######## design 1 ########
design_1/metal_density.png
The bar under the picture is 20 µm long. 16 x 16 tiles, from white (low) to dark blue (high), scaled to the fullest tile. Values are wire area over tile area, all layers added.
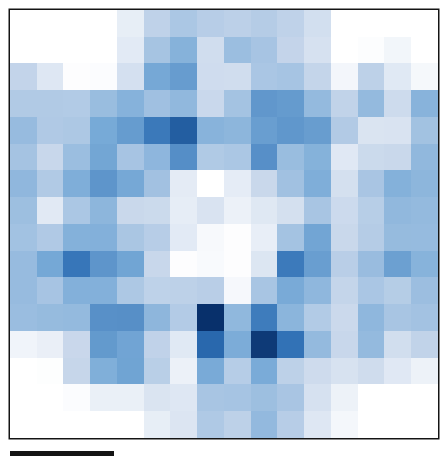

File: config.mk
export PLATFORM = sky130hd
export DESIGN_NAME = mdr_unit
export DESIGN_NICKNAME = d
export VERILOG_FILES = /design/src/rtl/mdr_pkg.sv /design/src/rtl/mdr_timeout_ctr.sv /design/src/rtl/mdr_unit.sv
export SDC_FILE = /design/constraint.sdc
export NUM_CORES = 1
export LEC_CHECK = 0
export CAP_MARGIN = 0
export CORE_MARGIN = 4
export CORE_UTILIZATION = 40
export DETAILED_ROUTE_END_ITERATION = 7
export GPL_ROUTABILITY_DRIVEN = 0
export PLACE_DENSITY = 0.95
export SLEW_MARGIN = 30
export SYNTH_ARGS = -nofsm -noshare
export SYNTH_HDL_FRONTEND = slang
export SYNTH_SLANG_ARGS = --single-unit
File: constraint.sdc
create_clock -name clk -period 2.9 [get_ports clk]
set_input_delay 0.725 -clock clk [delete_from_list [all_inputs] [get_ports clk]]
set_output_delay 0.725 -clock clk [all_outputs]
set_load 0.02 [all_outputs]
File: src/rtl/mdr_pkg.sv
// -----------------------------------------------------------------------------
// mdr_pkg -- shared definitions for the memory data register (MDR) unit.
//
// Contents:
//   MDR_DATA_W   default data path width
//   mdr_state_e  transaction state: IDLE, RD_WAIT, WR_WAIT
// -----------------------------------------------------------------------------
package mdr_pkg;

    localparam int MDR_DATA_W = 32;

    typedef enum logic [1:0] {
        IDLE    = 2'd0,
        RD_WAIT = 2'd1,
        WR_WAIT = 2'd2
    } mdr_state_e;

endpackage : mdr_pkg

File: src/rtl/mdr_timeout_ctr.sv
// -----------------------------------------------------------------------------
// mdr_timeout_ctr -- watchdog for an outstanding memory transaction.
//
// Counts rising edges while run_i is high and flags expired_o on the edge that
// would bring the count to TIMEOUT_CYCLES. The count restarts from zero
// whenever run_i is low, so each transaction gets a fresh budget.
//
// Ports:
//   clk        system clock
//   clear_i    synchronous active-low reset
//   run_i      high while a transaction is waiting for memory
//   expired_o  high on the cycle whose edge exhausts the budget
// -----------------------------------------------------------------------------
module mdr_timeout_ctr #(
    parameter int TIMEOUT_CYCLES = 16
) (
    input  logic clk,
    input  logic clear_i,
    input  logic run_i,
    output logic expired_o
);

    localparam int CNT_W = $clog2(TIMEOUT_CYCLES + 1);

    logic [CNT_W-1:0] cnt_q;
    logic [CNT_W-1:0] cnt_d;

    always_comb begin
        cnt_d = run_i ? cnt_q + 1'b1 : '0;
    end

    // cnt_q counts completed wait edges, so the Nth edge sees N-1 here.
    assign expired_o = run_i && (cnt_q == CNT_W'(TIMEOUT_CYCLES - 1));

    always_ff @(posedge clk) begin
        if (!clear_i) begin
            cnt_q <= '0;
        end else begin
            cnt_q <= cnt_d;
        end
    end

endmodule : mdr_timeout_ctr

File: src/rtl/mdr_unit.sv
// -----------------------------------------------------------------------------
// mdr_unit -- memory data register with a single-outstanding memory handshake.
//
// In IDLE the unit accepts a read strobe, a write strobe or a bus load, in that
// priority order. A read waits for mem_ready and captures mem_rdata into the
// MDR; a write presents the MDR on mem_wdata until mem_ready. Completion gives
// a one-cycle done pulse.
//
// Build option:
//   MDR_TIMEOUT_EN  adds a watchdog (mdr_timeout_ctr); a transaction that sees
//                   no mem_ready within TIMEOUT_CYCLES wait cycles is abandoned
//                   with a one-cycle err pulse. Without it err is tied low.
//
// Ports:
//   clk        system clock, rising edge
//   clear      synchronous active-low reset
//   mdr_in     load mdr_q from bus_in (IDLE only)
//   bus_in     internal bus data
//   rd_start   strobe: read memory into the MDR
//   wr_start   strobe: write the MDR to memory
//   mem_rdata  memory read data, valid with mem_ready
//   mem_ready  memory completion acknowledge
//   mem_req    registered memory request
//   mem_we     registered write qualifier (1 = write)
//   mem_wdata  write data, equal to mdr_q
//   mdr_q      MDR contents
//   busy       high outside IDLE
//   done       one-cycle completion pulse
//   err        one-cycle watchdog abort pulse
// -----------------------------------------------------------------------------
module mdr_unit
    import mdr_pkg::*;
#(
    parameter int DATA_W         = MDR_DATA_W,
    parameter int TIMEOUT_CYCLES = 16
) (
    input  logic              clk,
    input  logic              clear,
    input  logic              mdr_in,
    input  logic [DATA_W-1:0] bus_in,
    input  logic              rd_start,
    input  logic              wr_start,
    input  logic [DATA_W-1:0] mem_rdata,
    input  logic              mem_ready,
    output logic              mem_req,
    output logic              mem_we,
    output logic [DATA_W-1:0] mem_wdata,
    output logic [DATA_W-1:0] mdr_q,
    output logic              busy,
    output logic              done,
    output logic              err
);

    if (TIMEOUT_CYCLES < 1) begin : g_bad_timeout
        $error("mdr_unit: TIMEOUT_CYCLES must be at least 1");
    end

    mdr_state_e        state_q, state_d;
    logic [DATA_W-1:0] mdr_d;
    logic              mem_req_q, mem_req_d;
    logic              mem_we_q, mem_we_d;
    logic              done_q, done_d;
    logic              err_q, err_d;
    logic              timeout_hit;

    assign busy      = (state_q != IDLE);
    assign mem_req   = mem_req_q;
    assign mem_we    = mem_we_q;
    assign mem_wdata = mdr_q;
    assign done      = done_q;
    assign err       = err_q;

`ifdef MDR_TIMEOUT_EN
    mdr_timeout_ctr #(
        .TIMEOUT_CYCLES (TIMEOUT_CYCLES)
    ) u_timeout (
        .clk       (clk),
        .clear_i   (clear),
        .run_i     (busy),
        .expired_o (timeout_hit)
    );
`else
    assign timeout_hit = 1'b0;
`endif

    // NOTE: every output of this block is given a default before the case so
    // no path leaves a variable unassigned, which would infer a latch.
    always_comb begin
        state_d   = state_q;
        mdr_d     = mdr_q;
        mem_req_d = mem_req_q;
        mem_we_d  = mem_we_q;
        done_d    = 1'b0;
        err_d     = 1'b0;

        unique case (state_q)
            IDLE: begin
                // mem_ready is deliberately not looked at here.
                if (rd_start) begin
                    state_d   = RD_WAIT;
                    mem_req_d = 1'b1;
                    mem_we_d  = 1'b0;
                end else if (wr_start) begin
                    state_d   = WR_WAIT;
                    mem_req_d = 1'b1;
                    mem_we_d  = 1'b1;
                end else if (mdr_in) begin
                    mdr_d = bus_in;
                end
            end

            RD_WAIT: begin
                // mem_ready wins over a simultaneous watchdog expiry.
                if (mem_ready) begin
                    state_d   = IDLE;
                    mdr_d     = mem_rdata;
                    mem_req_d = 1'b0;
                    mem_we_d  = 1'b0;
                    done_d    = 1'b1;
                end else if (timeout_hit) begin
                    state_d   = IDLE;
                    mem_req_d = 1'b0;
                    mem_we_d  = 1'b0;
                    err_d     = 1'b1;
                end
            end

            WR_WAIT: begin
                if (mem_ready) begin
                    state_d   = IDLE;
                    mem_req_d = 1'b0;
                    mem_we_d  = 1'b0;
                    done_d    = 1'b1;
                end else if (timeout_hit) begin
                    state_d   = IDLE;
                    mem_req_d = 1'b0;
                    mem_we_d  = 1'b0;
                    err_d     = 1'b1;
                end
            end

            default: begin
                state_d   = IDLE;
                mem_req_d = 1'b0;
                mem_we_d  = 1'b0;
            end
        endcase
    end

    // NOTE: state is updated with non-blocking assignments so every register
    // samples the pre-edge values regardless of statement order.
    always_ff @(posedge clk) begin
        if (!clear) begin
            state_q   <= IDLE;
            mdr_q     <= '0;
            mem_req_q <= 1'b0;
            mem_we_q  <= 1'b0;
            done_q    <= 1'b0;
            err_q     <= 1'b0;
        end else begin
            state_q   <= state_d;
            mdr_q     <= mdr_d;
            mem_req_q <= mem_req_d;
            mem_we_q  <= mem_we_d;
            done_q    <= done_d;
            err_q     <= err_d;
        end
    end

endmodule : mdr_unit

######## design 2 ########
`config.mk`:
```
export PLATFORM = sky130hd
export DESIGN_NAME = clk_div_ctrl
export DESIGN_NICKNAME = d
export VERILOG_FILES = /design/src/rtl/clk_div_ctrl.sv
export SDC_FILE = /design/constraint.sdc
export NUM_CORES = 1
export LEC_CHECK = 0
export CORE_UTILIZATION = 39
export CTS_BUF_LIST = sky130_fd_sc_hd__clkbuf_4 sky130_fd_sc_hd__clkbuf_8
export DETAILED_ROUTE_END_ITERATION = 6
export PLACE_DENSITY = 0.73
export SETUP_SLACK_MARGIN = 0.1
export SYNTH_ARGS = -nofsm -noshare
export SYNTH_HDL_FRONTEND = slang
export SYNTH_SLANG_ARGS = --single-unit
export TNS_END_PERCENT = 5
```
`constraint.sdc`:
```
create_clock -name clk -period 3.8 [get_ports clk]
set_input_delay 0.95 -clock clk [delete_from_list [all_inputs] [get_ports clk]]
set_output_delay 0.95 -clock clk [all_outputs]
set_load 0.1 [all_outputs]
```
`src/rtl/clk_div_ctrl.sv`:
```
// Programmable clock divider: counts div_reg system clocks per tick, toggles clk_out on every tick,
// and runs either periodically or as a single one-shot tick.
module clk_div_ctrl #(
  parameter int          CNT_W       = 26,
  parameter int unsigned DEFAULT_DIV = 50000000
) (
  input  logic             clk,
  input  logic             rst,
  input  logic             cfg_valid,
  input  logic [CNT_W-1:0] cfg_div,
  input  logic             cfg_oneshot,
  output logic             cfg_ready,
  input  logic             start,
  input  logic             stop,
  output logic             tick,
  output logic             clk_out,
  output logic             busy,
  output logic             done,
  output logic [CNT_W-1:0] cnt
);

  // state | meaning
  // IDLE  | waiting for start; configuration accepted here only
  // RUN   | counting toward div_reg-1
  // DONE  | one-shot tick just fired; done pulses on the way back to IDLE
  typedef enum logic [1:0] {IDLE, RUN, DONE} state_t;

  state_t           state, state_nx;
  logic [CNT_W-1:0] div_reg, div_nx, cnt_nx;
  logic             mode_reg, mode_nx;
  logic             tick_nx, clk_out_nx, done_nx;
  logic             handshake, terminal;

  assign handshake = cfg_valid && cfg_ready;
  assign terminal  = (cnt == div_reg - CNT_W'(1));

  always_comb begin
    state_nx   = state;
    div_nx     = div_reg;
    mode_nx    = mode_reg;
    cnt_nx     = cnt;
    tick_nx    = 1'b0;
    clk_out_nx = clk_out;
    done_nx    = 1'b0;
    case (state)
      IDLE: begin
        if (handshake) begin
          // a zero divide would never reach terminal count; treat it as divide-by-one
          div_nx  = (cfg_div == '0) ? CNT_W'(1) : cfg_div;
          mode_nx = cfg_oneshot;
        end
        if (start) begin
          state_nx = RUN;
          cnt_nx   = '0;
        end
      end
      RUN: begin
        if (stop) begin
          state_nx = IDLE;
          cnt_nx   = '0;
        end else if (terminal) begin
          cnt_nx     = '0;
          tick_nx    = 1'b1;
          clk_out_nx = ~clk_out;
          if (mode_reg) state_nx = DONE;
        end else begin
          cnt_nx = cnt + CNT_W'(1);
        end
      end
      DONE: begin
        state_nx = IDLE;
        done_nx  = 1'b1;
      end
      default: state_nx = IDLE;
    endcase
  end

  always_ff @(posedge clk) begin
    if (rst) begin
      state     <= IDLE;
      cnt       <= '0;
      tick      <= 1'b0;
      clk_out   <= 1'b0;
      busy      <= 1'b0;
      done      <= 1'b0;
      cfg_ready <= 1'b1;
      div_reg   <= CNT_W'(DEFAULT_DIV);
      mode_reg  <= 1'b0;
    end else begin
      state     <= state_nx;
      cnt       <= cnt_nx;
      tick      <= tick_nx;
      clk_out   <= clk_out_nx;
      busy      <= (state_nx == RUN);
      done      <= done_nx;
      cfg_ready <= (state_nx == IDLE);
      div_reg   <= div_nx;
      mode_reg  <= mode_nx;
    end
  end

endmodule

```
######## design 3 ########
File: src/rtl/ccff_chain_loader.sv
// Serial configuration-chain writer: serializes bitstream words MSB-first
// into ccff_head and folds the bits leaving ccff_tail into a parity signature.
module ccff_chain_loader #(
    parameter int WORD_W    = 8,
    parameter int CHAIN_LEN = 48,
    parameter int CNT_W     = $clog2(CHAIN_LEN + 1)
) (
    input  logic              prog_clk,
    input  logic              prog_reset,
    input  logic              start,
    input  logic [WORD_W-1:0] s_data,
    input  logic              s_valid,
    output logic              s_ready,
    output logic              ccff_head,
    output logic              chain_shift_en,
    input  logic              ccff_tail,
    output logic              busy,
    output logic              done,
    output logic              tail_parity
);

    localparam int BL_W = $clog2(WORD_W + 1);
    localparam logic [CNT_W-1:0] LAST_CNT  = CNT_W'(CHAIN_LEN - 1);
    localparam logic [BL_W-1:0]  FULL_BITS = BL_W'(WORD_W);
    localparam logic [BL_W-1:0]  ONE_BIT   = BL_W'(1);

    typedef enum logic {
        IDLE,
        LOAD
    } state_t;

    state_t            state_q, state_d;
    logic [WORD_W-1:0] sreg_q, sreg_d;
    logic [BL_W-1:0]   bits_left_q, bits_left_d;
    logic [CNT_W-1:0]  shift_cnt_q, shift_cnt_d;
    logic              acc_q, acc_d;
    logic              tail_parity_q, tail_parity_d;
    logic              busy_q, busy_d;
    logic              done_q, done_d;

    logic              in_load;
    logic              shift_en;
    logic              ready;
    logic              accept;
    logic [31:0]       committed;

    // Handshake and shift controls depend on state registers only.
    always_comb begin
        in_load   = (state_q == LOAD);
        shift_en  = in_load && (bits_left_q != '0)
                    && (32'(shift_cnt_q) < 32'(CHAIN_LEN));
        committed = 32'(shift_cnt_q) + 32'(bits_left_q);
        ready     = in_load
                    && ((bits_left_q == '0)
                        || ((bits_left_q == ONE_BIT) && shift_en))
                    && (committed < 32'(CHAIN_LEN));
        accept    = s_valid && ready;
    end

    always_comb begin
        state_d       = state_q;
        sreg_d        = sreg_q;
        bits_left_d   = bits_left_q;
        shift_cnt_d   = shift_cnt_q;
        acc_d         = acc_q;
        tail_parity_d = tail_parity_q;
        busy_d        = busy_q;
        done_d        = 1'b0;
        unique case (state_q)
            IDLE: begin
                if (start) begin
                    state_d     = LOAD;
                    shift_cnt_d = '0;
                    bits_left_d = '0;
                    acc_d       = 1'b0;
                    busy_d      = 1'b1;
                end
            end
            LOAD: begin
                if (shift_en) begin
                    sreg_d      = {sreg_q[WORD_W-2:0], 1'b0};
                    bits_left_d = bits_left_q - ONE_BIT;
                    shift_cnt_d = shift_cnt_q + CNT_W'(1);
                    acc_d       = acc_q ^ ccff_tail;
                end
                if (accept) begin
                    sreg_d      = s_data;
                    bits_left_d = FULL_BITS;
                end
                // Any unshifted bits of the final word are dropped here.
                if (shift_en && (shift_cnt_q == LAST_CNT)) begin
                    state_d       = IDLE;
                    bits_left_d   = '0;
                    busy_d        = 1'b0;
                    done_d        = 1'b1;
                    tail_parity_d = acc_q ^ ccff_tail;
                end
            end
            default: state_d = IDLE;
        endcase
    end

    always_ff @(posedge prog_clk or posedge prog_reset) begin
        if (prog_reset) begin
            state_q       <= IDLE;
            sreg_q        <= '0;
            bits_left_q   <= '0;
            shift_cnt_q   <= '0;
            acc_q         <= 1'b0;
            tail_parity_q <= 1'b0;
            busy_q        <= 1'b0;
            done_q        <= 1'b0;
        end else begin
            state_q       <= state_d;
            sreg_q        <= sreg_d;
            bits_left_q   <= bits_left_d;
            shift_cnt_q   <= shift_cnt_d;
            acc_q         <= acc_d;
            tail_parity_q <= tail_parity_d;
            busy_q        <= busy_d;
            done_q        <= done_d;
        end
    end

    assign s_ready        = ready;
    assign chain_shift_en = shift_en;
    assign ccff_head      = shift_en & sreg_q[WORD_W-1];
    assign busy           = busy_q;
    assign done           = done_q;
    assign tail_parity    = tail_parity_q;

endmodule
File: config.mk
export PLATFORM = sky130hd
export DESIGN_NAME = ccff_chain_loader
export DESIGN_NICKNAME = d
export VERILOG_FILES = /design/src/rtl/ccff_chain_loader.sv
export SDC_FILE = /design/constraint.sdc
export NUM_CORES = 1
export LEC_CHECK = 0
export CAP_MARGIN = 10
export CORE_MARGIN = 5
export CORE_UTILIZATION = 60
export DETAILED_ROUTE_END_ITERATION = 10
export DONT_BUFFER_PORTS = 1
export GPL_TIMING_DRIVEN = 0
export PLACE_DENSITY_LB_ADDON = 0.2
export SYNTH_ARGS = -nofsm -noshare
export SYNTH_HDL_FRONTEND = slang
export SYNTH_SLANG_ARGS = --single-unit
File: constraint.sdc
create_clock -name prog_clk -period 5.1 [get_ports prog_clk]
set_input_delay 0.51 -clock prog_clk [delete_from_list [all_inputs] [get_ports prog_clk]]
set_output_delay 0.51 -clock prog_clk [all_outputs]
set_load 0.03 [all_outputs]

==> screenshots <==
Met3 routing.
Cells faint in the background.
(a)
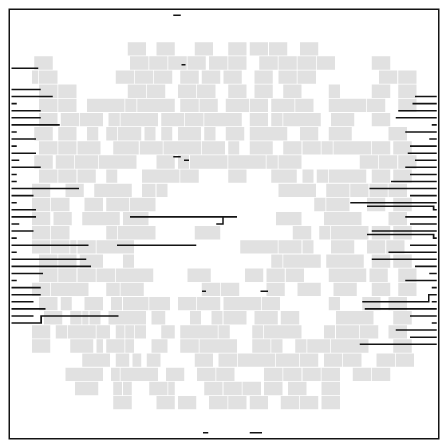
(b)
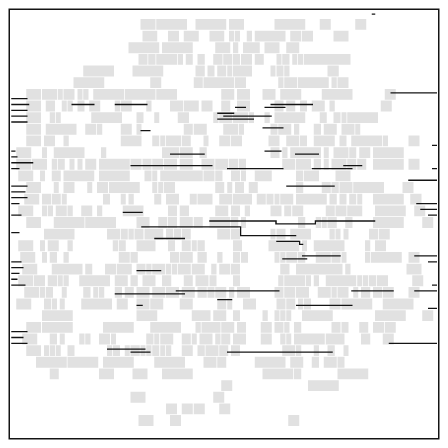
(c)
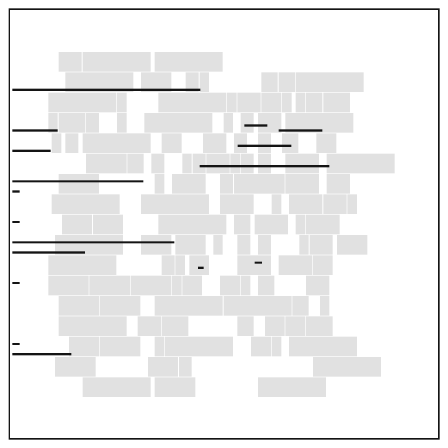
(a): design 1
(b): design 2
(c): design 3

design_3/clk_routes.png
The bar under the picture is 20 µm long.
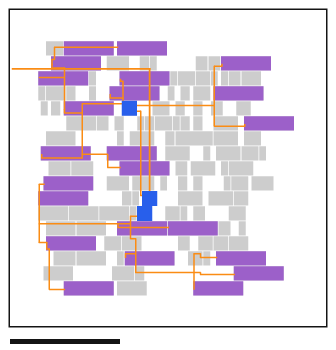
orange -> clock wires  # length 283 µm
blue -> clock drivers  # count 3
purple -> flip-flops  # count 23
routed clock nets = 4
Late-Pin Clk Latency: 310 ps
Clk pwr share: 9.0%

==> results.txt, design 3 <==
yosys + openroad results -> status complete, no violations, Worst Setup SP bits_left_q[2], Final min period between 2000 and 2500 ps, Fin Setup TNS 0 ps, Max Slew Vio Count 0, initial DRC count 7, # setup viols final 0, Clock Sinks 23, chip area in the Yosys report between 0.001 and 0.0015 mm², warnings from Yosys 0, Worst Setup Start Kind flip-flop, largest fanout on the critical path 8, die y size between 50 and 60 µm, Hold WC Path Type in2async, Pleak 0.678 nW, Switch Pwr 0.412 mW, top-count cell post-synth dfrtp_1, Fin. Hold Viols 0, worst slew pin tran around 850 ps, Flops after synth 23, reg-to-reg setup timing slack 3020 ps, share of layout cells above drive strength 1 23.8%, crit path to s_ready, TritonCTS buffer count 3, syn nets between 100 and 150, area leader, netlist dfrtp_1, DRC violations left 0, Avg Synthesized Cell Area ~11 µm², combinational power 0.496 mW, global-route wire length before repair between 4000 and 5000 µm, GRT Total Usage about 17%, WS Path Type reg2out, Area Growth Syn to Fin 4.67%, post-CTS sizing 0, achievable frequency approximately 430 MHz, Reg-to-Reg Start bits_left_q[0], Clock group roughly 0.085 mW, diodes inserted 0
[design 3: registers in the layout (all words and copies together) (netlist names)]
name / count
shift_cnt_q: 6
done: 1
busy: 1
tail_parity: 1
acc_q: 1
sreg_q: 8
in_load: 1
bits_left_q: 4
[design 3: metrics by stage]
stage	cell area [µm²]	instances
6_report	1400	150
5_1_grt	1400	150
4_1_cts	1400	150
3_5_place_dp	1380	146
3_3_place_gp	1380	146
2_1_floorplan	1340	118
[design 3: area by class of cell]
class	count	area [µm²]	area share, %
multi-input combinational	87	722	51.5
sequential	23	576	41.0
tap	28	35.0	2.50
inverter	7	31.3	2.23
clock buffer	3	22.5	1.61
buffer	1	11.3	0.803
clock inverter	1	5.00	0.357
[design 3: metal layers]
metal	part of all wire, %	wire length [µm]	GRT usage (%)	vias up
li1	-	-	-	426
met2	49	1200	27.2	21
met4	1.7	42	7.28	0
met3	5.1	126	4.07	4
met5	0	0	0	-
met1	44	1090	22.9	433
[design 3: critical path, stage by stage (launching register included)]
cell and delay (ps):
dfrtp_1 490, ha_1 340, a21oi_1 120, a21oi_1 90, nor2_1 470
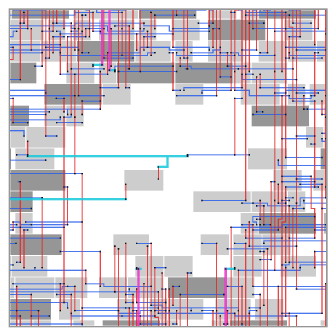
design_1/detail.png
Window x 21 to 61, y 21 to 61 µm. Cells in grey, sequential cells in the stronger grey; small squares are vias.
cyan -> metal 3
blue -> metal 1
magenta -> metal 4
red -> metal 2
cells with their middle in the window = 69
sequential cells in the window = 11
most frequent = a31oi_1 (17), clkdlybuf4s50_1 (14), a211oi_2 (13)
netlist names of flops here include = `mdr_q` (10), `state_q` (1)

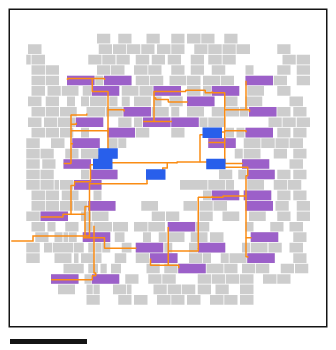
design_1/clk_routes.png
The bar under the picture is 20 µm long.
orange -> clock wires  # length 434 µm
blue -> clock drivers  # count 5
purple -> flip-flops  # count 36
routed clock nets = 6
Clk pwr share: 18.4%
Late-Pin Clk Latency: 270 ps

About design_1/metal_density.png:
nearly empty tiles = 14%
fullest tile = 0.51
mean over tiles = 0.15
routed via count: 1986
GRT Total Usage: 17.8%
DRT Wirelength: 6320 µm
WL/cell: 16.8 µm

==> results.txt, design 1 <==
yosys + openroad results -> Hold WC Path Type reg2reg, Switch Pwr 0.777 mW, Final min period around 2400 ps, Avg Synthesized Cell Area 10.4 µm², achievable frequency 423 MHz, tool warnings 28, Post-Route Skew 4.30 ps, post-CTS setup buffers 0, warnings from Yosys 0, CORE AREA roughly 0.0052 mm², Clock group approximately 0.38 mW, status complete, no violations, Pre-Place Util between 40% and 50%, post-CTS sizing 0, Pwr Total just over 2 mW
[design 1: layer usage]
| metal | vias up | wire [µm] | track usage (%) | share of wire (%) |
|---|---|---|---|---|
| li1 | 950 | - | - | - |
| met1 | 944 | 2430 | 19.6 | 38 |
| met2 | 82 | 3300 | 33.3 | 52 |
| met3 | 10 | 476 | 4.77 | 7.5 |
| met4 | 0 | 113 | 4.32 | 1.8 |
| met5 | - | 0 | 0 | 0 |
[design 1: cell usage in the layout (no fill, tap or decap), types with 2 or more instances in the layout]
| cell type | count |
|---|---|
| mux2i_1 | 32 |
| clkbuf_8 | 7 |
| o21ai_0 | 2 |
| clkdlybuf4s50_1 | 137 |
| inv_1 | 3 |
| buf_4 | 3 |
| a21oi_1 | 3 |
| dfxtp_1 | 36 |
| ha_1 | 2 |
| a211oi_2 | 30 |
| a31oi_1 | 32 |
| nand2b_1 | 2 |
| nor2b_1 | 2 |
| a211oi_1 | 2 |
[design 1: logic make-up after synthesis]
family / Yosys count / share of synthesized area, %
adders and majority gates: 3 / 1.70
DFF: 36 / 32.7
buffers and inverters: 58 / 18.6
AOI/OAI and AO/OA: 71 / 28.4
and+or+nand+nor: 10 / 3.29
other: 1 / 0.170
muxes: 33 / 15.2
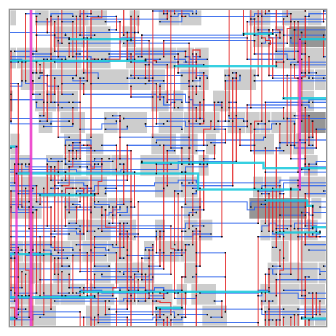
design_2/detail.png
Window x 30 to 70, y 30 to 70 µm. Cells in grey, sequential cells in the stronger grey; small squares are vias.
cyan -> metal 3
red -> metal 2
blue -> metal 1
magenta -> metal 4
netlist names of flops here include = `cnt` (2)
sequential cells in the window = 2
most frequent = nor2_1 (14), xnor2_1 (14), nand2_1 (10)
cells with their middle in the window = 140

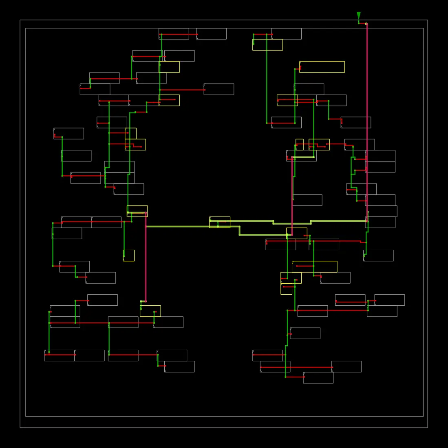
design_2/clocks.png
TritonCTS buffer count: 9
Clock Sinks: 60
Post-Route Skew: 8.05 ps
Clock group: 0.647 mW
Late-Pin Clk Latency: 340 ps

==> results.txt, design 2 <==
yosys + openroad results -> die y size 99.9 µm, WL/cell 14.8 µm, top sig layer met4, pin count of the biggest net entering global routing 31, worst vdd ir ~0.00018 V, Final min period ~3100 ps, GRT Total Usage approximately a fifth, Layout Nets 572, WP data required 4010 ps, Post-Synth Simple-Gate Area approximately 35%, warnings from Yosys 0, Flops after synth 60, largest fanout on the critical path 12, Fin. Hold Viols 0, Seq area share roughly a quarter, achievable frequency approximately 320 MHz, XOR/XNOR Area Share under 10%, ao+oa area frac between 10% and 20%, diodes inserted 0, adder-cell share of the synthesized area 0.669%, met2 Use GR between 30% and 40%, CTS tree yes, Crit path depth 11, Non-CTS inverters 10, Pre-Place Util 40.3%, HPWL after DPL 7450 µm, pre-CTS setup slack 698 ps, status complete, no violations, Area leader share between 30% and 40%, worst slew pin tran 964 ps, met1 wire length 4850 µm
-- design 2: cells in the final DEF, fill, tap and decap left out, drive strengths merged, types with 2 or more instances in the layout --
cell type      netlist  final
a211oi               6      6
a21o                 4      4
a21oi               24     24
a221oi               2      2
a31oi                6      6
a41oi                2      2
and2                 3      3
and3                 9      9
and4                 5      5
buf                  7     31
bufinv               0      2
clkbuf              26     12
clkdlybuf4s50        0     36
dfxtp               60     60
ha                   2      2
inv                 10     10
mux2i                5      5
nand2               92     92
nand2b               3      3
nand3               17     17
nand3b              12     12
nand4               12     12
nor2                32     32
nor2b                7      7
nor3                12     12
nor3b                4      4
nor4                20     20
o211ai               4      4
o21ai               19     19
o22ai                3      3
o311ai               2      2
o32a                 3      3
or2                  6      6
or3                  7      7
or4                  9      9
xnor2               24     24
xor2                16     16
-- design 2: report_power, final --
group / leakage, nW / internal, mW / switching (mW)
logic: 1.02 / 0.113 / 0.139
clock network: 0.113 / 0.401 / 0.246
registers: 0.489 / 0.653 / 0.0394
total: 1.63 / 1.17 / 0.424
-- design 2: per-stage QoR --
stage	instances	instance area, µm²
floorplan	493	3740
global placement	656	4360
detailed placement	656	4360
CTS	672	4580
global route	672	4580
finish	672	4580

######## design 4 ########
design_4/clocks.png
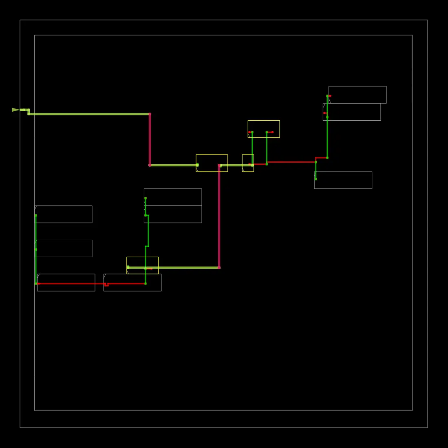

[config.mk]
export PLATFORM = sky130hd
export DESIGN_NAME = weighted_rr_packet_arbiter
export DESIGN_NICKNAME = d
export VERILOG_FILES = /design/src/rtl/arbiter_pkg.sv /design/src/rtl/rr_priority_picker.sv /design/src/rtl/weighted_rr_packet_arbiter.sv
export SDC_FILE = /design/constraint.sdc
export NUM_CORES = 1
export LEC_CHECK = 0
export ABC_AREA = 1
export CAP_MARGIN = 25
export CORE_MARGIN = 2
export CORE_UTILIZATION = 42
export DETAILED_ROUTE_END_ITERATION = 8
export GPL_ROUTABILITY_DRIVEN = 0
export PLACE_DENSITY = 0.68
export SETUP_SLACK_MARGIN = 0.1
export SLEW_MARGIN = 20
export SYNTH_ARGS = -nofsm -noshare
export SYNTH_HDL_FRONTEND = slang
export SYNTH_HIERARCHICAL = 1
export SYNTH_SLANG_ARGS = --single-unit
export TNS_END_PERCENT = 10
[constraint.sdc]
create_clock -name clk -period 5.7 [get_ports clk]
set_clock_uncertainty 0.15 [all_clocks]
set_input_delay 1.425 -clock clk [delete_from_list [all_inputs] [get_ports clk]]
set_output_delay 1.425 -clock clk [all_outputs]
set_load 0.05 [all_outputs]
[src/rtl/arbiter_pkg.sv]
// Shared types and helpers for the router arbitration blocks.
// Holds the packet-arbiter state encoding and the weight normalisation rule.
package arbiter_pkg;

  typedef enum logic {
    IDLE,
    LOCKED
  } arb_state_t;

  // A zero weight would starve the agent's own burst, so it is treated as 1.
  function automatic int unsigned weight_eff(input int unsigned weight);
    return (weight == 0) ? 1 : weight;
  endfunction

endpackage

[src/rtl/rr_priority_picker.sv]
// Combinational round-robin picker: first requester at or after start, wrapping.
// Reusable by any allocator that keeps its own priority pointer.
module rr_priority_picker #(
  parameter  int N     = 4,
  localparam int IDX_W = (N > 1) ? $clog2(N) : 1
) (
  input  logic [N-1:0]     requests,
  input  logic [IDX_W-1:0] start,
  output logic [N-1:0]     grant,
  output logic             valid,
  output logic [IDX_W-1:0] idx
);

  int               pos;
  logic [IDX_W-1:0] pos_idx;

  // NOTE: every output and temporary gets a default first so no latch is inferred.
  always_comb begin
    grant   = '0;
    valid   = 1'b0;
    idx     = '0;
    pos     = 0;
    pos_idx = '0;
    for (int k = 0; k < N; k++) begin
      // Wrap by compare-and-subtract instead of a modulo divider.
      pos = int'(start) + k;
      if (pos >= N) pos = pos - N;
      pos_idx = pos[IDX_W-1:0];
      if (!valid && requests[pos_idx]) begin
        valid          = 1'b1;
        grant[pos_idx] = 1'b1;
        idx            = pos_idx;
      end
    end
  end

endmodule

[src/rtl/weighted_rr_packet_arbiter.sv]
// Weighted round-robin packet arbiter: holds a grant head-to-tail and lets an
// agent win up to its weight in consecutive packets before priority rotates.
module weighted_rr_packet_arbiter
  import arbiter_pkg::*;
#(
  parameter  int AGENTS_NUM = 4,
  parameter  int WEIGHT_W   = 4,
  parameter  bit LOCK_EN    = 1'b1,
  localparam int IDX_W      = $clog2(AGENTS_NUM)
) (
  input  logic                           clk,
  input  logic                           rst,
  input  logic [AGENTS_NUM-1:0]          requests_i,
  input  logic [AGENTS_NUM-1:0]          tail_i,
  input  logic [AGENTS_NUM*WEIGHT_W-1:0] weights_i,
  input  logic                           ack_i,
  output logic [AGENTS_NUM-1:0]          grants_o,
  output logic                           grant_valid_o,
  output logic [IDX_W-1:0]               grant_idx_o
);

  arb_state_t         state_q, state_n;
  logic [IDX_W-1:0]   ptr_q, ptr_n;
  logic [IDX_W-1:0]   owner_q, owner_n;
  logic [WEIGHT_W-1:0] served_q, served_n;

  logic [AGENTS_NUM-1:0] pick_grant;
  logic                  pick_valid;
  logic [IDX_W-1:0]      pick_idx;

  logic                  accept;
  logic                  pkt_done;
  int unsigned           served_next;
  int unsigned           weff;

  rr_priority_picker #(.N(AGENTS_NUM)) u_picker (
    .requests (requests_i),
    .start    (ptr_q),
    .grant    (pick_grant),
    .valid    (pick_valid),
    .idx      (pick_idx)
  );

  // NOTE: sequential state uses non-blocking assignments so all registers
  // update together from the values sampled at the edge.
  always_ff @(posedge clk or posedge rst) begin
    if (rst) begin
      state_q  <= IDLE;
      ptr_q    <= '0;
      owner_q  <= '0;
      served_q <= '0;
    end else begin
      state_q  <= state_n;
      ptr_q    <= ptr_n;
      owner_q  <= owner_n;
      served_q <= served_n;
    end
  end

  // Grant is forced low during reset even though state is already cleared.
  always_comb begin
    grants_o    = '0;
    grant_idx_o = '0;
    if (!rst) begin
      if (state_q == LOCKED) begin
        if (requests_i[owner_q]) begin
          grants_o[owner_q] = 1'b1;
          grant_idx_o       = owner_q;
        end
      end else if (pick_valid) begin
        grants_o    = pick_grant;
        grant_idx_o = pick_idx;
      end
    end
  end

  assign grant_valid_o = |grants_o;
  assign accept        = ack_i && grant_valid_o;

  always_comb begin
    state_n     = state_q;
    ptr_n       = ptr_q;
    owner_n     = owner_q;
    served_n    = served_q;
    pkt_done    = 1'b0;
    served_next = 0;
    weff        = 1;

    case (state_q)
      IDLE: begin
        if (accept) begin
          if (LOCK_EN && !tail_i[grant_idx_o]) begin
            state_n = LOCKED;
            owner_n = grant_idx_o;
          end else begin
            pkt_done = 1'b1;
          end
        end
      end
      LOCKED: begin
        if (accept && tail_i[owner_q]) begin
          state_n  = IDLE;
          pkt_done = 1'b1;
        end
      end
      default: state_n = IDLE;
    endcase

    // The weight is read at packet end, so a mid-burst change applies here.
    if (pkt_done) begin
      served_next = (grant_idx_o == ptr_q) ? int'(served_q) + 1 : 1;
      weff        = weight_eff(32'(weights_i[grant_idx_o*WEIGHT_W +: WEIGHT_W]));
      if (served_next >= weff) begin
        ptr_n    = (int'(grant_idx_o) == AGENTS_NUM - 1) ? '0 : grant_idx_o + IDX_W'(1);
        served_n = '0;
      end else begin
        ptr_n    = grant_idx_o;
        served_n = served_next[WEIGHT_W-1:0];
      end
    end
  end

endmodule

######## design 5 ########
$ cat src/rtl/dbg_frame_pkg.sv
// Shared types and constants for the debug frame serializer.
// Optional trailing checksum byte is enabled with `define DBG_FRAME_CHECKSUM_EN.
package dbg_frame_pkg;

    typedef enum logic [1:0] {
        IDLE = 2'd0,
        SEND = 2'd1,
        WAIT = 2'd2,
        DONE = 2'd3
    } state_e;

    localparam int unsigned NB_ID_EX_DEF   = 144;
    localparam int unsigned NB_EX_MEM_DEF  = 32;
    localparam int unsigned NB_MEM_WB_DEF  = 40;
    localparam int unsigned NB_WB_ID_DEF   = 40;
    localparam int unsigned NB_CONTROL_DEF = 24;
    localparam logic [7:0]  HEADER_DEF     = 8'hA5;

    // Payload size in bytes for the five concatenated buses
    function automatic int unsigned payload_bytes(
        input int unsigned nb_id_ex,
        input int unsigned nb_ex_mem,
        input int unsigned nb_mem_wb,
        input int unsigned nb_wb_id,
        input int unsigned nb_control
    );
        return (nb_id_ex + nb_ex_mem + nb_mem_wb + nb_wb_id + nb_control) / 8;
    endfunction

    // Header + payload, plus one checksum byte when enabled
    function automatic int unsigned frame_bytes(
        input int unsigned pay_bytes,
        input bit          csum_en
    );
        return 1 + pay_bytes + 32'(csum_en);
    endfunction

endpackage

$ cat src/rtl/dbg_snapshot_shreg.sv
// Parallel-load snapshot register that shifts left one byte per request,
// so the next byte to send is always the top byte.
module dbg_snapshot_shreg
    import dbg_frame_pkg::*;
#(
    parameter int unsigned NB = 280
) (
    input  logic          clk,
    input  logic          i_rst,
    input  logic          i_load,
    input  logic          i_shift,
    input  logic [NB-1:0] i_data,
    output logic [7:0]    o_top
);

    logic [NB-1:0] sreg_q;
    logic [NB-1:0] sreg_d;

    // Load has priority over shift; otherwise hold
    always_comb begin
        sreg_d = sreg_q;
        if (i_load) begin
            sreg_d = i_data;
        end else if (i_shift) begin
            sreg_d = {sreg_q[NB-9:0], 8'h00};
        end
    end

    // Snapshot storage
    always_ff @(posedge clk or posedge i_rst) begin
        if (i_rst) begin
            sreg_q <= '0;
        end else begin
            sreg_q <= sreg_d;
        end
    end

    assign o_top = sreg_q[NB-1 -: 8];

endmodule

$ cat src/rtl/dbg_frame_serializer.sv
// Freezes the pipeline debug buses on a capture strobe and streams them as a
// framed byte sequence (header, payload MSB-first, optional XOR checksum) to
// uart_tx, one byte per tx_done handshake.
// Optional checksum byte: `define DBG_FRAME_CHECKSUM_EN.
module dbg_frame_serializer
    import dbg_frame_pkg::*;
#(
    parameter int unsigned NB_ID_EX   = NB_ID_EX_DEF,
    parameter int unsigned NB_EX_MEM  = NB_EX_MEM_DEF,
    parameter int unsigned NB_MEM_WB  = NB_MEM_WB_DEF,
    parameter int unsigned NB_WB_ID   = NB_WB_ID_DEF,
    parameter int unsigned NB_CONTROL = NB_CONTROL_DEF,
    parameter logic [7:0]  HEADER     = HEADER_DEF
) (
    input  logic                  clk,
    input  logic                  i_rst,
    input  logic                  i_capture,
    input  logic [NB_ID_EX-1:0]   i_id_ex,
    input  logic [NB_EX_MEM-1:0]  i_ex_mem,
    input  logic [NB_MEM_WB-1:0]  i_mem_wb,
    input  logic [NB_WB_ID-1:0]   i_wb_id,
    input  logic [NB_CONTROL-1:0] i_control,
    input  logic                  i_tx_done,
    output logic                  o_tx_start,
    output logic [7:0]            o_data,
    output logic                  o_busy,
    output logic                  o_frame_done,
    output logic                  o_dropped
);

    localparam int unsigned NB_PAYLOAD    = NB_ID_EX + NB_EX_MEM + NB_MEM_WB + NB_WB_ID + NB_CONTROL;
    localparam int unsigned PAYLOAD_BYTES = payload_bytes(NB_ID_EX, NB_EX_MEM, NB_MEM_WB, NB_WB_ID, NB_CONTROL);
`ifdef DBG_FRAME_CHECKSUM_EN
    localparam bit          CSUM_EN       = 1'b1;
`else
    localparam bit          CSUM_EN       = 1'b0;
`endif
    localparam int unsigned FRAME_BYTES   = frame_bytes(PAYLOAD_BYTES, CSUM_EN);
    localparam int unsigned CNT_W         = $clog2(FRAME_BYTES + 1);

    state_e             state_q, state_d;
    logic [CNT_W-1:0]   cnt_q, cnt_d;
    logic [7:0]         data_q, data_d;
    logic               start_q, start_d;
    logic               busy_q, busy_d;
    logic               done_q, done_d;
    logic               drop_q, drop_d;
`ifdef DBG_FRAME_CHECKSUM_EN
    logic [7:0]         csum_q, csum_d;
`endif

    logic               load;
    logic               shift;
    logic               is_payload;
    logic [7:0]         top_byte;

    dbg_snapshot_shreg #(
        .NB (NB_PAYLOAD)
    ) u_snapshot (
        .clk     (clk),
        .i_rst   (i_rst),
        .i_load  (load),
        .i_shift (shift),
        .i_data  ({i_id_ex, i_ex_mem, i_mem_wb, i_wb_id, i_control}),
        .o_top   (top_byte)
    );

    // Next-state, counter, byte select and output strobes
    always_comb begin
        state_d    = state_q;
        cnt_d      = cnt_q;
        data_d     = data_q;
        start_d    = 1'b0;
        busy_d     = (state_q != IDLE);
        done_d     = 1'b0;
        drop_d     = 1'b0;
        load       = 1'b0;
        shift      = 1'b0;
`ifdef DBG_FRAME_CHECKSUM_EN
        csum_d     = csum_q;
`endif
        // Byte index 0 is the header; payload occupies 1..PAYLOAD_BYTES
        is_payload = (cnt_q != '0) && (cnt_q <= CNT_W'(PAYLOAD_BYTES));

        case (state_q)
            IDLE: begin
                if (i_capture) begin
                    load    = 1'b1;
                    cnt_d   = '0;
`ifdef DBG_FRAME_CHECKSUM_EN
                    csum_d  = 8'h00;
`endif
                    state_d = SEND;
                end
            end
            SEND: begin
                start_d = 1'b1;
                if (cnt_q == '0) begin
                    data_d = HEADER;
`ifdef DBG_FRAME_CHECKSUM_EN
                end else if (cnt_q == CNT_W'(PAYLOAD_BYTES + 1)) begin
                    data_d = csum_q;
`endif
                end else begin
                    data_d = top_byte;
                end
                state_d = WAIT;
            end
            WAIT: begin
                if (i_tx_done) begin
                    cnt_d = cnt_q + CNT_W'(1);
                    shift = is_payload;
`ifdef DBG_FRAME_CHECKSUM_EN
                    if (is_payload) begin
                        csum_d = csum_q ^ top_byte;
                    end
`endif
                    state_d = (cnt_d == CNT_W'(FRAME_BYTES)) ? DONE : SEND;
                end
            end
            DONE: begin
                done_d  = 1'b1;
                state_d = IDLE;
            end
            default: begin
                state_d = IDLE;
            end
        endcase

        if (i_capture && (state_q != IDLE)) begin
            drop_d = 1'b1;
        end
    end

    // State, counter and registered outputs
    always_ff @(posedge clk or posedge i_rst) begin
        if (i_rst) begin
            state_q <= IDLE;
            cnt_q   <= '0;
            data_q  <= 8'h00;
            start_q <= 1'b0;
            busy_q  <= 1'b0;
            done_q  <= 1'b0;
            drop_q  <= 1'b0;
        end else begin
            state_q <= state_d;
            cnt_q   <= cnt_d;
            data_q  <= data_d;
            start_q <= start_d;
            busy_q  <= busy_d;
            done_q  <= done_d;
            drop_q  <= drop_d;
        end
    end

`ifdef DBG_FRAME_CHECKSUM_EN
    // Running XOR of acknowledged payload bytes
    always_ff @(posedge clk or posedge i_rst) begin
        if (i_rst) begin
            csum_q <= 8'h00;
        end else begin
            csum_q <= csum_d;
        end
    end
`endif

    assign o_tx_start   = start_q;
    assign o_data       = data_q;
    assign o_busy       = busy_q;
    assign o_frame_done = done_q;
    assign o_dropped    = drop_q;

endmodule
$ cat config.mk
export PLATFORM = sky130hd
export DESIGN_NAME = dbg_frame_serializer
export DESIGN_NICKNAME = d
export VERILOG_FILES = /design/src/rtl/dbg_frame_pkg.sv /design/src/rtl/dbg_snapshot_shreg.sv /design/src/rtl/dbg_frame_serializer.sv
export SDC_FILE = /design/constraint.sdc
export NUM_CORES = 1
export LEC_CHECK = 0
export CAP_MARGIN = 15
export CORE_MARGIN = 3
export CORE_UTILIZATION = 51
export CTS_CLUSTER_DIAMETER = 40
export DETAILED_ROUTE_END_ITERATION = 12
export PLACE_DENSITY = 0.81
export SYNTH_ARGS = -nofsm -noshare
export SYNTH_HDL_FRONTEND = slang
export SYNTH_SLANG_ARGS = --single-unit
$ cat constraint.sdc
create_clock -name clk -period 14 [get_ports clk]
set_input_delay 2.8 -clock clk [delete_from_list [all_inputs] [get_ports clk]]
set_output_delay 2.8 -clock clk [all_outputs]
set_load 0.01 [all_outputs]
######## design 6 ########
==> src/rtl/types.sv <==
// Shared types for the memory arbiter slice: word/strobe aliases, memory op encoding, arbiter states.
// Latency: n/a (types only).
// Backpressure: n/a (types only).
package types;

   typedef logic [31:0] u32_t;
   typedef logic [3:0]  wrstb_t;

   typedef enum logic [1:0] {
      MEM_OP_NONE  = 2'd0,
      MEM_OP_LOAD  = 2'd1,
      MEM_OP_STORE = 2'd2,
      MEM_OP_RSVD  = 2'd3
   } mem_op_e;

   typedef enum logic [1:0] {
      IDLE   = 2'd0,
      BUS_IF = 2'd1,
      BUS_DM = 2'd2
   } arb_state_e;

endpackage

==> src/rtl/mem_arbiter.sv <==
// Two-master (fetch, data) arbiter onto a single request/ack memory bus; data has priority, fetch wins after STARVE_LIMIT data grants.
// Latency: grant combinational in the request cycle, bus_req next cycle, rvalid the cycle after bus_ack.
// Backpressure: one transaction outstanding; requests are simply not granted until the bus is idle again.
//
// Ports:
//   clk, rst_n                    clock, async active-low reset
//   if_req/if_addr -> if_gnt      fetch request/grant; if_rvalid/if_rdata completion
//   dm_req/dm_op/dm_addr/dm_wdata/dm_wrstb -> dm_gnt   data request/grant; dm_rvalid/dm_rdata completion
//   bus_req/bus_we/bus_addr/bus_wdata/bus_wrstb, bus_ack/bus_rdata   memory bus
//   bus_timeout                   sticky timeout flag
// Optional feature: define MEM_ARBITER_TIMEOUT_EN to abort bus transactions after TIMEOUT_CYCLES without ack.
module mem_arbiter
   import types::*;
#(
   parameter int unsigned STARVE_LIMIT   = 4,
   parameter int unsigned TIMEOUT_CYCLES = 64
) (
   input  logic    clk,
   input  logic    rst_n,
   input  logic    if_req,
   input  u32_t    if_addr,
   output logic    if_gnt,
   output logic    if_rvalid,
   output u32_t    if_rdata,
   input  logic    dm_req,
   input  mem_op_e dm_op,
   input  u32_t    dm_addr,
   input  u32_t    dm_wdata,
   input  wrstb_t  dm_wrstb,
   output logic    dm_gnt,
   output logic    dm_rvalid,
   output u32_t    dm_rdata,
   output logic    bus_req,
   output logic    bus_we,
   output u32_t    bus_addr,
   output u32_t    bus_wdata,
   output wrstb_t  bus_wrstb,
   input  logic    bus_ack,
   input  u32_t    bus_rdata,
   output logic    bus_timeout
);

   localparam int unsigned SW = $clog2(STARVE_LIMIT + 1);

   arb_state_e    r_state;
   arb_state_e    w_next;
   logic [SW-1:0] r_starve;
   logic          w_dm_req;
   logic          w_if_win;
   logic          w_if_gnt;
   logic          w_dm_gnt;
   logic          w_done;
   logic          w_tmo;
   u32_t          w_rdata;

   logic          r_bus_req;
   logic          r_bus_we;
   u32_t          r_bus_addr;
   u32_t          r_bus_wdata;
   wrstb_t        r_bus_wrstb;
   logic          r_if_rvalid;
   logic          r_dm_rvalid;
   u32_t          r_if_rdata;
   u32_t          r_dm_rdata;

   // A data request carrying MEM_OP_NONE is not a request at all.
   assign w_dm_req = dm_req && (dm_op != MEM_OP_NONE);
   assign w_if_win = if_req && (!w_dm_req || (r_starve == SW'(STARVE_LIMIT)));
   assign w_done   = (r_state != IDLE) && (bus_ack || w_tmo);
   assign w_rdata  = w_tmo ? 32'hFFFF_FFFF : bus_rdata;

   always_ff @(posedge clk or negedge rst_n) begin
      if (!rst_n) begin
         r_state <= IDLE;
      end else begin
         r_state <= w_next;
      end
   end

   // Grants are gated by rst_n so nothing is granted while reset is held.
   always_comb begin
      w_next   = r_state;
      w_if_gnt = 1'b0;
      w_dm_gnt = 1'b0;
      unique case (r_state)
         IDLE: begin
            if (rst_n) begin
               if (w_if_win) begin
                  w_if_gnt = 1'b1;
                  w_next   = BUS_IF;
               end else if (w_dm_req) begin
                  w_dm_gnt = 1'b1;
                  w_next   = BUS_DM;
               end
            end
         end
         BUS_IF, BUS_DM: begin
            if (bus_ack || w_tmo) begin
               w_next = IDLE;
            end
         end
         default: w_next = IDLE;
      endcase
   end

   // Starve counter: counts data grants that overtook a waiting fetch.
   always_ff @(posedge clk or negedge rst_n) begin
      if (!rst_n) begin
         r_starve <= '0;
      end else if (!if_req || w_if_gnt) begin
         r_starve <= '0;
      end else if (w_dm_gnt && (r_starve != SW'(STARVE_LIMIT))) begin
         r_starve <= r_starve + 1'b1;
      end
   end

   always_ff @(posedge clk or negedge rst_n) begin
      if (!rst_n) begin
         r_bus_req   <= 1'b0;
         r_bus_we    <= 1'b0;
         r_bus_addr  <= '0;
         r_bus_wdata <= '0;
         r_bus_wrstb <= '0;
         r_if_rvalid <= 1'b0;
         r_dm_rvalid <= 1'b0;
         r_if_rdata  <= '0;
         r_dm_rdata  <= '0;
      end else begin
         r_if_rvalid <= 1'b0;
         r_dm_rvalid <= 1'b0;
         if (w_if_gnt) begin
            r_bus_req   <= 1'b1;
            r_bus_we    <= 1'b0;
            r_bus_addr  <= if_addr;
            r_bus_wdata <= '0;
            r_bus_wrstb <= '0;
         end else if (w_dm_gnt) begin
            r_bus_req   <= 1'b1;
            r_bus_we    <= (dm_op == MEM_OP_STORE);
            r_bus_addr  <= dm_addr;
            r_bus_wdata <= dm_wdata;
            r_bus_wrstb <= dm_wrstb;
         end else if (w_done) begin
            r_bus_req   <= 1'b0;
            r_bus_we    <= 1'b0;
            r_bus_addr  <= '0;
            r_bus_wdata <= '0;
            r_bus_wrstb <= '0;
            if (r_state == BUS_IF) begin
               r_if_rvalid <= 1'b1;
               r_if_rdata  <= w_rdata;
            end else begin
               r_dm_rvalid <= 1'b1;
               // Stores return zero, except an aborted store reports the error pattern.
               r_dm_rdata  <= (r_bus_we && !w_tmo) ? '0 : w_rdata;
            end
         end
      end
   end

`ifdef MEM_ARBITER_TIMEOUT_EN
   localparam int unsigned TW = $clog2(TIMEOUT_CYCLES + 1);

   logic [TW-1:0] r_tmo_cnt;
   logic          r_timeout;

   // Fires in the TIMEOUT_CYCLES-th bus cycle if that cycle also has no ack.
   assign w_tmo = (r_state != IDLE) && !bus_ack && (r_tmo_cnt == TW'(TIMEOUT_CYCLES - 1));

   always_ff @(posedge clk or negedge rst_n) begin
      if (!rst_n) begin
         r_tmo_cnt <= '0;
         r_timeout <= 1'b0;
      end else begin
         if (r_state == IDLE) begin
            r_tmo_cnt <= '0;
         end else begin
            r_tmo_cnt <= r_tmo_cnt + 1'b1;
         end
         if (w_tmo) begin
            r_timeout <= 1'b1;
         end
      end
   end

   assign bus_timeout = r_timeout;
`else
   logic w_unused_tmo;

   assign w_tmo        = 1'b0;
   assign bus_timeout  = 1'b0;
   assign w_unused_tmo = (TIMEOUT_CYCLES == 0);
`endif

   assign if_gnt    = w_if_gnt;
   assign dm_gnt    = w_dm_gnt;
   assign if_rvalid = r_if_rvalid;
   assign if_rdata  = r_if_rdata;
   assign dm_rvalid = r_dm_rvalid;
   assign dm_rdata  = r_dm_rdata;
   assign bus_req   = r_bus_req;
   assign bus_we    = r_bus_we;
   assign bus_addr  = r_bus_addr;
   assign bus_wdata = r_bus_wdata;
   assign bus_wrstb = r_bus_wrstb;

endmodule

==> config.mk <==
export PLATFORM = sky130hd
export DESIGN_NAME = mem_arbiter
export DESIGN_NICKNAME = d
export VERILOG_FILES = /design/src/rtl/types.sv /design/src/rtl/mem_arbiter.sv
export SDC_FILE = /design/constraint.sdc
export NUM_CORES = 1
export LEC_CHECK = 0
export CAP_MARGIN = 20
export CORE_MARGIN = 2
export CORE_UTILIZATION = 40
export DETAILED_ROUTE_END_ITERATION = 16
export GPL_TIMING_DRIVEN = 0
export PLACE_DENSITY = 0.81
export SLEW_MARGIN = 20
export SYNTH_ARGS = -nofsm -noshare
export SYNTH_HDL_FRONTEND = slang
export SYNTH_SLANG_ARGS = --single-unit
export TNS_END_PERCENT = 20
==> constraint.sdc <==
create_clock -name clk -period 2.59 [get_ports clk]
set_input_delay 0.518 -clock clk [delete_from_list [all_inputs] [get_ports clk]]
set_output_delay 0.518 -clock clk [all_outputs]
set_load 0.05 [all_outputs]
######## design 7 ########
==> config.mk <==
export PLATFORM = sky130hd
export DESIGN_NAME = count_event_fifo
export DESIGN_NICKNAME = d
export VERILOG_FILES = /design/src/rtl/count_event_fifo_pkg.sv /design/src/rtl/count_event_fifo_sync_fifo.sv /design/src/rtl/count_event_fifo.sv
export SDC_FILE = /design/constraint.sdc
export NUM_CORES = 1
export LEC_CHECK = 0
export ABC_AREA = 1
export ABC_CLOCK_PERIOD_IN_PS = 3700
export CAP_MARGIN = 30
export CELL_PAD_IN_SITES_DETAIL_PLACEMENT = 0
export CELL_PAD_IN_SITES_GLOBAL_PLACEMENT = 1
export CORE_ASPECT_RATIO = 0.6
export CORE_UTILIZATION = 46
export DETAILED_ROUTE_END_ITERATION = 16
export PLACE_DENSITY_LB_ADDON = 0.15
export RECOVER_POWER = 25
export SLEW_MARGIN = 20
export SYNTH_ARGS = -nofsm -noshare
export SYNTH_HDL_FRONTEND = slang
export SYNTH_HIERARCHICAL = 1
export SYNTH_SLANG_ARGS = --single-unit
==> constraint.sdc <==
create_clock -name clk -period 3.7 [get_ports clk]
set_input_delay 0.555 -clock clk [delete_from_list [all_inputs] [get_ports clk]]
set_output_delay 0.555 -clock clk [all_outputs]
set_load 0.02 [all_outputs]
==> src/rtl/count_event_fifo_pkg.sv <==
`default_nettype none
// ============================================================================
// Module      : count_event_pkg
// Description : Shared event kinds and default parameters for count_event_fifo
// Revision    : 1.0 - initial release
// ============================================================================
package count_event_pkg;

  typedef enum logic [1:0] {
    EV_NONE   = 2'd0,
    EV_WRAP   = 2'd1,
    EV_THRESH = 2'd2
  } ev_kind_e;

  localparam int DEF_BITWIDTH = 4;
  localparam int DEF_DEPTH    = 4;
  localparam int DEF_TSW      = 16;

endpackage
`default_nettype wire

==> src/rtl/count_event_fifo_sync_fifo.sv <==
`default_nettype none
// ============================================================================
// Module      : sync_fifo
// Description : Show-ahead synchronous FIFO with wrap-bit pointers
// Revision    : 1.0 - initial release
// ============================================================================
module sync_fifo
  import count_event_pkg::*;
#(
  parameter int WIDTH = 8,
  parameter int DEPTH = DEF_DEPTH
) (
  input  logic                       clk,
  input  logic                       rst,
  input  logic                       push,
  input  logic                       pop,
  input  logic [WIDTH-1:0]           wdata,
  output logic [WIDTH-1:0]           rdata,
  output logic                       full,
  output logic                       empty,
  output logic [$clog2(DEPTH+1)-1:0] level
);

  localparam int AW = $clog2(DEPTH);
  localparam int LW = $clog2(DEPTH+1);

  generate
    if (DEPTH < 2 || (DEPTH & (DEPTH - 1)) != 0) begin : g_bad_depth
      $error("sync_fifo: DEPTH must be a power of two >= 2");
    end
  endgenerate

  logic [AW:0]      r_wr_ptr;
  logic [AW:0]      r_rd_ptr;
  logic [WIDTH-1:0] r_mem [DEPTH];
  logic             w_do_push;
  logic             w_do_pop;
  logic [AW:0]      w_diff;

  assign empty = (r_wr_ptr == r_rd_ptr);
  assign full  = (r_wr_ptr[AW] != r_rd_ptr[AW]) &&
                 (r_wr_ptr[AW-1:0] == r_rd_ptr[AW-1:0]);

  // A pop frees the head slot on this edge, so a full FIFO can still accept
  assign w_do_pop  = pop && !empty;
  assign w_do_push = push && (!full || w_do_pop);

  assign w_diff = r_wr_ptr - r_rd_ptr;
  assign level  = LW'(w_diff);
  assign rdata  = empty ? '0 : r_mem[r_rd_ptr[AW-1:0]];

  always_ff @(posedge clk) begin
    if (rst) begin
      r_wr_ptr <= '0;
      r_rd_ptr <= '0;
    end else begin
      if (w_do_push) r_wr_ptr <= r_wr_ptr + 1'b1;
      if (w_do_pop)  r_rd_ptr <= r_rd_ptr + 1'b1;
    end
  end

  always_ff @(posedge clk) begin
    if (w_do_push && !rst) r_mem[r_wr_ptr[AW-1:0]] <= wdata;
  end

endmodule
`default_nettype wire

==> src/rtl/count_event_fifo.sv <==
`default_nettype none
// ============================================================================
// Module      : count_event_fifo
// Description : Detects wrap / threshold events on a down-counter value and
//               queues them with timestamps behind a valid/ready port
// Revision    : 1.0 - initial release
// ============================================================================
module count_event_fifo
  import count_event_pkg::*;
#(
  parameter int BITWIDTH = DEF_BITWIDTH,
  parameter int DEPTH    = DEF_DEPTH,
  parameter int TSW      = DEF_TSW
) (
  input  logic                       clk,
  input  logic                       rst,
  input  logic [BITWIDTH-1:0]        indata,
  input  logic [BITWIDTH-1:0]        thresh,
  output logic                       ev_valid,
  input  logic                       ev_ready,
  output ev_kind_e                   ev_kind,
  output logic [BITWIDTH-1:0]        ev_value,
  output logic [TSW-1:0]             ev_time,
  output logic [$clog2(DEPTH+1)-1:0] level,
  output logic                       overflow
);

  localparam int EW = 2 + BITWIDTH + TSW;

  logic [TSW-1:0]      r_ts;
  logic [BITWIDTH-1:0] r_prev;
  logic                r_prev_vld;
  logic                r_overflow;
  ev_kind_e            w_kind;
  logic                w_push;
  logic                w_pop;
  logic                w_full;
  logic                w_empty;
  logic [EW-1:0]       w_wdata;
  logic [EW-1:0]       w_rdata;

  // r_prev_vld masks the first edge after reset, when the upstream counter
  // jumps from its reset value and must not read as a wrap
  always_comb begin
    w_kind = EV_NONE;
    if (r_prev_vld) begin
      if (r_prev == '0 && indata == '1) begin
        w_kind = EV_WRAP;
      end else if (r_prev > thresh && indata <= thresh) begin
        w_kind = EV_THRESH;
      end
    end
  end

  assign w_push  = !rst && (w_kind != EV_NONE);
  assign w_pop   = !w_empty && ev_ready;
  assign w_wdata = {w_kind, indata, r_ts};

  always_ff @(posedge clk) begin
    if (rst) begin
      r_ts       <= '0;
      r_prev     <= '0;
      r_prev_vld <= 1'b0;
      r_overflow <= 1'b0;
    end else begin
      r_ts       <= r_ts + 1'b1;
      r_prev     <= indata;
      r_prev_vld <= 1'b1;
      if (w_push && w_full && !w_pop) r_overflow <= 1'b1;
    end
  end

  sync_fifo #(
    .WIDTH (EW),
    .DEPTH (DEPTH)
  ) u_fifo (
    .clk   (clk),
    .rst   (rst),
    .push  (w_push),
    .pop   (w_pop),
    .wdata (w_wdata),
    .rdata (w_rdata),
    .full  (w_full),
    .empty (w_empty),
    .level (level)
  );

  assign ev_valid = !w_empty;
  assign ev_kind  = ev_kind_e'(w_rdata[EW-1 -: 2]);
  assign ev_value = w_rdata[TSW +: BITWIDTH];
  assign ev_time  = w_rdata[TSW-1:0];
  assign overflow = r_overflow;

endmodule
`default_nettype wire

design_4/clk_routes.png
The bar under the picture is 20 µm long.
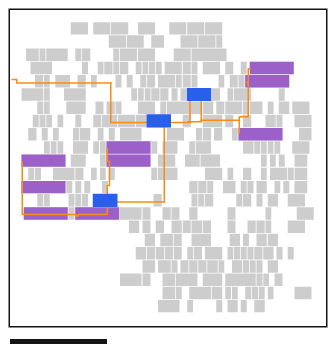
orange -> clock wires  # length 157 µm
blue -> clock drivers  # count 3
purple -> flip-flops  # count 9
routed clock nets = 4
Clk pwr share: 6.2%
Clock group: 0.0744 mW

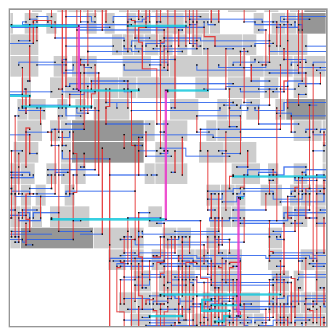
design_4/detail.png
Window x 12 to 52, y 12 to 52 µm. Cells in grey, sequential cells in the stronger grey; small squares are vias.
magenta -> metal 4
red -> metal 2
blue -> metal 1
cyan -> metal 3
most frequent = nand2_1 (42), nand3_1 (27), a21oi_1 (15)
cells with their middle in the window = 156
netlist names of flops here include = `ptr_q` (2)
sequential cells in the window = 4

Notes on design_4/clocks.png above:
TritonCTS buffer count: 3
Late-Pin Clk Latency: 230 ps
clock buf count: 3

==> results.txt, design 4 <==
yosys + openroad results -> vias in the first global route approximately 1600, WP data required between 4000 and 5000 ps, routed wire length on met2 about 1800 µm, WS Path Type in2out, Top cells by area nand2_1, dfrtp_1, nand3_1, ha_1, inv_1, HPWL after DPL slightly above 3000 µm, status complete, no violations, register share after synthesis about 14%, tool warnings 30, DR WL met3 180 µm, Die W 65.0 µm, die y size 65.0 µm, normalized max-slew margin between 60% and 70%, Worst Setup SP requests_i[3], Fin Hold WS 365 ps, RSZ-0062 raised after global routing no, initial DRC count ~110, crit path to grant_idx_o[0], slowest cell on the critical path clkdlybuf4s50_1, Clock Sinks 9, EDFF count, synth 0, most frequent logic cell in the layout nand2_1, fill count 369, Final min period approximately 5200 ps, pin count of the biggest net entering global routing 15, met2 Use GR a little under a third, top sig layer met4, First-pass DRT Iterations 4, Buffers, non-clock 33, combinational power just under 1 mW
==> design 4: critical path: cells and delay by family <==
family	cells	cell delay (ps)
and+or+nand+nor	8	1040
buffers and inverters	4	930
AOI/OAI and AO/OA	1	250
==> design 4: cells by family (layout without fill, tap and decap cells) <==
logic type                 Yosys count  in the layout  share of synthesized area (%)
xor gates and xnor gates             3              3                           1.68
and+or+nand+nor                    158            158                           51.5
adders and majority gates           10             10                           8.01
muxes                                1              1                          0.641
AOI/OAI and AO/OA                   31             31                           11.5
DFF                                  9              9                           14.4
buffers and inverters               39             70                           12.3
==> design 4: per-stage QoR <==
stage          utilization (%)  setup slack, ps  area [µm²]  std cells
5_1_grt                   53.8              152        1940        330
4_1_cts                   53.6              449        1930        330
3_3_place_gp              52.3              354        1890        326
2_1_floorplan                -             1180        1560        251
3_5_place_dp              52.3              281        1890        326
6_report                  53.8              476        1940        330
==> design 4: registers in the layout, indices dropped and copies added (netlist names) <==
name,cells
owner_q,2
ptr_q,2
served_q,4
state_q,1
==> design 4: what timing repair did <==
action                     in CTS  in global routing
setup endpoints to repair       0                  5
buffers inserted                0                  0
gates resized                   0                  2
hold buffers                    0                  0
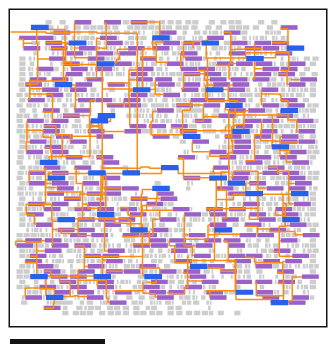
design_5/clk_routes.png
The bar under the picture is 50 µm long.
purple -> flip-flops  # count 300
blue -> clock drivers  # count 39
orange -> clock wires  # length 3810 µm
routed clock nets = 40
Clock group: 0.973 mW
Late-Pin Clk Latency: 530 ps
Post-Route Skew: 22.5 ps
Clk pwr share: 28.3%

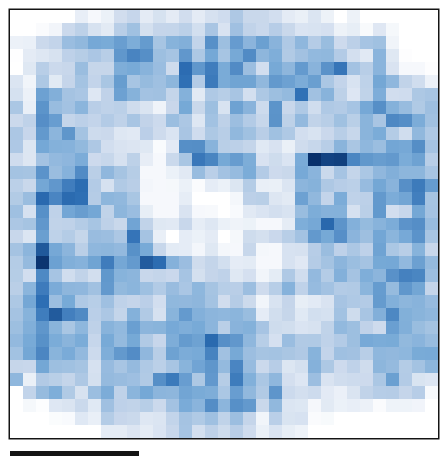
design_5/metal_density.png
The bar under the picture is 50 µm long. 33 x 33 tiles, from white (low) to dark blue (high), scaled to the fullest tile. Values are wire area over tile area, all layers added.
emptiest ninth of the die = centre
fullest tile = 0.66
mean over tiles = 0.22
densest ninth of the die = middle right
routed via count: 11128
GRT Total Usage: 24.8%
WL/cell: 18.7 µm
DRT Wirelength: 35800 µm

==> results.txt, design 5 <==
yosys + openroad results -> ys async rst share 100%, initial antenna violation count 4, CTS H-Tree Depth 2, P per Cell Area approximately 200 mW/mm², GP Congestion 0.841, clk buf depth 3, Top cells by area dfrtp_1, a22oi_1, o21ai_0, nand2_1, clkbuf_1, Flops after synth ~300, post-CTS sizing 0, pin count of the biggest net entering global routing about 280, Remaining Overflow, GRT 0, status complete, no violations, RSZ-0062 raised after global routing no, die y size about 170 µm, normalized max-slew margin between 20% and 30%, Critical R2R Capture u_snapshot.sreg_q[110], CORE AREA roughly 0.025 mm², CTS tree yes, placed insts about 1800, Switching Share about a third, Gate Area 0.00489 mm²
## design 5: logic make-up after synthesis
logic type               synth area share [%]
AND-OR/OR-AND                            27.5
buffers and inverters                    4.65
AND/OR/NAND/NOR                          9.74
XOR/XNOR                               0.0675
flip-flops                               57.8
adder cells (fa/ha/maj)                 0.193
## design 5: per-layer routing
layer,part of all wire (%),track usage (%)
met1,42,34.0
met2,47,39.1
met3,8.0,6.39
met4,2.5,8.02
met5,0.064,0
## design 5: power by group through the flow
stage          clock network, mW  logic, mW  registers (mW)
6_report                   0.973      0.927            1.54
3_3_place_gp                   0      0.880            1.52
2_1_floorplan                  0      0.662            1.46
5_1_grt                     1.03       1.06            1.58
4_1_cts                    0.990      0.932            1.53
3_5_place_dp                   0      0.921            1.54
## design 5: critical path: stages
cell	delay, ps
clkdlybuf4s50_1	520
nand3b_1	190
a211oi_4	200
buf_4	650
buf_12	690
buf_4	710
a22oi_1	200
o21ai_1	150
## design 5: area by class of cell
class,count,area share (%)
Timing Repair Buffer,305,17.8
Multi-Input combinational cell,905,28.5
Antenna cell,2,0.0291
Inverter,8,0.219
Clock buffer,43,5.94
Sequential cell,300,43.7
Clock inverter,28,1.50
Tap cell,324,2.36
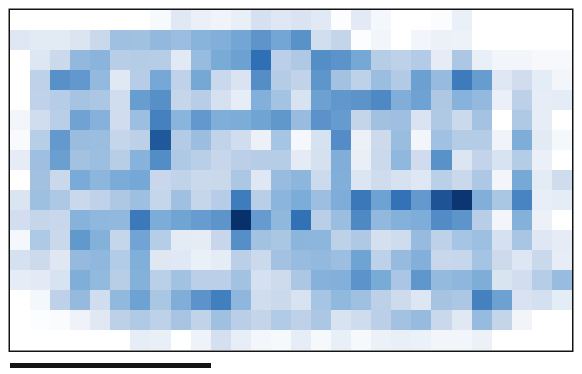
design_7/metal_density.png
The bar under the picture is 50 µm long. 28 x 17 tiles, from white (low) to dark blue (high), scaled to the fullest tile. Values are wire area over tile area, all layers added.
nearly empty tiles = 9.9%
mean over tiles = 0.14
tiles over half the peak = 14%
fullest tile = 0.48
WL/cell: 15.2 µm
routed via count: 3405
GRT Total Usage: 19.5%
DRT Wirelength: 10500 µm

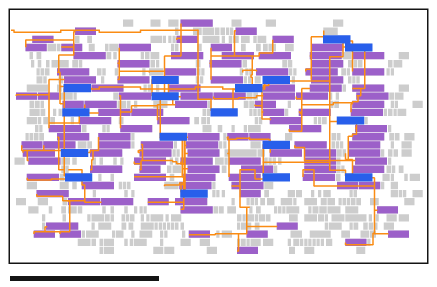
design_7/clk_routes.png
The bar under the picture is 50 µm long.
blue -> clock drivers  # count 17
purple -> flip-flops  # count 118
orange -> clock wires  # length 1330 µm
routed clock nets = 18
Post-Route Skew: 7.31 ps
Clock group: 1.50 mW
Late-Pin Clk Latency: 400 ps
Clk pwr share: 48.9%

==> results.txt, design 7 <==
yosys + openroad results -> CP peak stage delay just over 600 ps, post-layout period usage between 80 and 90%, slowest cell on the critical path clkdlybuf4s50_1, clk buf depth 2, crit path DAT between 2000 and 3000 ps, top sig layer met4, die y size about 85 µm, fill count 885, Crit path depth 5, Worst Setup Start Kind flip-flop, syn nets a little over 500, CP top delay family buffers and inverters, M1 GR Usage between 20 and 30%, initial antenna violation count 0, CTS H-Tree Depth 4, worst r2r path cells 15, status complete, no violations, WP data required between 3000 and 4000 ps, HPWL after DPL ~6700 µm, Pwr Total just over 3 mW, Worst-path clk slew 50 ps, IO buf count 37, Non-Filler Instances between 600 and 700, GP Congestion 0.790, Area Growth Syn to Fin 20.3%, pre-CTS setup slack approximately 420 ps, initial DRC count 208, Mapped Area 0.00524 mm², Pre-Place Util around half, Comb pwr share under 10%, post-CTS sizing 0, dominant logic cell types in the final layout nor2_1, edfxtp_1, o21ai_0, diodes inserted 0
## design 7: kinds of logic (layout without fill, tap and decap cells)
family          Yosys count  count (layout)  synth area share (%)
compound gates           89              89                  10.0
xor+xnor                  5               5                 0.836
fa+ha+maj                17              17                  4.21
buf+inv                  66             129                  5.85
flops                   118             118                  61.9
simple gates            196             196                  17.1
## design 7: worst min path at each step
stage | from | to | slack, ps | depth (start not counted)
2_1_floorplan | r_ts[0] | r_ts[0] | 460 | 1
3_3_place_gp | overflow | overflow | 440 | 2
3_5_place_dp | overflow | overflow | 440 | 2
4_1_cts | overflow | overflow | 450 | 2
5_1_grt | overflow | overflow | 490 | 2
6_report | overflow | overflow | 440 | 2
## design 7: cell type report
class                   count  area (µm²)  share of cell area, %
flip-flops and latches    118        3240                   51.5
clock buffers              28         507                   8.05
clock inverters             4        43.8                  0.695
multi-input cells         307        1690                   26.8
repair buffers             47         445                   7.07
inverters                  50         196                   3.12
well taps                 139         174                   2.76
## design 7: power by group through the flow
stage	Combinational (mW)	Sequential [mW]	Clock [mW]
finish	0.134	1.43	1.50
global route	0.149	1.43	1.60
global placement	0.133	1.46	0
CTS	0.134	1.43	1.53
detailed placement	0.133	1.46	0
floorplan	0.0851	1.45	0
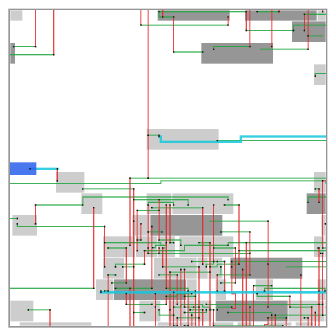
design_6/detail.png
Window x 43 to 83, y 43 to 83 µm. Cells in grey, sequential cells in the stronger grey; small squares are vias.
red -> metal 2
cyan -> metal 3
blue -> metal 5
green -> metal 1
sequential cells in the window = 7
netlist names of flops here include = `if_rdata` (2), `r_starve` (2), `r_state` (2)
most frequent = dfrtp_1 (7)
cells with their middle in the window = 34

==> results.txt, design 6 <==
yosys + openroad results -> # rows 44, design area between 0.009 and 0.01 mm², HPWL after DPL ~13000 µm, most used cell, CP buf_4, Crit. End Element output port, CTS H-Tree Depth 4, Fin Hold WS about 62 ps, area leader, netlist dfrtp_1, initial antenna violation count 1, Pre-Place Util between 40% and 50%, Main power group combinational cells, CTS tree yes, status complete, no violations, GP Congestion around 0.82, Ports roughly 280, register share after synthesis around three fifths, dpl cell area roughly 0.009 mm²
[design 6: cell type report]
cell class | count | area [µm²]
plain buffers | 39 | 246
clock buffers | 22 | 484
clock inverters | 9 | 158
fillers | 1068 | 4830
inverters | 8 | 30.0
multi-input cells | 302 | 2160
flip-flops and latches | 141 | 3530
well taps | 184 | 230
repair buffers | 282 | 2870
[design 6: routing by layer]
layer | wire length [µm] | up-vias | GRT usage [%]
li1 | - | 2353 | -
met1 | 6970 | 2428 | 27.7
met2 | 8540 | 224 | 37.4
met3 | 1300 | 34 | 6.46
met4 | 416 | 2 | 9.11
met5 | 11 | - | 0
[design 6: stage by stage]
step	setup TNS [ps]	total power [mW]	std cells	util (%)
finish	0	13.7	987	66.8
global route	0	14.3	987	66.8
detailed placement	-1670	11.1	951	61.7
global placement	-974600	11.0	950	61.4
CTS	0	13.8	987	66.7
floorplan	0	8.41	490	-
[design 6: cells by family after synthesis]
group	Yosys count	synth area share [%]
adders and majority gates	4	0.843
other	1	0.0632
and+or+nand+nor	116	9.27
DFF	141	59.4
muxes	32	6.07
AOI/OAI and AO/OA	149	19.7
buffers and inverters	47	4.57

==> gallery <==
Clock nets.
picture 1
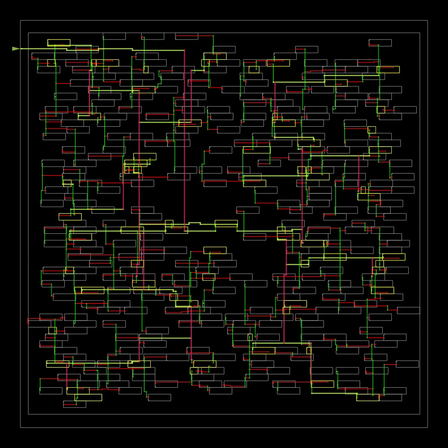
picture 2
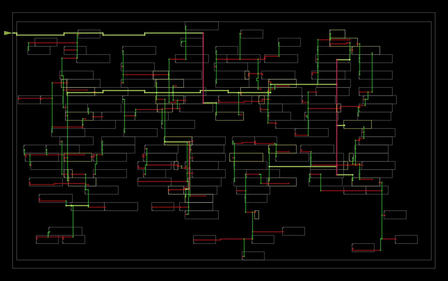
picture 3
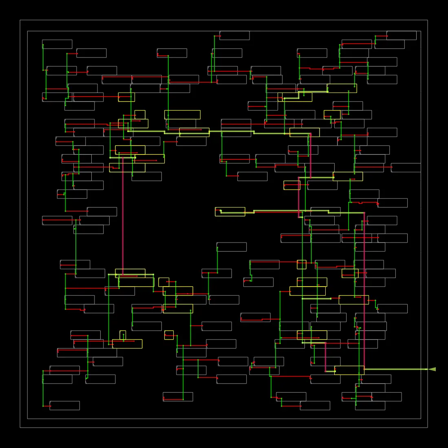
Of these, most clock buffers: picture 1
Of these, most sequential cells: picture 1
| from | picture |
|---|---|
| design 6 | picture 3 |
| design 5 | picture 1 |
| design 7 | picture 2 |


######## design 8 ########
design_8/detail.png
Window x 42 to 82, y 42 to 82 µm. Cells in grey, sequential cells in the stronger grey; small squares are vias.
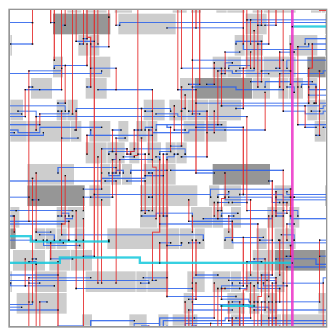

<file path="src/rtl/tmds_dec_align.sv">
// TMDS receive channel: finds the word boundary by requesting bitslips until control tokens
// appear, then decodes each word to video/control data. All outputs registered, 1-cycle latency.
module tmds_dec_align #(
   parameter int unsigned LOCK_TOKENS   = 64,
   parameter int unsigned SEARCH_CYCLES = 4096,
   parameter int unsigned SLIP_WAIT     = 16
) (
   input  logic       clk_pix,
   input  logic       reset,
   input  logic [9:0] tmds_i,
   output logic       bitslip_o,
   output logic       locked_o,
   output logic [3:0] slip_cnt_o,
   output logic [7:0] vd_o,
   output logic [1:0] cd_o,
   output logic       de_o
);
   typedef enum logic [1:0] {S_SEARCH, S_SLIP, S_WAIT, S_LOCKED} state_t;

   localparam logic [15:0] RUN_MAX   = 16'(LOCK_TOKENS);
   localparam logic [16:0] RUN_HIT   = 17'(LOCK_TOKENS);
   localparam logic [16:0] WD_HIT    = 17'(SEARCH_CYCLES);
   localparam logic [15:0] SRCH_LAST = 16'(SEARCH_CYCLES - 1);
   localparam logic [7:0]  WAIT_LAST = 8'(SLIP_WAIT - 1);

   state_t      state_q, state_d;
   logic [15:0] run_q, run_d, timer_q, timer_d, wd_q, wd_d;
   logic [7:0]  wait_q, wait_d;
   logic [3:0]  slip_cnt_q, slip_cnt_d;
   logic        bitslip_q, bitslip_d, locked_q, locked_d, de_q, de_d;
   logic [7:0]  vd_q, vd_d;
   logic [1:0]  cd_q, cd_d;

   logic        is_tok;
   logic [1:0]  tok_val;
   logic [7:0]  d_in, vid;
   logic [16:0] run_inc, wd_inc;

   always_comb begin
      is_tok  = 1'b1;
      tok_val = 2'b00;
      case (tmds_i)
         10'b1101010100: tok_val = 2'b00;
         10'b0010101011: tok_val = 2'b01;
         10'b0101010100: tok_val = 2'b10;
         10'b1010101011: tok_val = 2'b11;
         default:        is_tok  = 1'b0;
      endcase
   end

   // Undo the optional inversion (bit 9), then the XOR/XNOR chain selected by bit 8.
   always_comb begin
      d_in   = tmds_i[9] ? ~tmds_i[7:0] : tmds_i[7:0];
      vid    = '0;
      vid[0] = d_in[0];
      for (int i = 1; i < 8; i++) begin
         vid[i] = tmds_i[8] ? (d_in[i] ^ d_in[i-1]) : ~(d_in[i] ^ d_in[i-1]);
      end
   end

   always_comb begin
      state_d    = state_q;
      run_d      = run_q;
      timer_d    = timer_q;
      wd_d       = wd_q;
      wait_d     = wait_q;
      slip_cnt_d = slip_cnt_q;
      run_inc    = {1'b0, run_q} + 17'd1;
      wd_inc     = {1'b0, wd_q} + 17'd1;
      case (state_q)
         S_SEARCH: begin
            timer_d = timer_q + 16'd1;
            if (is_tok) run_d = (run_q == RUN_MAX) ? run_q : run_q + 16'd1;
            else        run_d = '0;
            // Lock takes priority over the window expiring on the same cycle.
            if (is_tok && run_inc == RUN_HIT) begin
               state_d = S_LOCKED;
               wd_d    = '0;
            end else if (timer_q == SRCH_LAST) begin
               state_d    = S_SLIP;
               slip_cnt_d = (slip_cnt_q == 4'd9) ? 4'd0 : slip_cnt_q + 4'd1;
            end
         end
         S_SLIP: begin
            state_d = S_WAIT;
            wait_d  = '0;
         end
         S_WAIT: begin
            if (wait_q == WAIT_LAST) begin
               state_d = S_SEARCH;
               run_d   = '0;
               timer_d = '0;
            end else begin
               wait_d = wait_q + 8'd1;
            end
         end
         S_LOCKED: begin
            if (is_tok) begin
               wd_d = '0;
            end else if (wd_inc == WD_HIT) begin
               state_d = S_SEARCH;
               run_d   = '0;
               timer_d = '0;
               wd_d    = '0;
            end else begin
               wd_d = wd_q + 16'd1;
            end
         end
         default: state_d = S_SEARCH;
      endcase
   end

   always_comb begin
      bitslip_d = (state_d == S_SLIP);
      locked_d  = (state_d == S_LOCKED);
      vd_d      = '0;
      cd_d      = '0;
      de_d      = 1'b0;
      if (state_d == S_LOCKED) begin
         if (is_tok) begin
            cd_d = tok_val;
         end else begin
            vd_d = vid;
            cd_d = cd_q;
            de_d = 1'b1;
         end
      end
   end

   always_ff @(posedge clk_pix) begin
      if (reset) begin
         state_q    <= S_SEARCH;
         run_q      <= '0;
         timer_q    <= '0;
         wd_q       <= '0;
         wait_q     <= '0;
         slip_cnt_q <= '0;
         bitslip_q  <= 1'b0;
         locked_q   <= 1'b0;
         vd_q       <= '0;
         cd_q       <= '0;
         de_q       <= 1'b0;
      end else begin
         state_q    <= state_d;
         run_q      <= run_d;
         timer_q    <= timer_d;
         wd_q       <= wd_d;
         wait_q     <= wait_d;
         slip_cnt_q <= slip_cnt_d;
         bitslip_q  <= bitslip_d;
         locked_q   <= locked_d;
         vd_q       <= vd_d;
         cd_q       <= cd_d;
         de_q       <= de_d;
      end
   end

   assign bitslip_o  = bitslip_q;
   assign locked_o   = locked_q;
   assign slip_cnt_o = slip_cnt_q;
   assign vd_o       = vd_q;
   assign cd_o       = cd_q;
   assign de_o       = de_q;
endmodule

</file>
<file path="config.mk">
export PLATFORM = sky130hd
export DESIGN_NAME = tmds_dec_align
export DESIGN_NICKNAME = d
export VERILOG_FILES = /design/src/rtl/tmds_dec_align.sv
export SDC_FILE = /design/constraint.sdc
export NUM_CORES = 1
export LEC_CHECK = 0
export ABC_AREA = 1
export CAP_MARGIN = 20
export CELL_PAD_IN_SITES_DETAIL_PLACEMENT = 0
export CELL_PAD_IN_SITES_GLOBAL_PLACEMENT = 2
export CORE_MARGIN = 2
export CORE_UTILIZATION = 32
export DETAILED_ROUTE_END_ITERATION = 12
export MAX_ROUTING_LAYER = met4
export PLACE_DENSITY = 0.79
export SETUP_SLACK_MARGIN = 0.05
export SLEW_MARGIN = 20
export SYNTH_ARGS = -nofsm -noshare
export SYNTH_HDL_FRONTEND = slang
export SYNTH_SLANG_ARGS = --single-unit
</file>
<file path="constraint.sdc">
create_clock -name clk_pix -period 2.3 [get_ports clk_pix]
set_input_delay 0.575 -clock clk_pix [delete_from_list [all_inputs] [get_ports clk_pix]]
set_output_delay 0.575 -clock clk_pix [all_outputs]
set_load 0.02 [all_outputs]
</file>
######## design 9 ########
## src/rtl/wb_pkg.sv

```systemverilog
// Shared constants, write-request payload and helpers for the register-file write-port arbiter.
package wb_pkg;

  localparam int unsigned XLEN   = 32;
  localparam int unsigned REG_AW = 5;

  // One register-file write: destination index and data.
  typedef struct packed {
    logic [REG_AW-1:0] rd;
    logic [XLEN-1:0]   wdata;
  } wb_req_t;

  // True for writes to the hard-wired zero register.
  function automatic logic is_x0(input logic [REG_AW-1:0] rd);
    return (rd == '0);
  endfunction

endpackage

```

## src/rtl/wb_fifo.sv

```systemverilog
// Small in-order queue of long-latency write results with per-entry
// destination compare for the hazard unit.
import wb_pkg::*;

module wb_fifo #(
  parameter int unsigned DEPTH = 4
) (
  input  logic                      clk,
  input  logic                      rst,
  input  logic                      push_i,
  input  wb_req_t                   push_data_i,
  input  logic                      pop_i,
  output wb_req_t                   head_o,
  output logic [$clog2(DEPTH):0]    count_o,
  output logic                      full_o,
  output logic                      empty_o,
  input  logic [REG_AW-1:0]         cmp1_addr_i,
  input  logic [REG_AW-1:0]         cmp2_addr_i,
  output logic [DEPTH-1:0]          hit1_o,
  output logic [DEPTH-1:0]          hit2_o
);

  localparam int unsigned PW = $clog2(DEPTH);
  localparam int unsigned CW = PW + 1;

  wb_req_t          mem_q [DEPTH];
  logic [DEPTH-1:0] valid_q, valid_d;
  logic [PW-1:0]    wr_ptr_q, wr_ptr_d;
  logic [PW-1:0]    rd_ptr_q, rd_ptr_d;
  logic [CW-1:0]    count_q, count_d;

  // Next-state for pointers, count and entry-valid bits; pointers wrap naturally.
  always_comb begin
    valid_d  = valid_q;
    wr_ptr_d = wr_ptr_q;
    rd_ptr_d = rd_ptr_q;
    count_d  = count_q;
    if (pop_i) begin
      valid_d[rd_ptr_q] = 1'b0;
      rd_ptr_d          = rd_ptr_q + PW'(1);
    end
    if (push_i) begin
      valid_d[wr_ptr_q] = 1'b1;
      wr_ptr_d          = wr_ptr_q + PW'(1);
    end
    case ({push_i, pop_i})
      2'b10:   count_d = count_q + CW'(1);
      2'b01:   count_d = count_q - CW'(1);
      default: count_d = count_q;
    endcase
  end

  // Control state register.
  always_ff @(posedge clk) begin
    if (rst) begin
      valid_q  <= '0;
      wr_ptr_q <= '0;
      rd_ptr_q <= '0;
      count_q  <= '0;
    end else begin
      valid_q  <= valid_d;
      wr_ptr_q <= wr_ptr_d;
      rd_ptr_q <= rd_ptr_d;
      count_q  <= count_d;
    end
  end

  // Payload storage; contents are qualified by valid_q so no reset is needed.
  always_ff @(posedge clk) begin
    if (push_i) mem_q[wr_ptr_q] <= push_data_i;
  end

  // Per-entry destination match against both decode-stage sources.
  always_comb begin
    hit1_o = '0;
    hit2_o = '0;
    for (int i = 0; i < int'(DEPTH); i++) begin
      hit1_o[i] = valid_q[i] & (mem_q[i].rd == cmp1_addr_i);
      hit2_o[i] = valid_q[i] & (mem_q[i].rd == cmp2_addr_i);
    end
  end

  assign head_o  = mem_q[rd_ptr_q];
  assign count_o = count_q;
  assign full_o  = (count_q == CW'(DEPTH));
  assign empty_o = (count_q == '0);

endmodule

```

## src/rtl/wb_port_arbiter.sv

```systemverilog
// Register-file write-port arbiter: WB stage has priority, long-latency
// results queue and drain in idle slots, starvation forces a one-cycle freeze.
// Optional same-cycle bypass of an empty queue: define WB_ARB_BYPASS_EN.
import wb_pkg::*;

module wb_port_arbiter #(
  parameter int unsigned FIFO_DEPTH   = 4,
  parameter int unsigned STARVE_LIMIT = 8
) (
  input  logic                         clk,
  input  logic                         rst,
  input  logic                         pipe_we,
  input  logic [REG_AW-1:0]            pipe_rd,
  input  logic [XLEN-1:0]              pipe_wdata,
  input  logic                         mdu_valid,
  output logic                         mdu_ready,
  input  logic [REG_AW-1:0]            mdu_rd,
  input  logic [XLEN-1:0]              mdu_wdata,
  output logic                         rf_we,
  output logic [REG_AW-1:0]            rf_rd,
  output logic [XLEN-1:0]              rf_wdata,
  output logic                         stall_o,
  output logic [$clog2(FIFO_DEPTH):0]  fifo_count,
  input  logic [REG_AW-1:0]            rs1_addr,
  input  logic [REG_AW-1:0]            rs2_addr,
  output logic                         rs1_pending,
  output logic                         rs2_pending
);

  localparam int unsigned CW    = $clog2(FIFO_DEPTH) + 1;
  localparam int unsigned CNT_W = $clog2(STARVE_LIMIT + 1);

  wb_req_t               push_req;
  wb_req_t               head;
  logic                  fifo_push, fifo_pop, fifo_full, fifo_empty;
  logic [CW-1:0]         fifo_cnt;
  logic [FIFO_DEPTH-1:0] hit1, hit2;

  logic                  pipe_act, pipe_grant, head_grant, bypass;
  logic [CNT_W-1:0]      starve_q, starve_d;
  logic                  stall_q, stall_d;

  assign pipe_act = pipe_we & ~is_x0(pipe_rd);
  assign push_req = '{rd: mdu_rd, wdata: mdu_wdata};

  // Port arbitration, handshake and write-port mux.
  always_comb begin
    pipe_grant = pipe_act & ~stall_q & ~rst;
    head_grant = ~fifo_empty & ~pipe_grant & ~rst;
`ifdef WB_ARB_BYPASS_EN
    bypass     = fifo_empty & ~pipe_grant & mdu_valid & ~rst;
`else
    bypass     = 1'b0;
`endif
    mdu_ready  = ~fifo_full & ~rst;
    fifo_push  = mdu_valid & mdu_ready & ~is_x0(mdu_rd) & ~bypass;
    fifo_pop   = head_grant;

    rf_we      = 1'b0;
    rf_rd      = '0;
    rf_wdata   = '0;
    if (pipe_grant) begin
      rf_we    = 1'b1;
      rf_rd    = pipe_rd;
      rf_wdata = pipe_wdata;
    end else if (head_grant) begin
      rf_we    = 1'b1;
      rf_rd    = head.rd;
      rf_wdata = head.wdata;
    end else if (bypass && !is_x0(mdu_rd)) begin
      rf_we    = 1'b1;
      rf_rd    = mdu_rd;
      rf_wdata = mdu_wdata;
    end
  end

  // Starvation counter saturates at the limit and fires a single freeze cycle.
  always_comb begin
    starve_d = starve_q;
    if (fifo_empty || fifo_pop) begin
      starve_d = '0;
    end else if (starve_q != CNT_W'(STARVE_LIMIT)) begin
      starve_d = starve_q + CNT_W'(1);
    end
    stall_d = (starve_q == CNT_W'(STARVE_LIMIT)) & ~stall_q;
  end

  // Starvation and freeze state register.
  always_ff @(posedge clk) begin
    if (rst) begin
      starve_q <= '0;
      stall_q  <= 1'b0;
    end else begin
      starve_q <= starve_d;
      stall_q  <= stall_d;
    end
  end

  wb_fifo #(
    .DEPTH (FIFO_DEPTH)
  ) u_fifo (
    .clk         (clk),
    .rst         (rst),
    .push_i      (fifo_push),
    .push_data_i (push_req),
    .pop_i       (fifo_pop),
    .head_o      (head),
    .count_o     (fifo_cnt),
    .full_o      (fifo_full),
    .empty_o     (fifo_empty),
    .cmp1_addr_i (rs1_addr),
    .cmp2_addr_i (rs2_addr),
    .hit1_o      (hit1),
    .hit2_o      (hit2)
  );

  assign stall_o     = stall_q & ~rst;
  assign fifo_count  = rst ? '0 : fifo_cnt;
  assign rs1_pending = ~rst & ~is_x0(rs1_addr) & (|hit1);
  assign rs2_pending = ~rst & ~is_x0(rs2_addr) & (|hit2);

  // The WB stage must stay silent while the port is frozen for a drain.
  a_no_pipe_during_stall: assert property (@(posedge clk) disable iff (rst) !(pipe_act && stall_q));

endmodule

```

## config.mk

```make
export PLATFORM = sky130hd
export DESIGN_NAME = wb_port_arbiter
export DESIGN_NICKNAME = d
export VERILOG_FILES = /design/src/rtl/wb_pkg.sv /design/src/rtl/wb_fifo.sv /design/src/rtl/wb_port_arbiter.sv
export SDC_FILE = /design/constraint.sdc
export NUM_CORES = 1
export LEC_CHECK = 0
export ABC_AREA = 1
export CORE_MARGIN = 3
export CORE_UTILIZATION = 35
export CTS_CLUSTER_SIZE = 40
export DETAILED_ROUTE_END_ITERATION = 7
export HOLD_SLACK_MARGIN = 0.1
export MAX_ROUTING_LAYER = met4
export SLEW_MARGIN = 25
export SYNTH_ARGS = -nofsm -noshare
export SYNTH_HDL_FRONTEND = slang
export SYNTH_SLANG_ARGS = --single-unit
```

## constraint.sdc

```tcl
create_clock -name clk -period 2.5 [get_ports clk]
set_clock_uncertainty 0.1 [all_clocks]
set_input_delay 0.5 -clock clk [delete_from_list [all_inputs] [get_ports clk]]
set_output_delay 0.5 -clock clk [all_outputs]
set_load 0.005 [all_outputs]
```

design_9/clocks.png
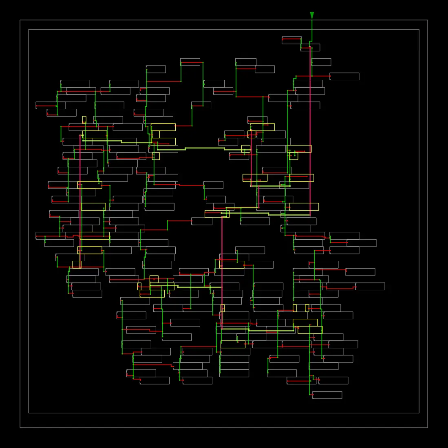
clock buf count: 19
Late-Pin Clk Latency: 420 ps

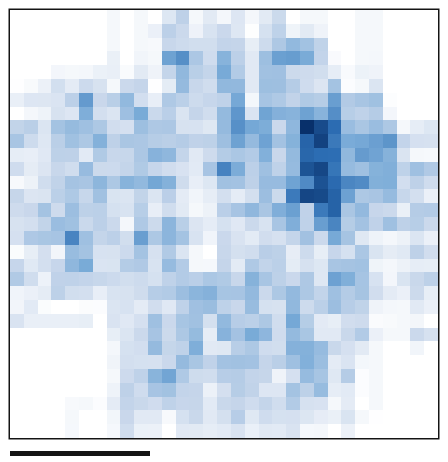
design_9/metal_density.png
The bar under the picture is 50 µm long. 31 x 31 tiles, from white (low) to dark blue (high), scaled to the fullest tile. Values are wire area over tile area, all layers added.
fullest tile = 0.62
nearly empty tiles = 18%
tiles over half the peak = 5.9%
mean over tiles = 0.13
GRT Total Usage: 17.3%
routed via count: 6095
WL/cell: 15.8 µm
DRT Wirelength: 20000 µm

==> results.txt, design 9 <==
yosys + openroad results -> status complete, but fails checks, violated checks setup timing, DR WL met3 ~1000 µm, pin count of the biggest net entering global routing between 40 and 50, Gate Area 0.00253 mm², # setup viols final 8, syn nets 882, Max Slew Vio Count 0, Reg-to-Reg Start stall_q, Clock group approximately 2.5 mW, initial DRC count ~480, Clk Tree Root Cell clkbuf_16, warnings from Yosys 0, routed wire length on met2 9960 µm, Final min period 2630 ps, Reg area around 0.0048 mm², chip area in the Yosys report roughly 0.0076 mm², Cell Type Count 23, placed insts 1219, DRT antenna net count 0, adder-cell share of the synthesized area approximately 2.1%, worst vdd ir 0.000562 V, XOR/XNOR Area Share 0%, most frequent logic cell in the layout nand2_1, top sig layer met4, RSZ-0062 raised after global routing yes, Worst-path clk slew around 60 ps, tool warnings 35, Final non-clock buffer share between 10% and 20%, Final Worst Setup Slack -126 ps, # rows 53, Clk pwr share between 30% and 40%, Pleak 4.28 nW, Fin Hold WS slightly above 400 ps, P_seq 3.17 mW, Fin. Hold Viols 0, combinational power ~1.6 mW, clk tree area frac 5.36%, worst r2r path cells 12, Die W approximately 150 µm, TritonCTS buffer count 17, Worst Setup Start Kind primary input
-- design 9: cells in the mapped netlist (all sizes together) --
| cell type | n | area (µm²) |
|---|---|---|
| buf | 12 | 78.8 |
| nor3b | 1 | 18.8 |
| ha | 11 | 138 |
| o22ai | 32 | 200 |
| inv | 56 | 210 |
| nand3 | 21 | 105 |
| a21oi | 26 | 134 |
| nand2 | 226 | 863 |
| edfxtp | 148 | 4440 |
| clkbuf | 18 | 67.6 |
| dfxtp | 18 | 360 |
| clkinv | 1 | 3.75 |
| nor3 | 3 | 15.0 |
| o31ai | 1 | 7.51 |
| nor2 | 109 | 409 |
| fa | 1 | 20.0 |
| o21ai | 88 | 440 |
| nand4 | 10 | 62.6 |
-- design 9: how the worst max path moves through the flow --
stage | depth (start not counted) | endpoint | startpoint
after floorplan | 13 | u_fifo.count_o[2] | pipe_rd[2]
after global placement | 8 | rf_rd[1] | rst
after CTS | 11 | rf_wdata[16] | stall_q
final | 12 | rf_wdata[16] | rst
after detailed placement | 14 | u_fifo.count_o[2] | pipe_rd[0]
after global routing | 11 | rf_wdata[16] | stall_q
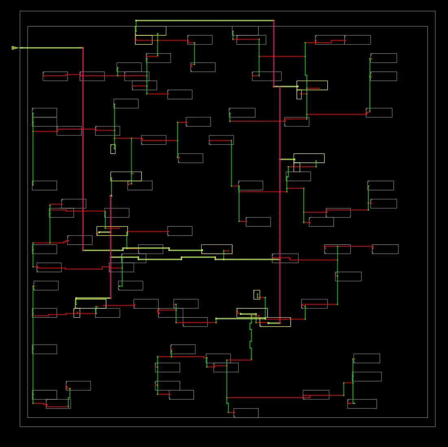
design_8/clocks.png
clock buf count: 12
TritonCTS buffer count: 9
Post-Route Skew: 11.3 ps
Clock group: 1.32 mW

Notes on design_8/detail.png above:
red -> metal 2
blue -> metal 1
magenta -> metal 4
cyan -> metal 3
cells with their middle in the window = 109
most frequent = nand2_1 (27), buf_4 (15), inv_1 (11)
netlist names of flops here include = `run_q` (2)
sequential cells in the window = 5

==> results.txt, design 8 <==
yosys + openroad results -> Fin. Hold Viols 0, tool warnings 32, Main synth FF type dfxtp_1, Reg area 0.00154 mm², Top cells by area dfxtp_1, nand2_1, nor2_1, nand3_1, inv_1, Late-Pin Clk Latency around 350 ps, Non-Filler Instances about 1000, post-layout period usage between 90% and 100%, register share after synthesis 32.5%, Crit. End Element flip-flop, Fin Setup TNS 0 ps, chip area in the Yosys report around 0.0046 mm², Ports 29, dpl cell area roughly 0.0055 mm², status complete, no violations, worst slew pin tran a little over 500 ps, most frequent logic cell in the layout nand2_1, Area leader share 32.5%, # setup viols final 0, CORE AREA ~0.014 mm², largest fanout on the critical path 7, Max Slew Vio Count 0, dominant logic cell types in the final layout nand2_1, nor2_1, inv_1, yosys cell count 746, met2 Use GR between 20 and 30%, Worst-path clk slew 60 ps, Gate Area about 0.0031 mm², crit path to run_q[12], initial antenna violation count 0, multi-input combinational area share 48.5%, Hold Path Depth 2, Die W 124 µm, achievable frequency 438 MHz, IO buf count 28, share of layout cells above drive strength 1 roughly 23%, HPWL after DPL 9430 µm, worst vdd ir 0.000396 V, DR WL met3 approximately 420 µm, global-route wire length before repair roughly 22000 µm, routed via count 4948, die y size ~120 µm, GRT Total Usage ~18%, CP peak stage delay ~360 ps, Cell Type Count 32
[design 8: per-stage QoR]
step	utilization [%]	worst slack (ps)
detailed placement	39.0	-510
global placement	39.0	-447
CTS	41.8	52.9
floorplan	-	155
global route	45.4	-119
finish	45.4	17.8
[design 8: power breakdown]
group / internal, mW / switching [mW] / leakage, nW
Combinational: 1.23 / 1.67 / 1.92
Clock: 0.750 / 0.567 / 0.132
Sequential: 1.53 / 0.238 / 0.618
[design 8: cell families after synthesis]
| family | synth area share [%] |
|---|---|
| AND-OR/OR-AND | 8.44 |
| AND/OR/NAND/NOR | 41.3 |
| flip-flops | 32.5 |
| buffers and inverters | 9.31 |
| XOR/XNOR | 4.92 |
| adder cells (fa/ha/maj) | 3.52 |
[design 8: cells in the mapped netlist, types with 5 or more instances]
cell type    n
buf_2        5
nand4_1     26
dfxtp_1     75
xor2_1      16
inv_1       89
xnor2_1     10
nand3_1     70
nor2_2      10
nand2_1    216
clkbuf_1    10
o21ai_0      8
a21oi_1     56
nor3_1      10
ha_1        13
nor2_1     108
[design 8: what timing repair did]
action                     4_1_cts  5_1_grt
cloned                           1        4
resized                         38      116
pin swaps                        7       33
setup buffers                    2       14
setup endpoints to repair       64       65

==> notes/layouts.md <==
Pictures saved along the way, in no particular order.

Clock network drawn from the DEF.
Plate I
The bar under the picture is 50 µm long.
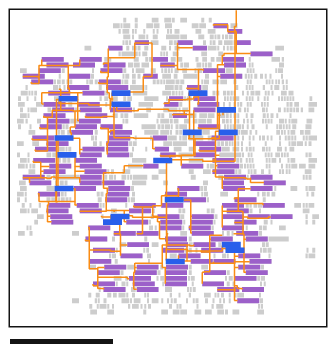
Plate II
The bar under the picture is 20 µm long.
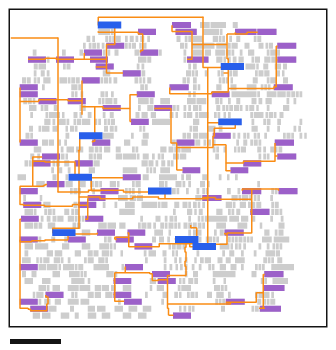
design 9: Plate I
design 8: Plate II

Key to Plate II:
orange -> clock wires  # length 1320 µm
purple -> flip-flops  # count 75
blue -> clock drivers  # count 9
routed clock nets = 10
flops lie = spread over the die


######## design 10 ########
design_10/clk_routes.png
The bar under the picture is 20 µm long.
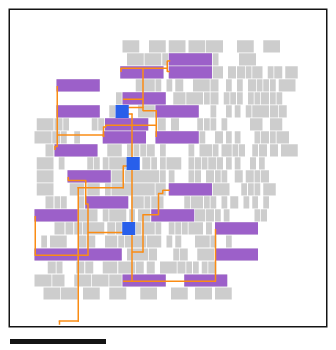

$ cat config.mk
export PLATFORM = sky130hd
export DESIGN_NAME = cond_exec_unit
export DESIGN_NICKNAME = d
export VERILOG_FILES = /design/src/rtl/cond_pkg.sv /design/src/rtl/cond_eval.sv /design/src/rtl/cond_exec_unit.sv
export SDC_FILE = /design/constraint.sdc
export NUM_CORES = 1
export LEC_CHECK = 0
export ABC_AREA = 1
export CAP_MARGIN = 10
export CORE_MARGIN = 5
export CORE_UTILIZATION = 45
export CTS_CLUSTER_SIZE = 40
export DETAILED_ROUTE_END_ITERATION = 6
export MAX_ROUTING_LAYER = met4
export PLACE_DENSITY = 0.84
export SYNTH_ARGS = -nofsm -noshare
export SYNTH_HDL_FRONTEND = slang
export SYNTH_SLANG_ARGS = --single-unit
$ cat constraint.sdc
create_clock -name clock -period 2.3 [get_ports clock]
set_input_delay 0.46 -clock clock [delete_from_list [all_inputs] [get_ports clock]]
set_output_delay 0.46 -clock clock [all_outputs]
set_load 0.005 [all_outputs]
$ cat src/rtl/cond_pkg.sv
// Shared definitions for the conditional-execution unit.
//   - condition-code constants (EQ..NV) as used on it_cond / br_cond
//   - bit positions of N, Z, C, V inside the packed {N,Z,C,V} flag word
//   - FSM state enum for the block tracker
package cond_pkg;

  localparam logic [3:0] COND_EQ = 4'h0;
  localparam logic [3:0] COND_NE = 4'h1;
  localparam logic [3:0] COND_CS = 4'h2;
  localparam logic [3:0] COND_CC = 4'h3;
  localparam logic [3:0] COND_MI = 4'h4;
  localparam logic [3:0] COND_PL = 4'h5;
  localparam logic [3:0] COND_VS = 4'h6;
  localparam logic [3:0] COND_VC = 4'h7;
  localparam logic [3:0] COND_HI = 4'h8;
  localparam logic [3:0] COND_LS = 4'h9;
  localparam logic [3:0] COND_GE = 4'hA;
  localparam logic [3:0] COND_LT = 4'hB;
  localparam logic [3:0] COND_GT = 4'hC;
  localparam logic [3:0] COND_LE = 4'hD;
  localparam logic [3:0] COND_AL = 4'hE;
  localparam logic [3:0] COND_NV = 4'hF;

  // Flag word is {N,Z,C,V}, N in the MSB.
  localparam int FLAG_N = 3;
  localparam int FLAG_Z = 2;
  localparam int FLAG_C = 1;
  localparam int FLAG_V = 0;

  typedef enum logic {
    ST_IDLE   = 1'b0,
    ST_ACTIVE = 1'b1
  } state_t;

endpackage

$ cat src/rtl/cond_eval.sv
// Combinational condition decoder.
//   cond  : 4-bit condition code
//   flags : {N,Z,C,V}
//   pass  : 1 when the condition holds for the given flags
module cond_eval
  import cond_pkg::*;
(
  input  logic [3:0] cond,
  input  logic [3:0] flags,
  output logic       pass
);

  logic n, z, c, v;

  assign n = flags[FLAG_N];
  assign z = flags[FLAG_Z];
  assign c = flags[FLAG_C];
  assign v = flags[FLAG_V];

  always_comb begin
    pass = 1'b0;
    case (cond)
      COND_EQ: pass = z;
      COND_NE: pass = !z;
      COND_CS: pass = c;
      COND_CC: pass = !c;
      COND_MI: pass = n;
      COND_PL: pass = !n;
      COND_VS: pass = v;
      COND_VC: pass = !v;
      COND_HI: pass = c & !z;
      COND_LS: pass = !c | z;
      COND_GE: pass = (n == v);
      COND_LT: pass = (n != v);
      COND_GT: pass = !z & (n == v);
      COND_LE: pass = z | (n != v);
      COND_AL: pass = 1'b1;
      COND_NV: pass = 1'b0;
      default: pass = 1'b0;
    endcase
  end

endmodule

$ cat src/rtl/cond_exec_unit.sv
// Conditional-execution unit: flag register, IT-style conditional block
// tracker and a registered branch-condition resolver.
//   clock, reset_n             : rising-edge clock, async active-low reset
//   flags_we, flags_in         : load {N,Z,C,V}; flags_out is the register
//   it_start/cond/len/pattern  : open a block (pattern bit i: 1=then, 0=else)
//   flush                      : abort any open block
//   instr_valid, exec_en       : retiring instruction and its execute enable
//   in_block, remaining, it_err: block status (registered)
//   br_valid, br_cond          : branch query; br_take/br_done one cycle later
//   state                      : current FSM state, for observation
//
// Handshake: every request input (it_start, instr_valid, br_valid, flush) is
// a single-cycle strobe sampled on the rising edge; there is no back-pressure,
// the unit accepts every cycle. br_done is a one-cycle valid qualifying br_take.
module cond_exec_unit
  import cond_pkg::*;
#(
  parameter int MAX_BLOCK = 4,
  parameter int LEN_W     = $clog2(MAX_BLOCK + 1)
) (
  input  logic                 clock,
  input  logic                 reset_n,
  input  logic                 flags_we,
  input  logic [3:0]           flags_in,
  output logic [3:0]           flags_out,
  input  logic                 it_start,
  input  logic [3:0]           it_cond,
  input  logic [LEN_W-1:0]     it_len,
  input  logic [MAX_BLOCK-1:0] it_pattern,
  input  logic                 flush,
  input  logic                 instr_valid,
  output logic                 exec_en,
  output logic                 in_block,
  output logic [LEN_W-1:0]     remaining,
  output logic                 it_err,
  input  logic                 br_valid,
  input  logic [3:0]           br_cond,
  output logic                 br_take,
  output logic                 br_done,
  output state_t               state
);

  localparam logic [LEN_W-1:0] MAX_LEN = LEN_W'(MAX_BLOCK);
  localparam logic [LEN_W-1:0] ONE     = LEN_W'(1);

  logic [3:0]           flags_q;
  state_t               state_q;
  logic [3:0]           cond_q;
  logic [MAX_BLOCK-1:0] pattern_q;
  logic [LEN_W-1:0]     len_q;
  logic [LEN_W-1:0]     remaining_q;
  logic                 it_err_q;
  logic                 br_take_q;
  logic                 br_done_q;

  logic                 blk_pass;
  logic                 br_pass;
  logic [LEN_W-1:0]     slot;
  logic [MAX_BLOCK-1:0] pattern_shift;
  logic                 never_else;
  logic                 start_ok;

  // Both paths read the registered flags, so a same-cycle flags_we is not seen.
  cond_eval u_blk_eval (.cond(cond_q),  .flags(flags_q), .pass(blk_pass));
  cond_eval u_br_eval  (.cond(br_cond), .flags(flags_q), .pass(br_pass));

  // Slot counts up from 0 while remaining counts down; shifting avoids a
  // variable bit-select whose index is wider than the pattern.
  assign slot          = len_q - remaining_q;
  assign pattern_shift = pattern_q >> slot;

  // The inverse of AL/NV is not a meaningful condition: else-slots never run.
  assign never_else = (cond_q == COND_AL) || (cond_q == COND_NV);

  assign start_ok = (state_q == ST_IDLE) && (it_len != '0) &&
                    (it_len <= MAX_LEN) && it_pattern[0];

  always_comb begin
    exec_en = 1'b0;
    if (instr_valid) begin
      if (state_q == ST_IDLE)    exec_en = 1'b1;
      else if (pattern_shift[0]) exec_en = blk_pass;
      else                       exec_en = !blk_pass && !never_else;
    end
  end

  always_ff @(posedge clock or negedge reset_n) begin
    if (!reset_n) begin
      flags_q     <= '0;
      state_q     <= ST_IDLE;
      cond_q      <= '0;
      pattern_q   <= '0;
      len_q       <= '0;
      remaining_q <= '0;
      it_err_q    <= 1'b0;
      br_take_q   <= 1'b0;
      br_done_q   <= 1'b0;
    end else begin
      if (flags_we) flags_q <= flags_in;

      br_done_q <= br_valid;
      if (br_valid) br_take_q <= br_pass;

      it_err_q <= 1'b0;
      if (flush) begin
        // Flush wins over a simultaneous start and never reports an error.
        state_q     <= ST_IDLE;
        remaining_q <= '0;
      end else begin
        if (state_q == ST_ACTIVE && instr_valid) begin
          remaining_q <= remaining_q - ONE;
          if (remaining_q == ONE) state_q <= ST_IDLE;
        end
        if (it_start) begin
          if (start_ok) begin
            state_q     <= ST_ACTIVE;
            cond_q      <= it_cond;
            pattern_q   <= it_pattern;
            len_q       <= it_len;
            remaining_q <= it_len;
          end else begin
            it_err_q <= 1'b1;
          end
        end
      end
    end
  end

  assign flags_out = flags_q;
  assign in_block  = (state_q == ST_ACTIVE);
  assign remaining = remaining_q;
  assign it_err    = it_err_q;
  assign br_take   = br_take_q;
  assign br_done   = br_done_q;
  assign state     = state_q;

endmodule
######## design 11 ########
`src/rtl/keypad_matrix_scanner_pkg.sv`:
```
// Shared types and constants for the 4x3 keypad scanner.
// Key codes, FSM/frame enums and the row/column to key-code map.
package keypad_pkg;

    localparam int unsigned ROWS = 4;
    localparam int unsigned COLS = 3;

    localparam logic [3:0] KEY_STAR = 4'hA;
    localparam logic [3:0] KEY_HASH = 4'hB;
    localparam logic [3:0] KEY_NONE = 4'hF;

    typedef enum logic [1:0] {
        IDLE       = 2'd0,
        PRESS_DB   = 2'd1,
        HELD       = 2'd2,
        RELEASE_DB = 2'd3
    } kp_state_e;

    typedef enum logic [1:0] {
        NONE   = 2'd0,
        SINGLE = 2'd1,
        MULTI  = 2'd2
    } frame_kind_e;

    // Rows 0..2 hold 1..9 in reading order; row 3 is "* 0 #".
    function automatic logic [3:0] key_map(input logic [1:0] row, input logic [1:0] col);
        logic [3:0] code;
        if (row == 2'd3) begin
            case (col)
                2'd0:    code = KEY_STAR;
                2'd1:    code = 4'h0;
                default: code = KEY_HASH;
            endcase
        end else begin
            code = 4'({2'b00, row} * 4'd3 + {2'b00, col} + 4'd1);
        end
        return code;
    endfunction

endpackage

```
`src/rtl/keypad_matrix_scanner_row_scanner.sv`:
```
// Column synchronizer, active-low row drive and per-frame key assembly.
// frame_*_c_o are combinational and valid in the last cycle of the row-3 slot.
module keypad_row_scanner
    import keypad_pkg::*;
#(
    parameter int unsigned SCAN_DIV = 1000
) (
    input  logic        clk,
    input  logic        rst_n,
    input  logic [2:0]  col_n_i,
    output logic [3:0]  row_n_o,
    output logic        frame_done_c_o,
    output frame_kind_e frame_kind_c_o,
    output logic [3:0]  frame_code_c_o
);

    localparam int unsigned SW = (SCAN_DIV > 1) ? $clog2(SCAN_DIV) : 1;

    logic [2:0]    sync1_q, sync2_q;
    logic [SW-1:0] slot_q, slot_d;
    logic [1:0]    row_q, row_d;
    logic [3:0]    drive_q, drive_d;
    logic [1:0]    acc_cnt_q, acc_cnt_d;
    logic [3:0]    acc_code_q, acc_code_d;

    logic          slot_end;
    logic [2:0]    hit;
    logic [1:0]    row_hits;
    logic [1:0]    row_col;
    logic [2:0]    sum;
    logic [1:0]    total;
    logic [3:0]    code_now;

    always_ff @(posedge clk or negedge rst_n) begin
        if (!rst_n) begin
            sync1_q    <= 3'b111;
            sync2_q    <= 3'b111;
            slot_q     <= '0;
            row_q      <= 2'd0;
            drive_q    <= 4'b1110;
            acc_cnt_q  <= 2'd0;
            acc_code_q <= KEY_NONE;
        end else begin
            sync1_q    <= col_n_i;
            sync2_q    <= sync1_q;
            slot_q     <= slot_d;
            row_q      <= row_d;
            drive_q    <= drive_d;
            acc_cnt_q  <= acc_cnt_d;
            acc_code_q <= acc_code_d;
        end
    end

    // Fold this row's columns into the running frame count (saturating at 2).
    always_comb begin
        hit      = ~sync2_q;
        row_hits = 2'(hit[0]) + 2'(hit[1]) + 2'(hit[2]);
        row_col  = hit[0] ? 2'd0 : (hit[1] ? 2'd1 : 2'd2);
        sum      = {1'b0, acc_cnt_q} + {1'b0, row_hits};
        total    = (sum >= 3'd2) ? 2'd2 : sum[1:0];
        code_now = (acc_cnt_q == 2'd0 && row_hits == 2'd1) ? key_map(row_q, row_col)
                                                            : acc_code_q;
        slot_end = (slot_q == SW'(SCAN_DIV - 1));
    end

    always_comb begin
        slot_d     = slot_q + SW'(1);
        row_d      = row_q;
        drive_d    = drive_q;
        acc_cnt_d  = acc_cnt_q;
        acc_code_d = acc_code_q;
        if (slot_end) begin
            slot_d  = '0;
            row_d   = row_q + 2'd1;
            drive_d = {drive_q[2:0], drive_q[3]};
            if (row_q == 2'd3) begin
                acc_cnt_d  = 2'd0;
                acc_code_d = KEY_NONE;
            end else begin
                acc_cnt_d  = total;
                acc_code_d = code_now;
            end
        end
    end

    always_comb begin
        frame_done_c_o = slot_end && (row_q == 2'd3);
        frame_code_c_o = code_now;
        case (total)
            2'd0:    frame_kind_c_o = NONE;
            2'd1:    frame_kind_c_o = SINGLE;
            default: frame_kind_c_o = MULTI;
        endcase
    end

    assign row_n_o = drive_q;

endmodule

```
`src/rtl/keypad_matrix_scanner.sv`:
```
// 4x3 keypad scanner: frame-level debounce FSM producing one key_valid pulse
// per accepted press, a held key code and key_down / multi_key levels.
module keypad_matrix_scanner
    import keypad_pkg::*;
#(
    parameter int unsigned SCAN_DIV        = 1000,
    parameter int unsigned DEBOUNCE_FRAMES = 4
) (
    input  logic       clk,
    input  logic       rst_n,
    input  logic [2:0] in_key,
    output logic [3:0] out_signal,
    output logic [3:0] key_code,
    output logic       key_valid,
    output logic       key_down,
    output logic       multi_key
);

    localparam int unsigned CW = $clog2(DEBOUNCE_FRAMES + 1);

    logic        frame_done_c;
    frame_kind_e frame_kind_c;
    logic [3:0]  frame_code_c;

    kp_state_e   state_q, state_d;
    logic [3:0]  cand_q, cand_d;
    logic [CW-1:0] cnt_q, cnt_d;
    logic [CW-1:0] cnt_inc;
    logic        cnt_full;
    logic [3:0]  key_code_q, key_code_d;
    logic        key_valid_q, key_valid_d;
    logic        key_down_q, key_down_d;
    logic        multi_key_q, multi_key_d;

    keypad_row_scanner #(
        .SCAN_DIV (SCAN_DIV)
    ) u_row_scanner (
        .clk            (clk),
        .rst_n          (rst_n),
        .col_n_i        (in_key),
        .row_n_o        (out_signal),
        .frame_done_c_o (frame_done_c),
        .frame_kind_c_o (frame_kind_c),
        .frame_code_c_o (frame_code_c)
    );

    always_ff @(posedge clk or negedge rst_n) begin
        if (!rst_n) begin
            state_q     <= IDLE;
            cand_q      <= KEY_NONE;
            cnt_q       <= '0;
            key_code_q  <= KEY_NONE;
            key_valid_q <= 1'b0;
            key_down_q  <= 1'b0;
            multi_key_q <= 1'b0;
        end else begin
            state_q     <= state_d;
            cand_q      <= cand_d;
            cnt_q       <= cnt_d;
            key_code_q  <= key_code_d;
            key_valid_q <= key_valid_d;
            key_down_q  <= key_down_d;
            multi_key_q <= multi_key_d;
        end
    end

    assign cnt_inc  = cnt_q + CW'(1);
    assign cnt_full = (cnt_inc >= CW'(DEBOUNCE_FRAMES));

    // Debounce FSM, stepped once per completed scan frame.
    always_comb begin
        state_d     = state_q;
        cand_d      = cand_q;
        cnt_d       = cnt_q;
        key_code_d  = key_code_q;
        key_valid_d = 1'b0;
        key_down_d  = key_down_q;
        multi_key_d = multi_key_q;

        if (frame_done_c) begin
            multi_key_d = (frame_kind_c == MULTI);
            case (state_q)
                IDLE: begin
                    if (frame_kind_c == SINGLE) begin
                        cand_d = frame_code_c;
                        if (DEBOUNCE_FRAMES == 1) begin
                            state_d     = HELD;
                            cnt_d       = '0;
                            key_code_d  = frame_code_c;
                            key_valid_d = 1'b1;
                            key_down_d  = 1'b1;
                        end else begin
                            state_d = PRESS_DB;
                            cnt_d   = CW'(1);
                        end
                    end
                end
                PRESS_DB: begin
                    if (frame_kind_c == SINGLE && frame_code_c == cand_q) begin
                        if (cnt_full) begin
                            state_d     = HELD;
                            cnt_d       = '0;
                            key_code_d  = cand_q;
                            key_valid_d = 1'b1;
                            key_down_d  = 1'b1;
                        end else begin
                            cnt_d = cnt_inc;
                        end
                    end else if (frame_kind_c == SINGLE) begin
                        cand_d = frame_code_c;
                        cnt_d  = CW'(1);
                    end else begin
                        state_d = IDLE;
                        cnt_d   = '0;
                    end
                end
                HELD: begin
                    if (frame_kind_c == NONE) begin
                        if (DEBOUNCE_FRAMES == 1) begin
                            state_d    = IDLE;
                            cnt_d      = '0;
                            key_down_d = 1'b0;
                        end else begin
                            state_d = RELEASE_DB;
                            cnt_d   = CW'(1);
                        end
                    end
                end
                RELEASE_DB: begin
                    if (frame_kind_c == NONE) begin
                        if (cnt_full) begin
                            state_d    = IDLE;
                            cnt_d      = '0;
                            key_down_d = 1'b0;
                        end else begin
                            cnt_d = cnt_inc;
                        end
                    end else begin
                        state_d = HELD;
                        cnt_d   = '0;
                    end
                end
                default: begin
                    state_d = IDLE;
                    cnt_d   = '0;
                end
            endcase
        end
    end

    assign key_code  = key_code_q;
    assign key_valid = key_valid_q;
    assign key_down  = key_down_q;
    assign multi_key = multi_key_q;

endmodule

```
`config.mk`:
```
export PLATFORM = sky130hd
export DESIGN_NAME = keypad_matrix_scanner
export DESIGN_NICKNAME = d
export VERILOG_FILES = /design/src/rtl/keypad_matrix_scanner_pkg.sv /design/src/rtl/keypad_matrix_scanner_row_scanner.sv /design/src/rtl/keypad_matrix_scanner.sv
export SDC_FILE = /design/constraint.sdc
export NUM_CORES = 1
export LEC_CHECK = 0
export ABC_AREA = 1
export CAP_MARGIN = 15
export CORE_UTILIZATION = 25
export CTS_BUF_LIST = sky130_fd_sc_hd__clkbuf_8
export CTS_CLUSTER_DIAMETER = 200
export DETAILED_ROUTE_END_ITERATION = 12
export PLACE_DENSITY_LB_ADDON = 0.2
export SKIP_CTS_REPAIR_TIMING = 1
export SYNTH_ARGS = -nofsm -noshare
export SYNTH_HDL_FRONTEND = slang
export SYNTH_SLANG_ARGS = --single-unit
```
`constraint.sdc`:
```
create_clock -name clk -period 8.15 [get_ports clk]
set_input_delay 2.445 -clock clk [delete_from_list [all_inputs] [get_ports clk]]
set_output_delay 2.445 -clock clk [all_outputs]
set_load 0.01 [all_outputs]
```
design_10/detail.png
Window x 13 to 53, y 13 to 53 µm. Cells in grey, sequential cells in the stronger grey; small squares are vias.
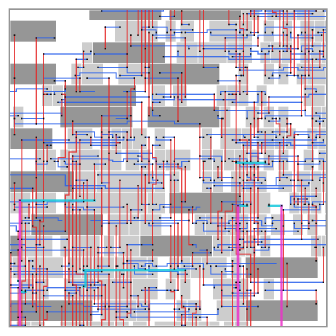
red -> metal 2
cyan -> metal 3
magenta -> metal 4
blue -> metal 1
cells with their middle in the window = 162
netlist names of flops here include = `cond_q` (4), `flags_out` (3), `len_q` (3)
sequential cells in the window = 15
most frequent = nand2_1 (48), nor2_1 (19), inv_1 (16)

Notes on design_10/clk_routes.png above:
blue -> clock drivers  # count 3
purple -> flip-flops  # count 22
orange -> clock wires  # length 261 µm
routed clock nets = 4
Clk pwr share: 15.5%
Post-Route Skew: 11.1 ps
Clock group: 0.170 mW
Late-Pin Clk Latency: 300 ps

==> results.txt, design 10 <==
yosys + openroad results -> status complete, but fails checks, violated checks setup timing, clock buf count 3, placed insts 291, Fin Setup TNS -318 ps, Gate Area ~760 µm², Pre-Place Util 46.8%, CP top delay family adder cells, global-route wire length before repair about 6000 µm, slowest cell on the critical path fa_1, Mapped Area approximately 0.0014 mm², largest fanout on the critical path 2, mi-comb count 148, Fin Hold WS roughly 480 ps, tapcell count 44, worst vdd ir around 0.00031 V, yosys cell count around 200, CTS H-Tree Depth 1, Non-CTS inverters 27, GRT Total Usage ~18%, Clk Tree Root Cell clkbuf_4, CP peak stage delay approximately 490 ps, GP Congestion ~0.9, Worst-path clk slew 120 ps, # setup viols final 1, WS Path Type reg2out, CORE AREA roughly 0.003 mm², Remaining Overflow, GRT 0, Final Worst Setup Slack -318 ps, DR WL met3 approximately 67 µm, Worst Setup Start Kind flip-flop, Top cells by area dfrtp_1, nand2_1, nand3_1, inv_1, o21ai_0, crit path DAT ~2200 ps, clk tree area frac around 1.1%
design 10: placed cells by master (no fill, tap or decap), types with 2 or more instances in the layout:
cell / instances
nand4_1: 3
clkdlybuf4s50_1: 37
dfrtp_1: 22
inv_2: 3
o21ai_0: 17
nand3_2: 2
clkbuf_4: 3
buf_4: 14
a21oi_1: 5
ha_1: 2
xor2_1: 2
a21oi_2: 4
nand2_1: 62
nor2_1: 20
nand3_1: 17
inv_1: 22
nor3_1: 2
design 10: metal layers:
layer	track usage, %	vias to the layer above
li1	-	748
met1	22.4	657
met2	28.6	20
met3	1.19	6
met4	7.61	0
met5	-	-
design 10: logic make-up after synthesis:
group / after synthesis / synth area share (%)
simple gates: 111 / 33.8
buf+inv: 30 / 9.01
flops: 22 / 38.9
mux: 1 / 0.795
compound gates: 30 / 12.2
fa+ha+maj: 4 / 4.06
xor+xnor: 2 / 1.24
design 10: power breakdown:
| part | internal [mW] | leakage [nW] | switching, mW |
|---|---|---|---|
| Sequential | 0.439 | 0.264 | 0.0473 |
| Clock | 0.0610 | 0.0138 | 0.109 |
| Combinational | 0.218 | 0.690 | 0.221 |
| Total | 0.718 | 0.968 | 0.377 |
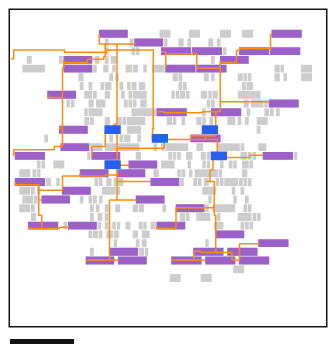
design_11/clk_routes.png
The bar under the picture is 20 µm long.
purple -> flip-flops  # count 44
orange -> clock wires  # length 637 µm
blue -> clock drivers  # count 5
flops lie = spread over the die
Clock group: 0.166 mW
Late-Pin Clk Latency: 290 ps
Clk pwr share: 39.5%
Post-Route Skew: 6.96 ps

==> results.txt, design 11 <==
yosys + openroad results -> Main synth FF type dfrtp_1, Comb pwr share ~8%, First-pass DRT Iterations 6, Max Slew Vio Count 0, CP top delay family flip-flops, DRT antenna net count 0, Hold Crit Start u_row_scanner.sync1_q[2], # rows 34, multi-input combinational area share a little over a third, Flop Count 44, status complete, no violations, Non-CTS inverters roughly 50, slowest cell on the critical path dfstp_2, hold endpoint u_row_scanner.sync2_q[2], worst vdd ir around 0.000064 V
==> design 11: worst register-to-register path, cell delays in order (launching register included) <==
cell and delay, ps:
dfstp_2 540, inv_1 80, fa_1 600, ha_1 160, inv_1 50, fa_1 500, nand2_1 140, nor2_2 230
inv_1 60, o21ai_0 150, a21oi_1 70, nor2_1 190, nand2_1 70, inv_1 90, nand3_1 90, o21ai_0 100
inv_1 60
==> design 11: power by group through the flow <==
stage / clock [mW] / combinational [mW] / sequential [mW]
global placement: 0 / 0.0323 / 0.226
CTS: 0.172 / 0.0327 / 0.222
floorplan: 0 / 0.0218 / 0.226
global route: 0.181 / 0.0374 / 0.222
finish: 0.166 / 0.0327 / 0.222
detailed placement: 0 / 0.0325 / 0.226
==> design 11: layer usage <==
| layer | vias up | track usage (%) |
|---|---|---|
| met5 | - | 0 |
| met4 | 0 | 2.53 |
| met3 | 4 | 2.55 |
| met2 | 16 | 16.7 |
| met1 | 794 | 13.2 |
| li1 | 894 | - |


==> screenshots <==
A small window of the routed layout.
panel A
Window x 50 to 90, y 22 to 62 µm. Cells in grey, sequential cells in the stronger grey; small squares are vias.
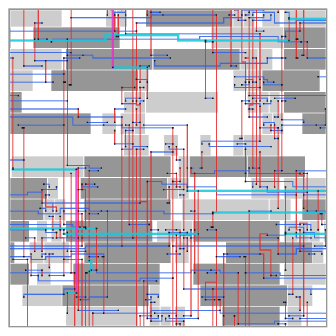
panel B
Window x 29 to 69, y 29 to 69 µm. Cells in grey, sequential cells in the stronger grey; small squares are vias.
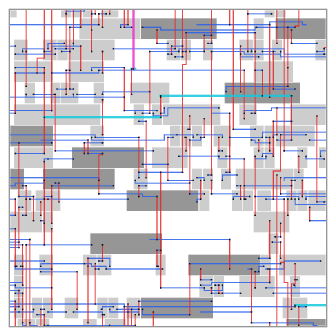
panel C
Window x 63 to 103, y 63 to 103 µm. Cells in grey, sequential cells in the stronger grey; small squares are vias.
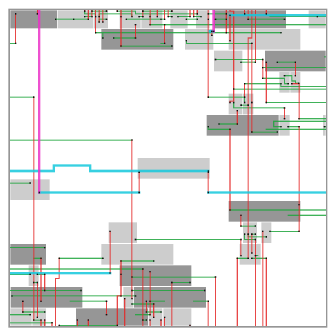
panel D
Window x 57 to 97, y 57 to 97 µm. Cells in grey, sequential cells in the stronger grey; small squares are vias.
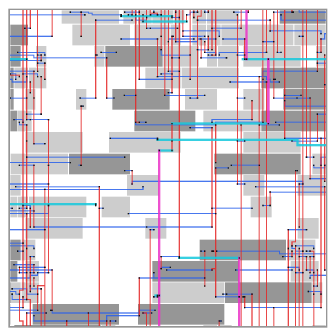
design 9: panel D
design 11: panel B
design 5: panel C
design 7: panel A

Key to panel C:
red -> metal 2
cyan -> metal 3
green -> metal 1
magenta -> metal 4
sequential cells in the window = 11
netlist names of flops here include = `u_snapshot.sreg_q` (6), `cnt_q` (2), `o_data` (2)
cells with their middle in the window = 38
most frequent = dfrtp_1 (11), nand2_1 (7), o21ai_0 (6)


==> screenshots <==
Wire density map.
image #1
The bar under the picture is 20 µm long. 13 x 13 tiles, from white (low) to dark blue (high), scaled to the fullest tile. Values are wire area over tile area, all layers added.
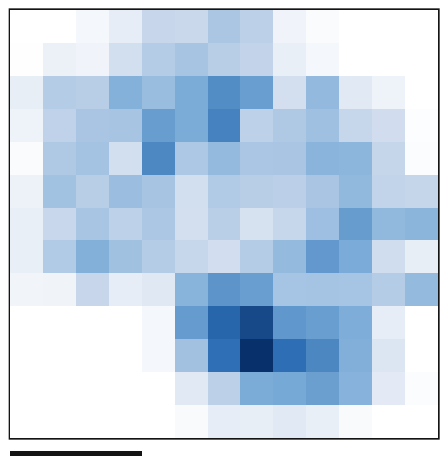
image #2
The bar under the picture is 20 µm long. 13 x 13 tiles, from white (low) to dark blue (high), scaled to the fullest tile. Values are wire area over tile area, all layers added.
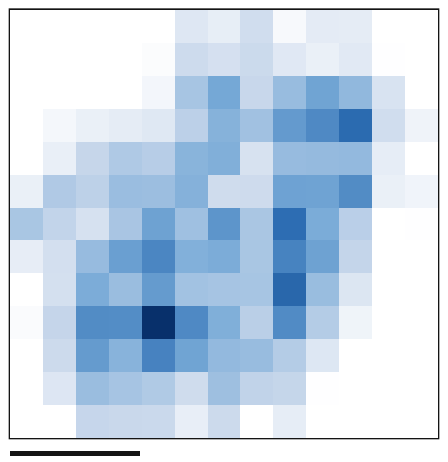
image #3
The bar under the picture is 20 µm long. 20 x 20 tiles, from white (low) to dark blue (high), scaled to the fullest tile. Values are wire area over tile area, all layers added.
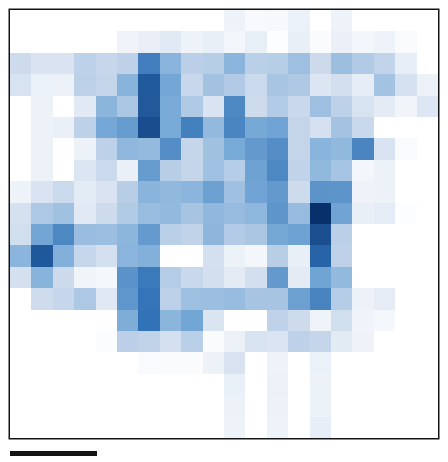
image #4
The bar under the picture is 20 µm long. 11 x 11 tiles, from white (low) to dark blue (high), scaled to the fullest tile. Values are wire area over tile area, all layers added.
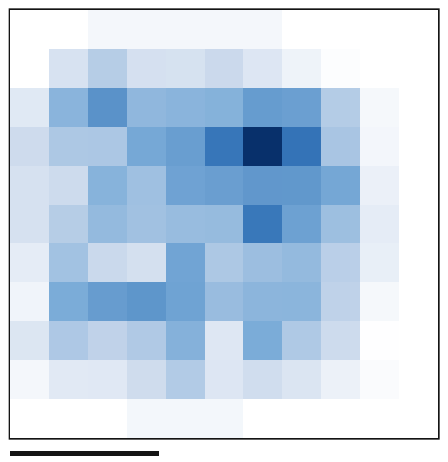
image #5
The bar under the picture is 20 µm long. 25 x 25 tiles, from white (low) to dark blue (high), scaled to the fullest tile. Values are wire area over tile area, all layers added.
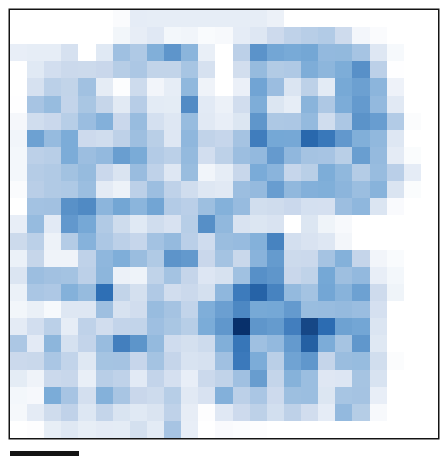
image #6
The bar under the picture is 20 µm long. 20 x 20 tiles, from white (low) to dark blue (high), scaled to the fullest tile. Values are wire area over tile area, all layers added.
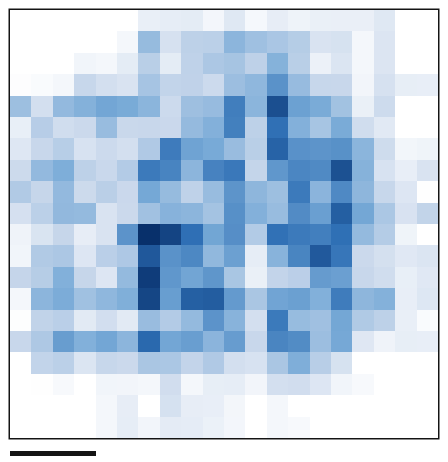
Of these, largest die: image #5
| picture | from |
|---|---|
| image #2 | design 10 |
| image #1 | design 4 |
| image #4 | design 3 |
| image #3 | design 11 |
| image #5 | design 8 |
| image #6 | design 2 |

Key to image #3:
fullest tile = 0.35
mean over tiles = 0.069
densest ninth of the die = centre

Power figures rest on the tool's default switching activity, not on a simulated workload.
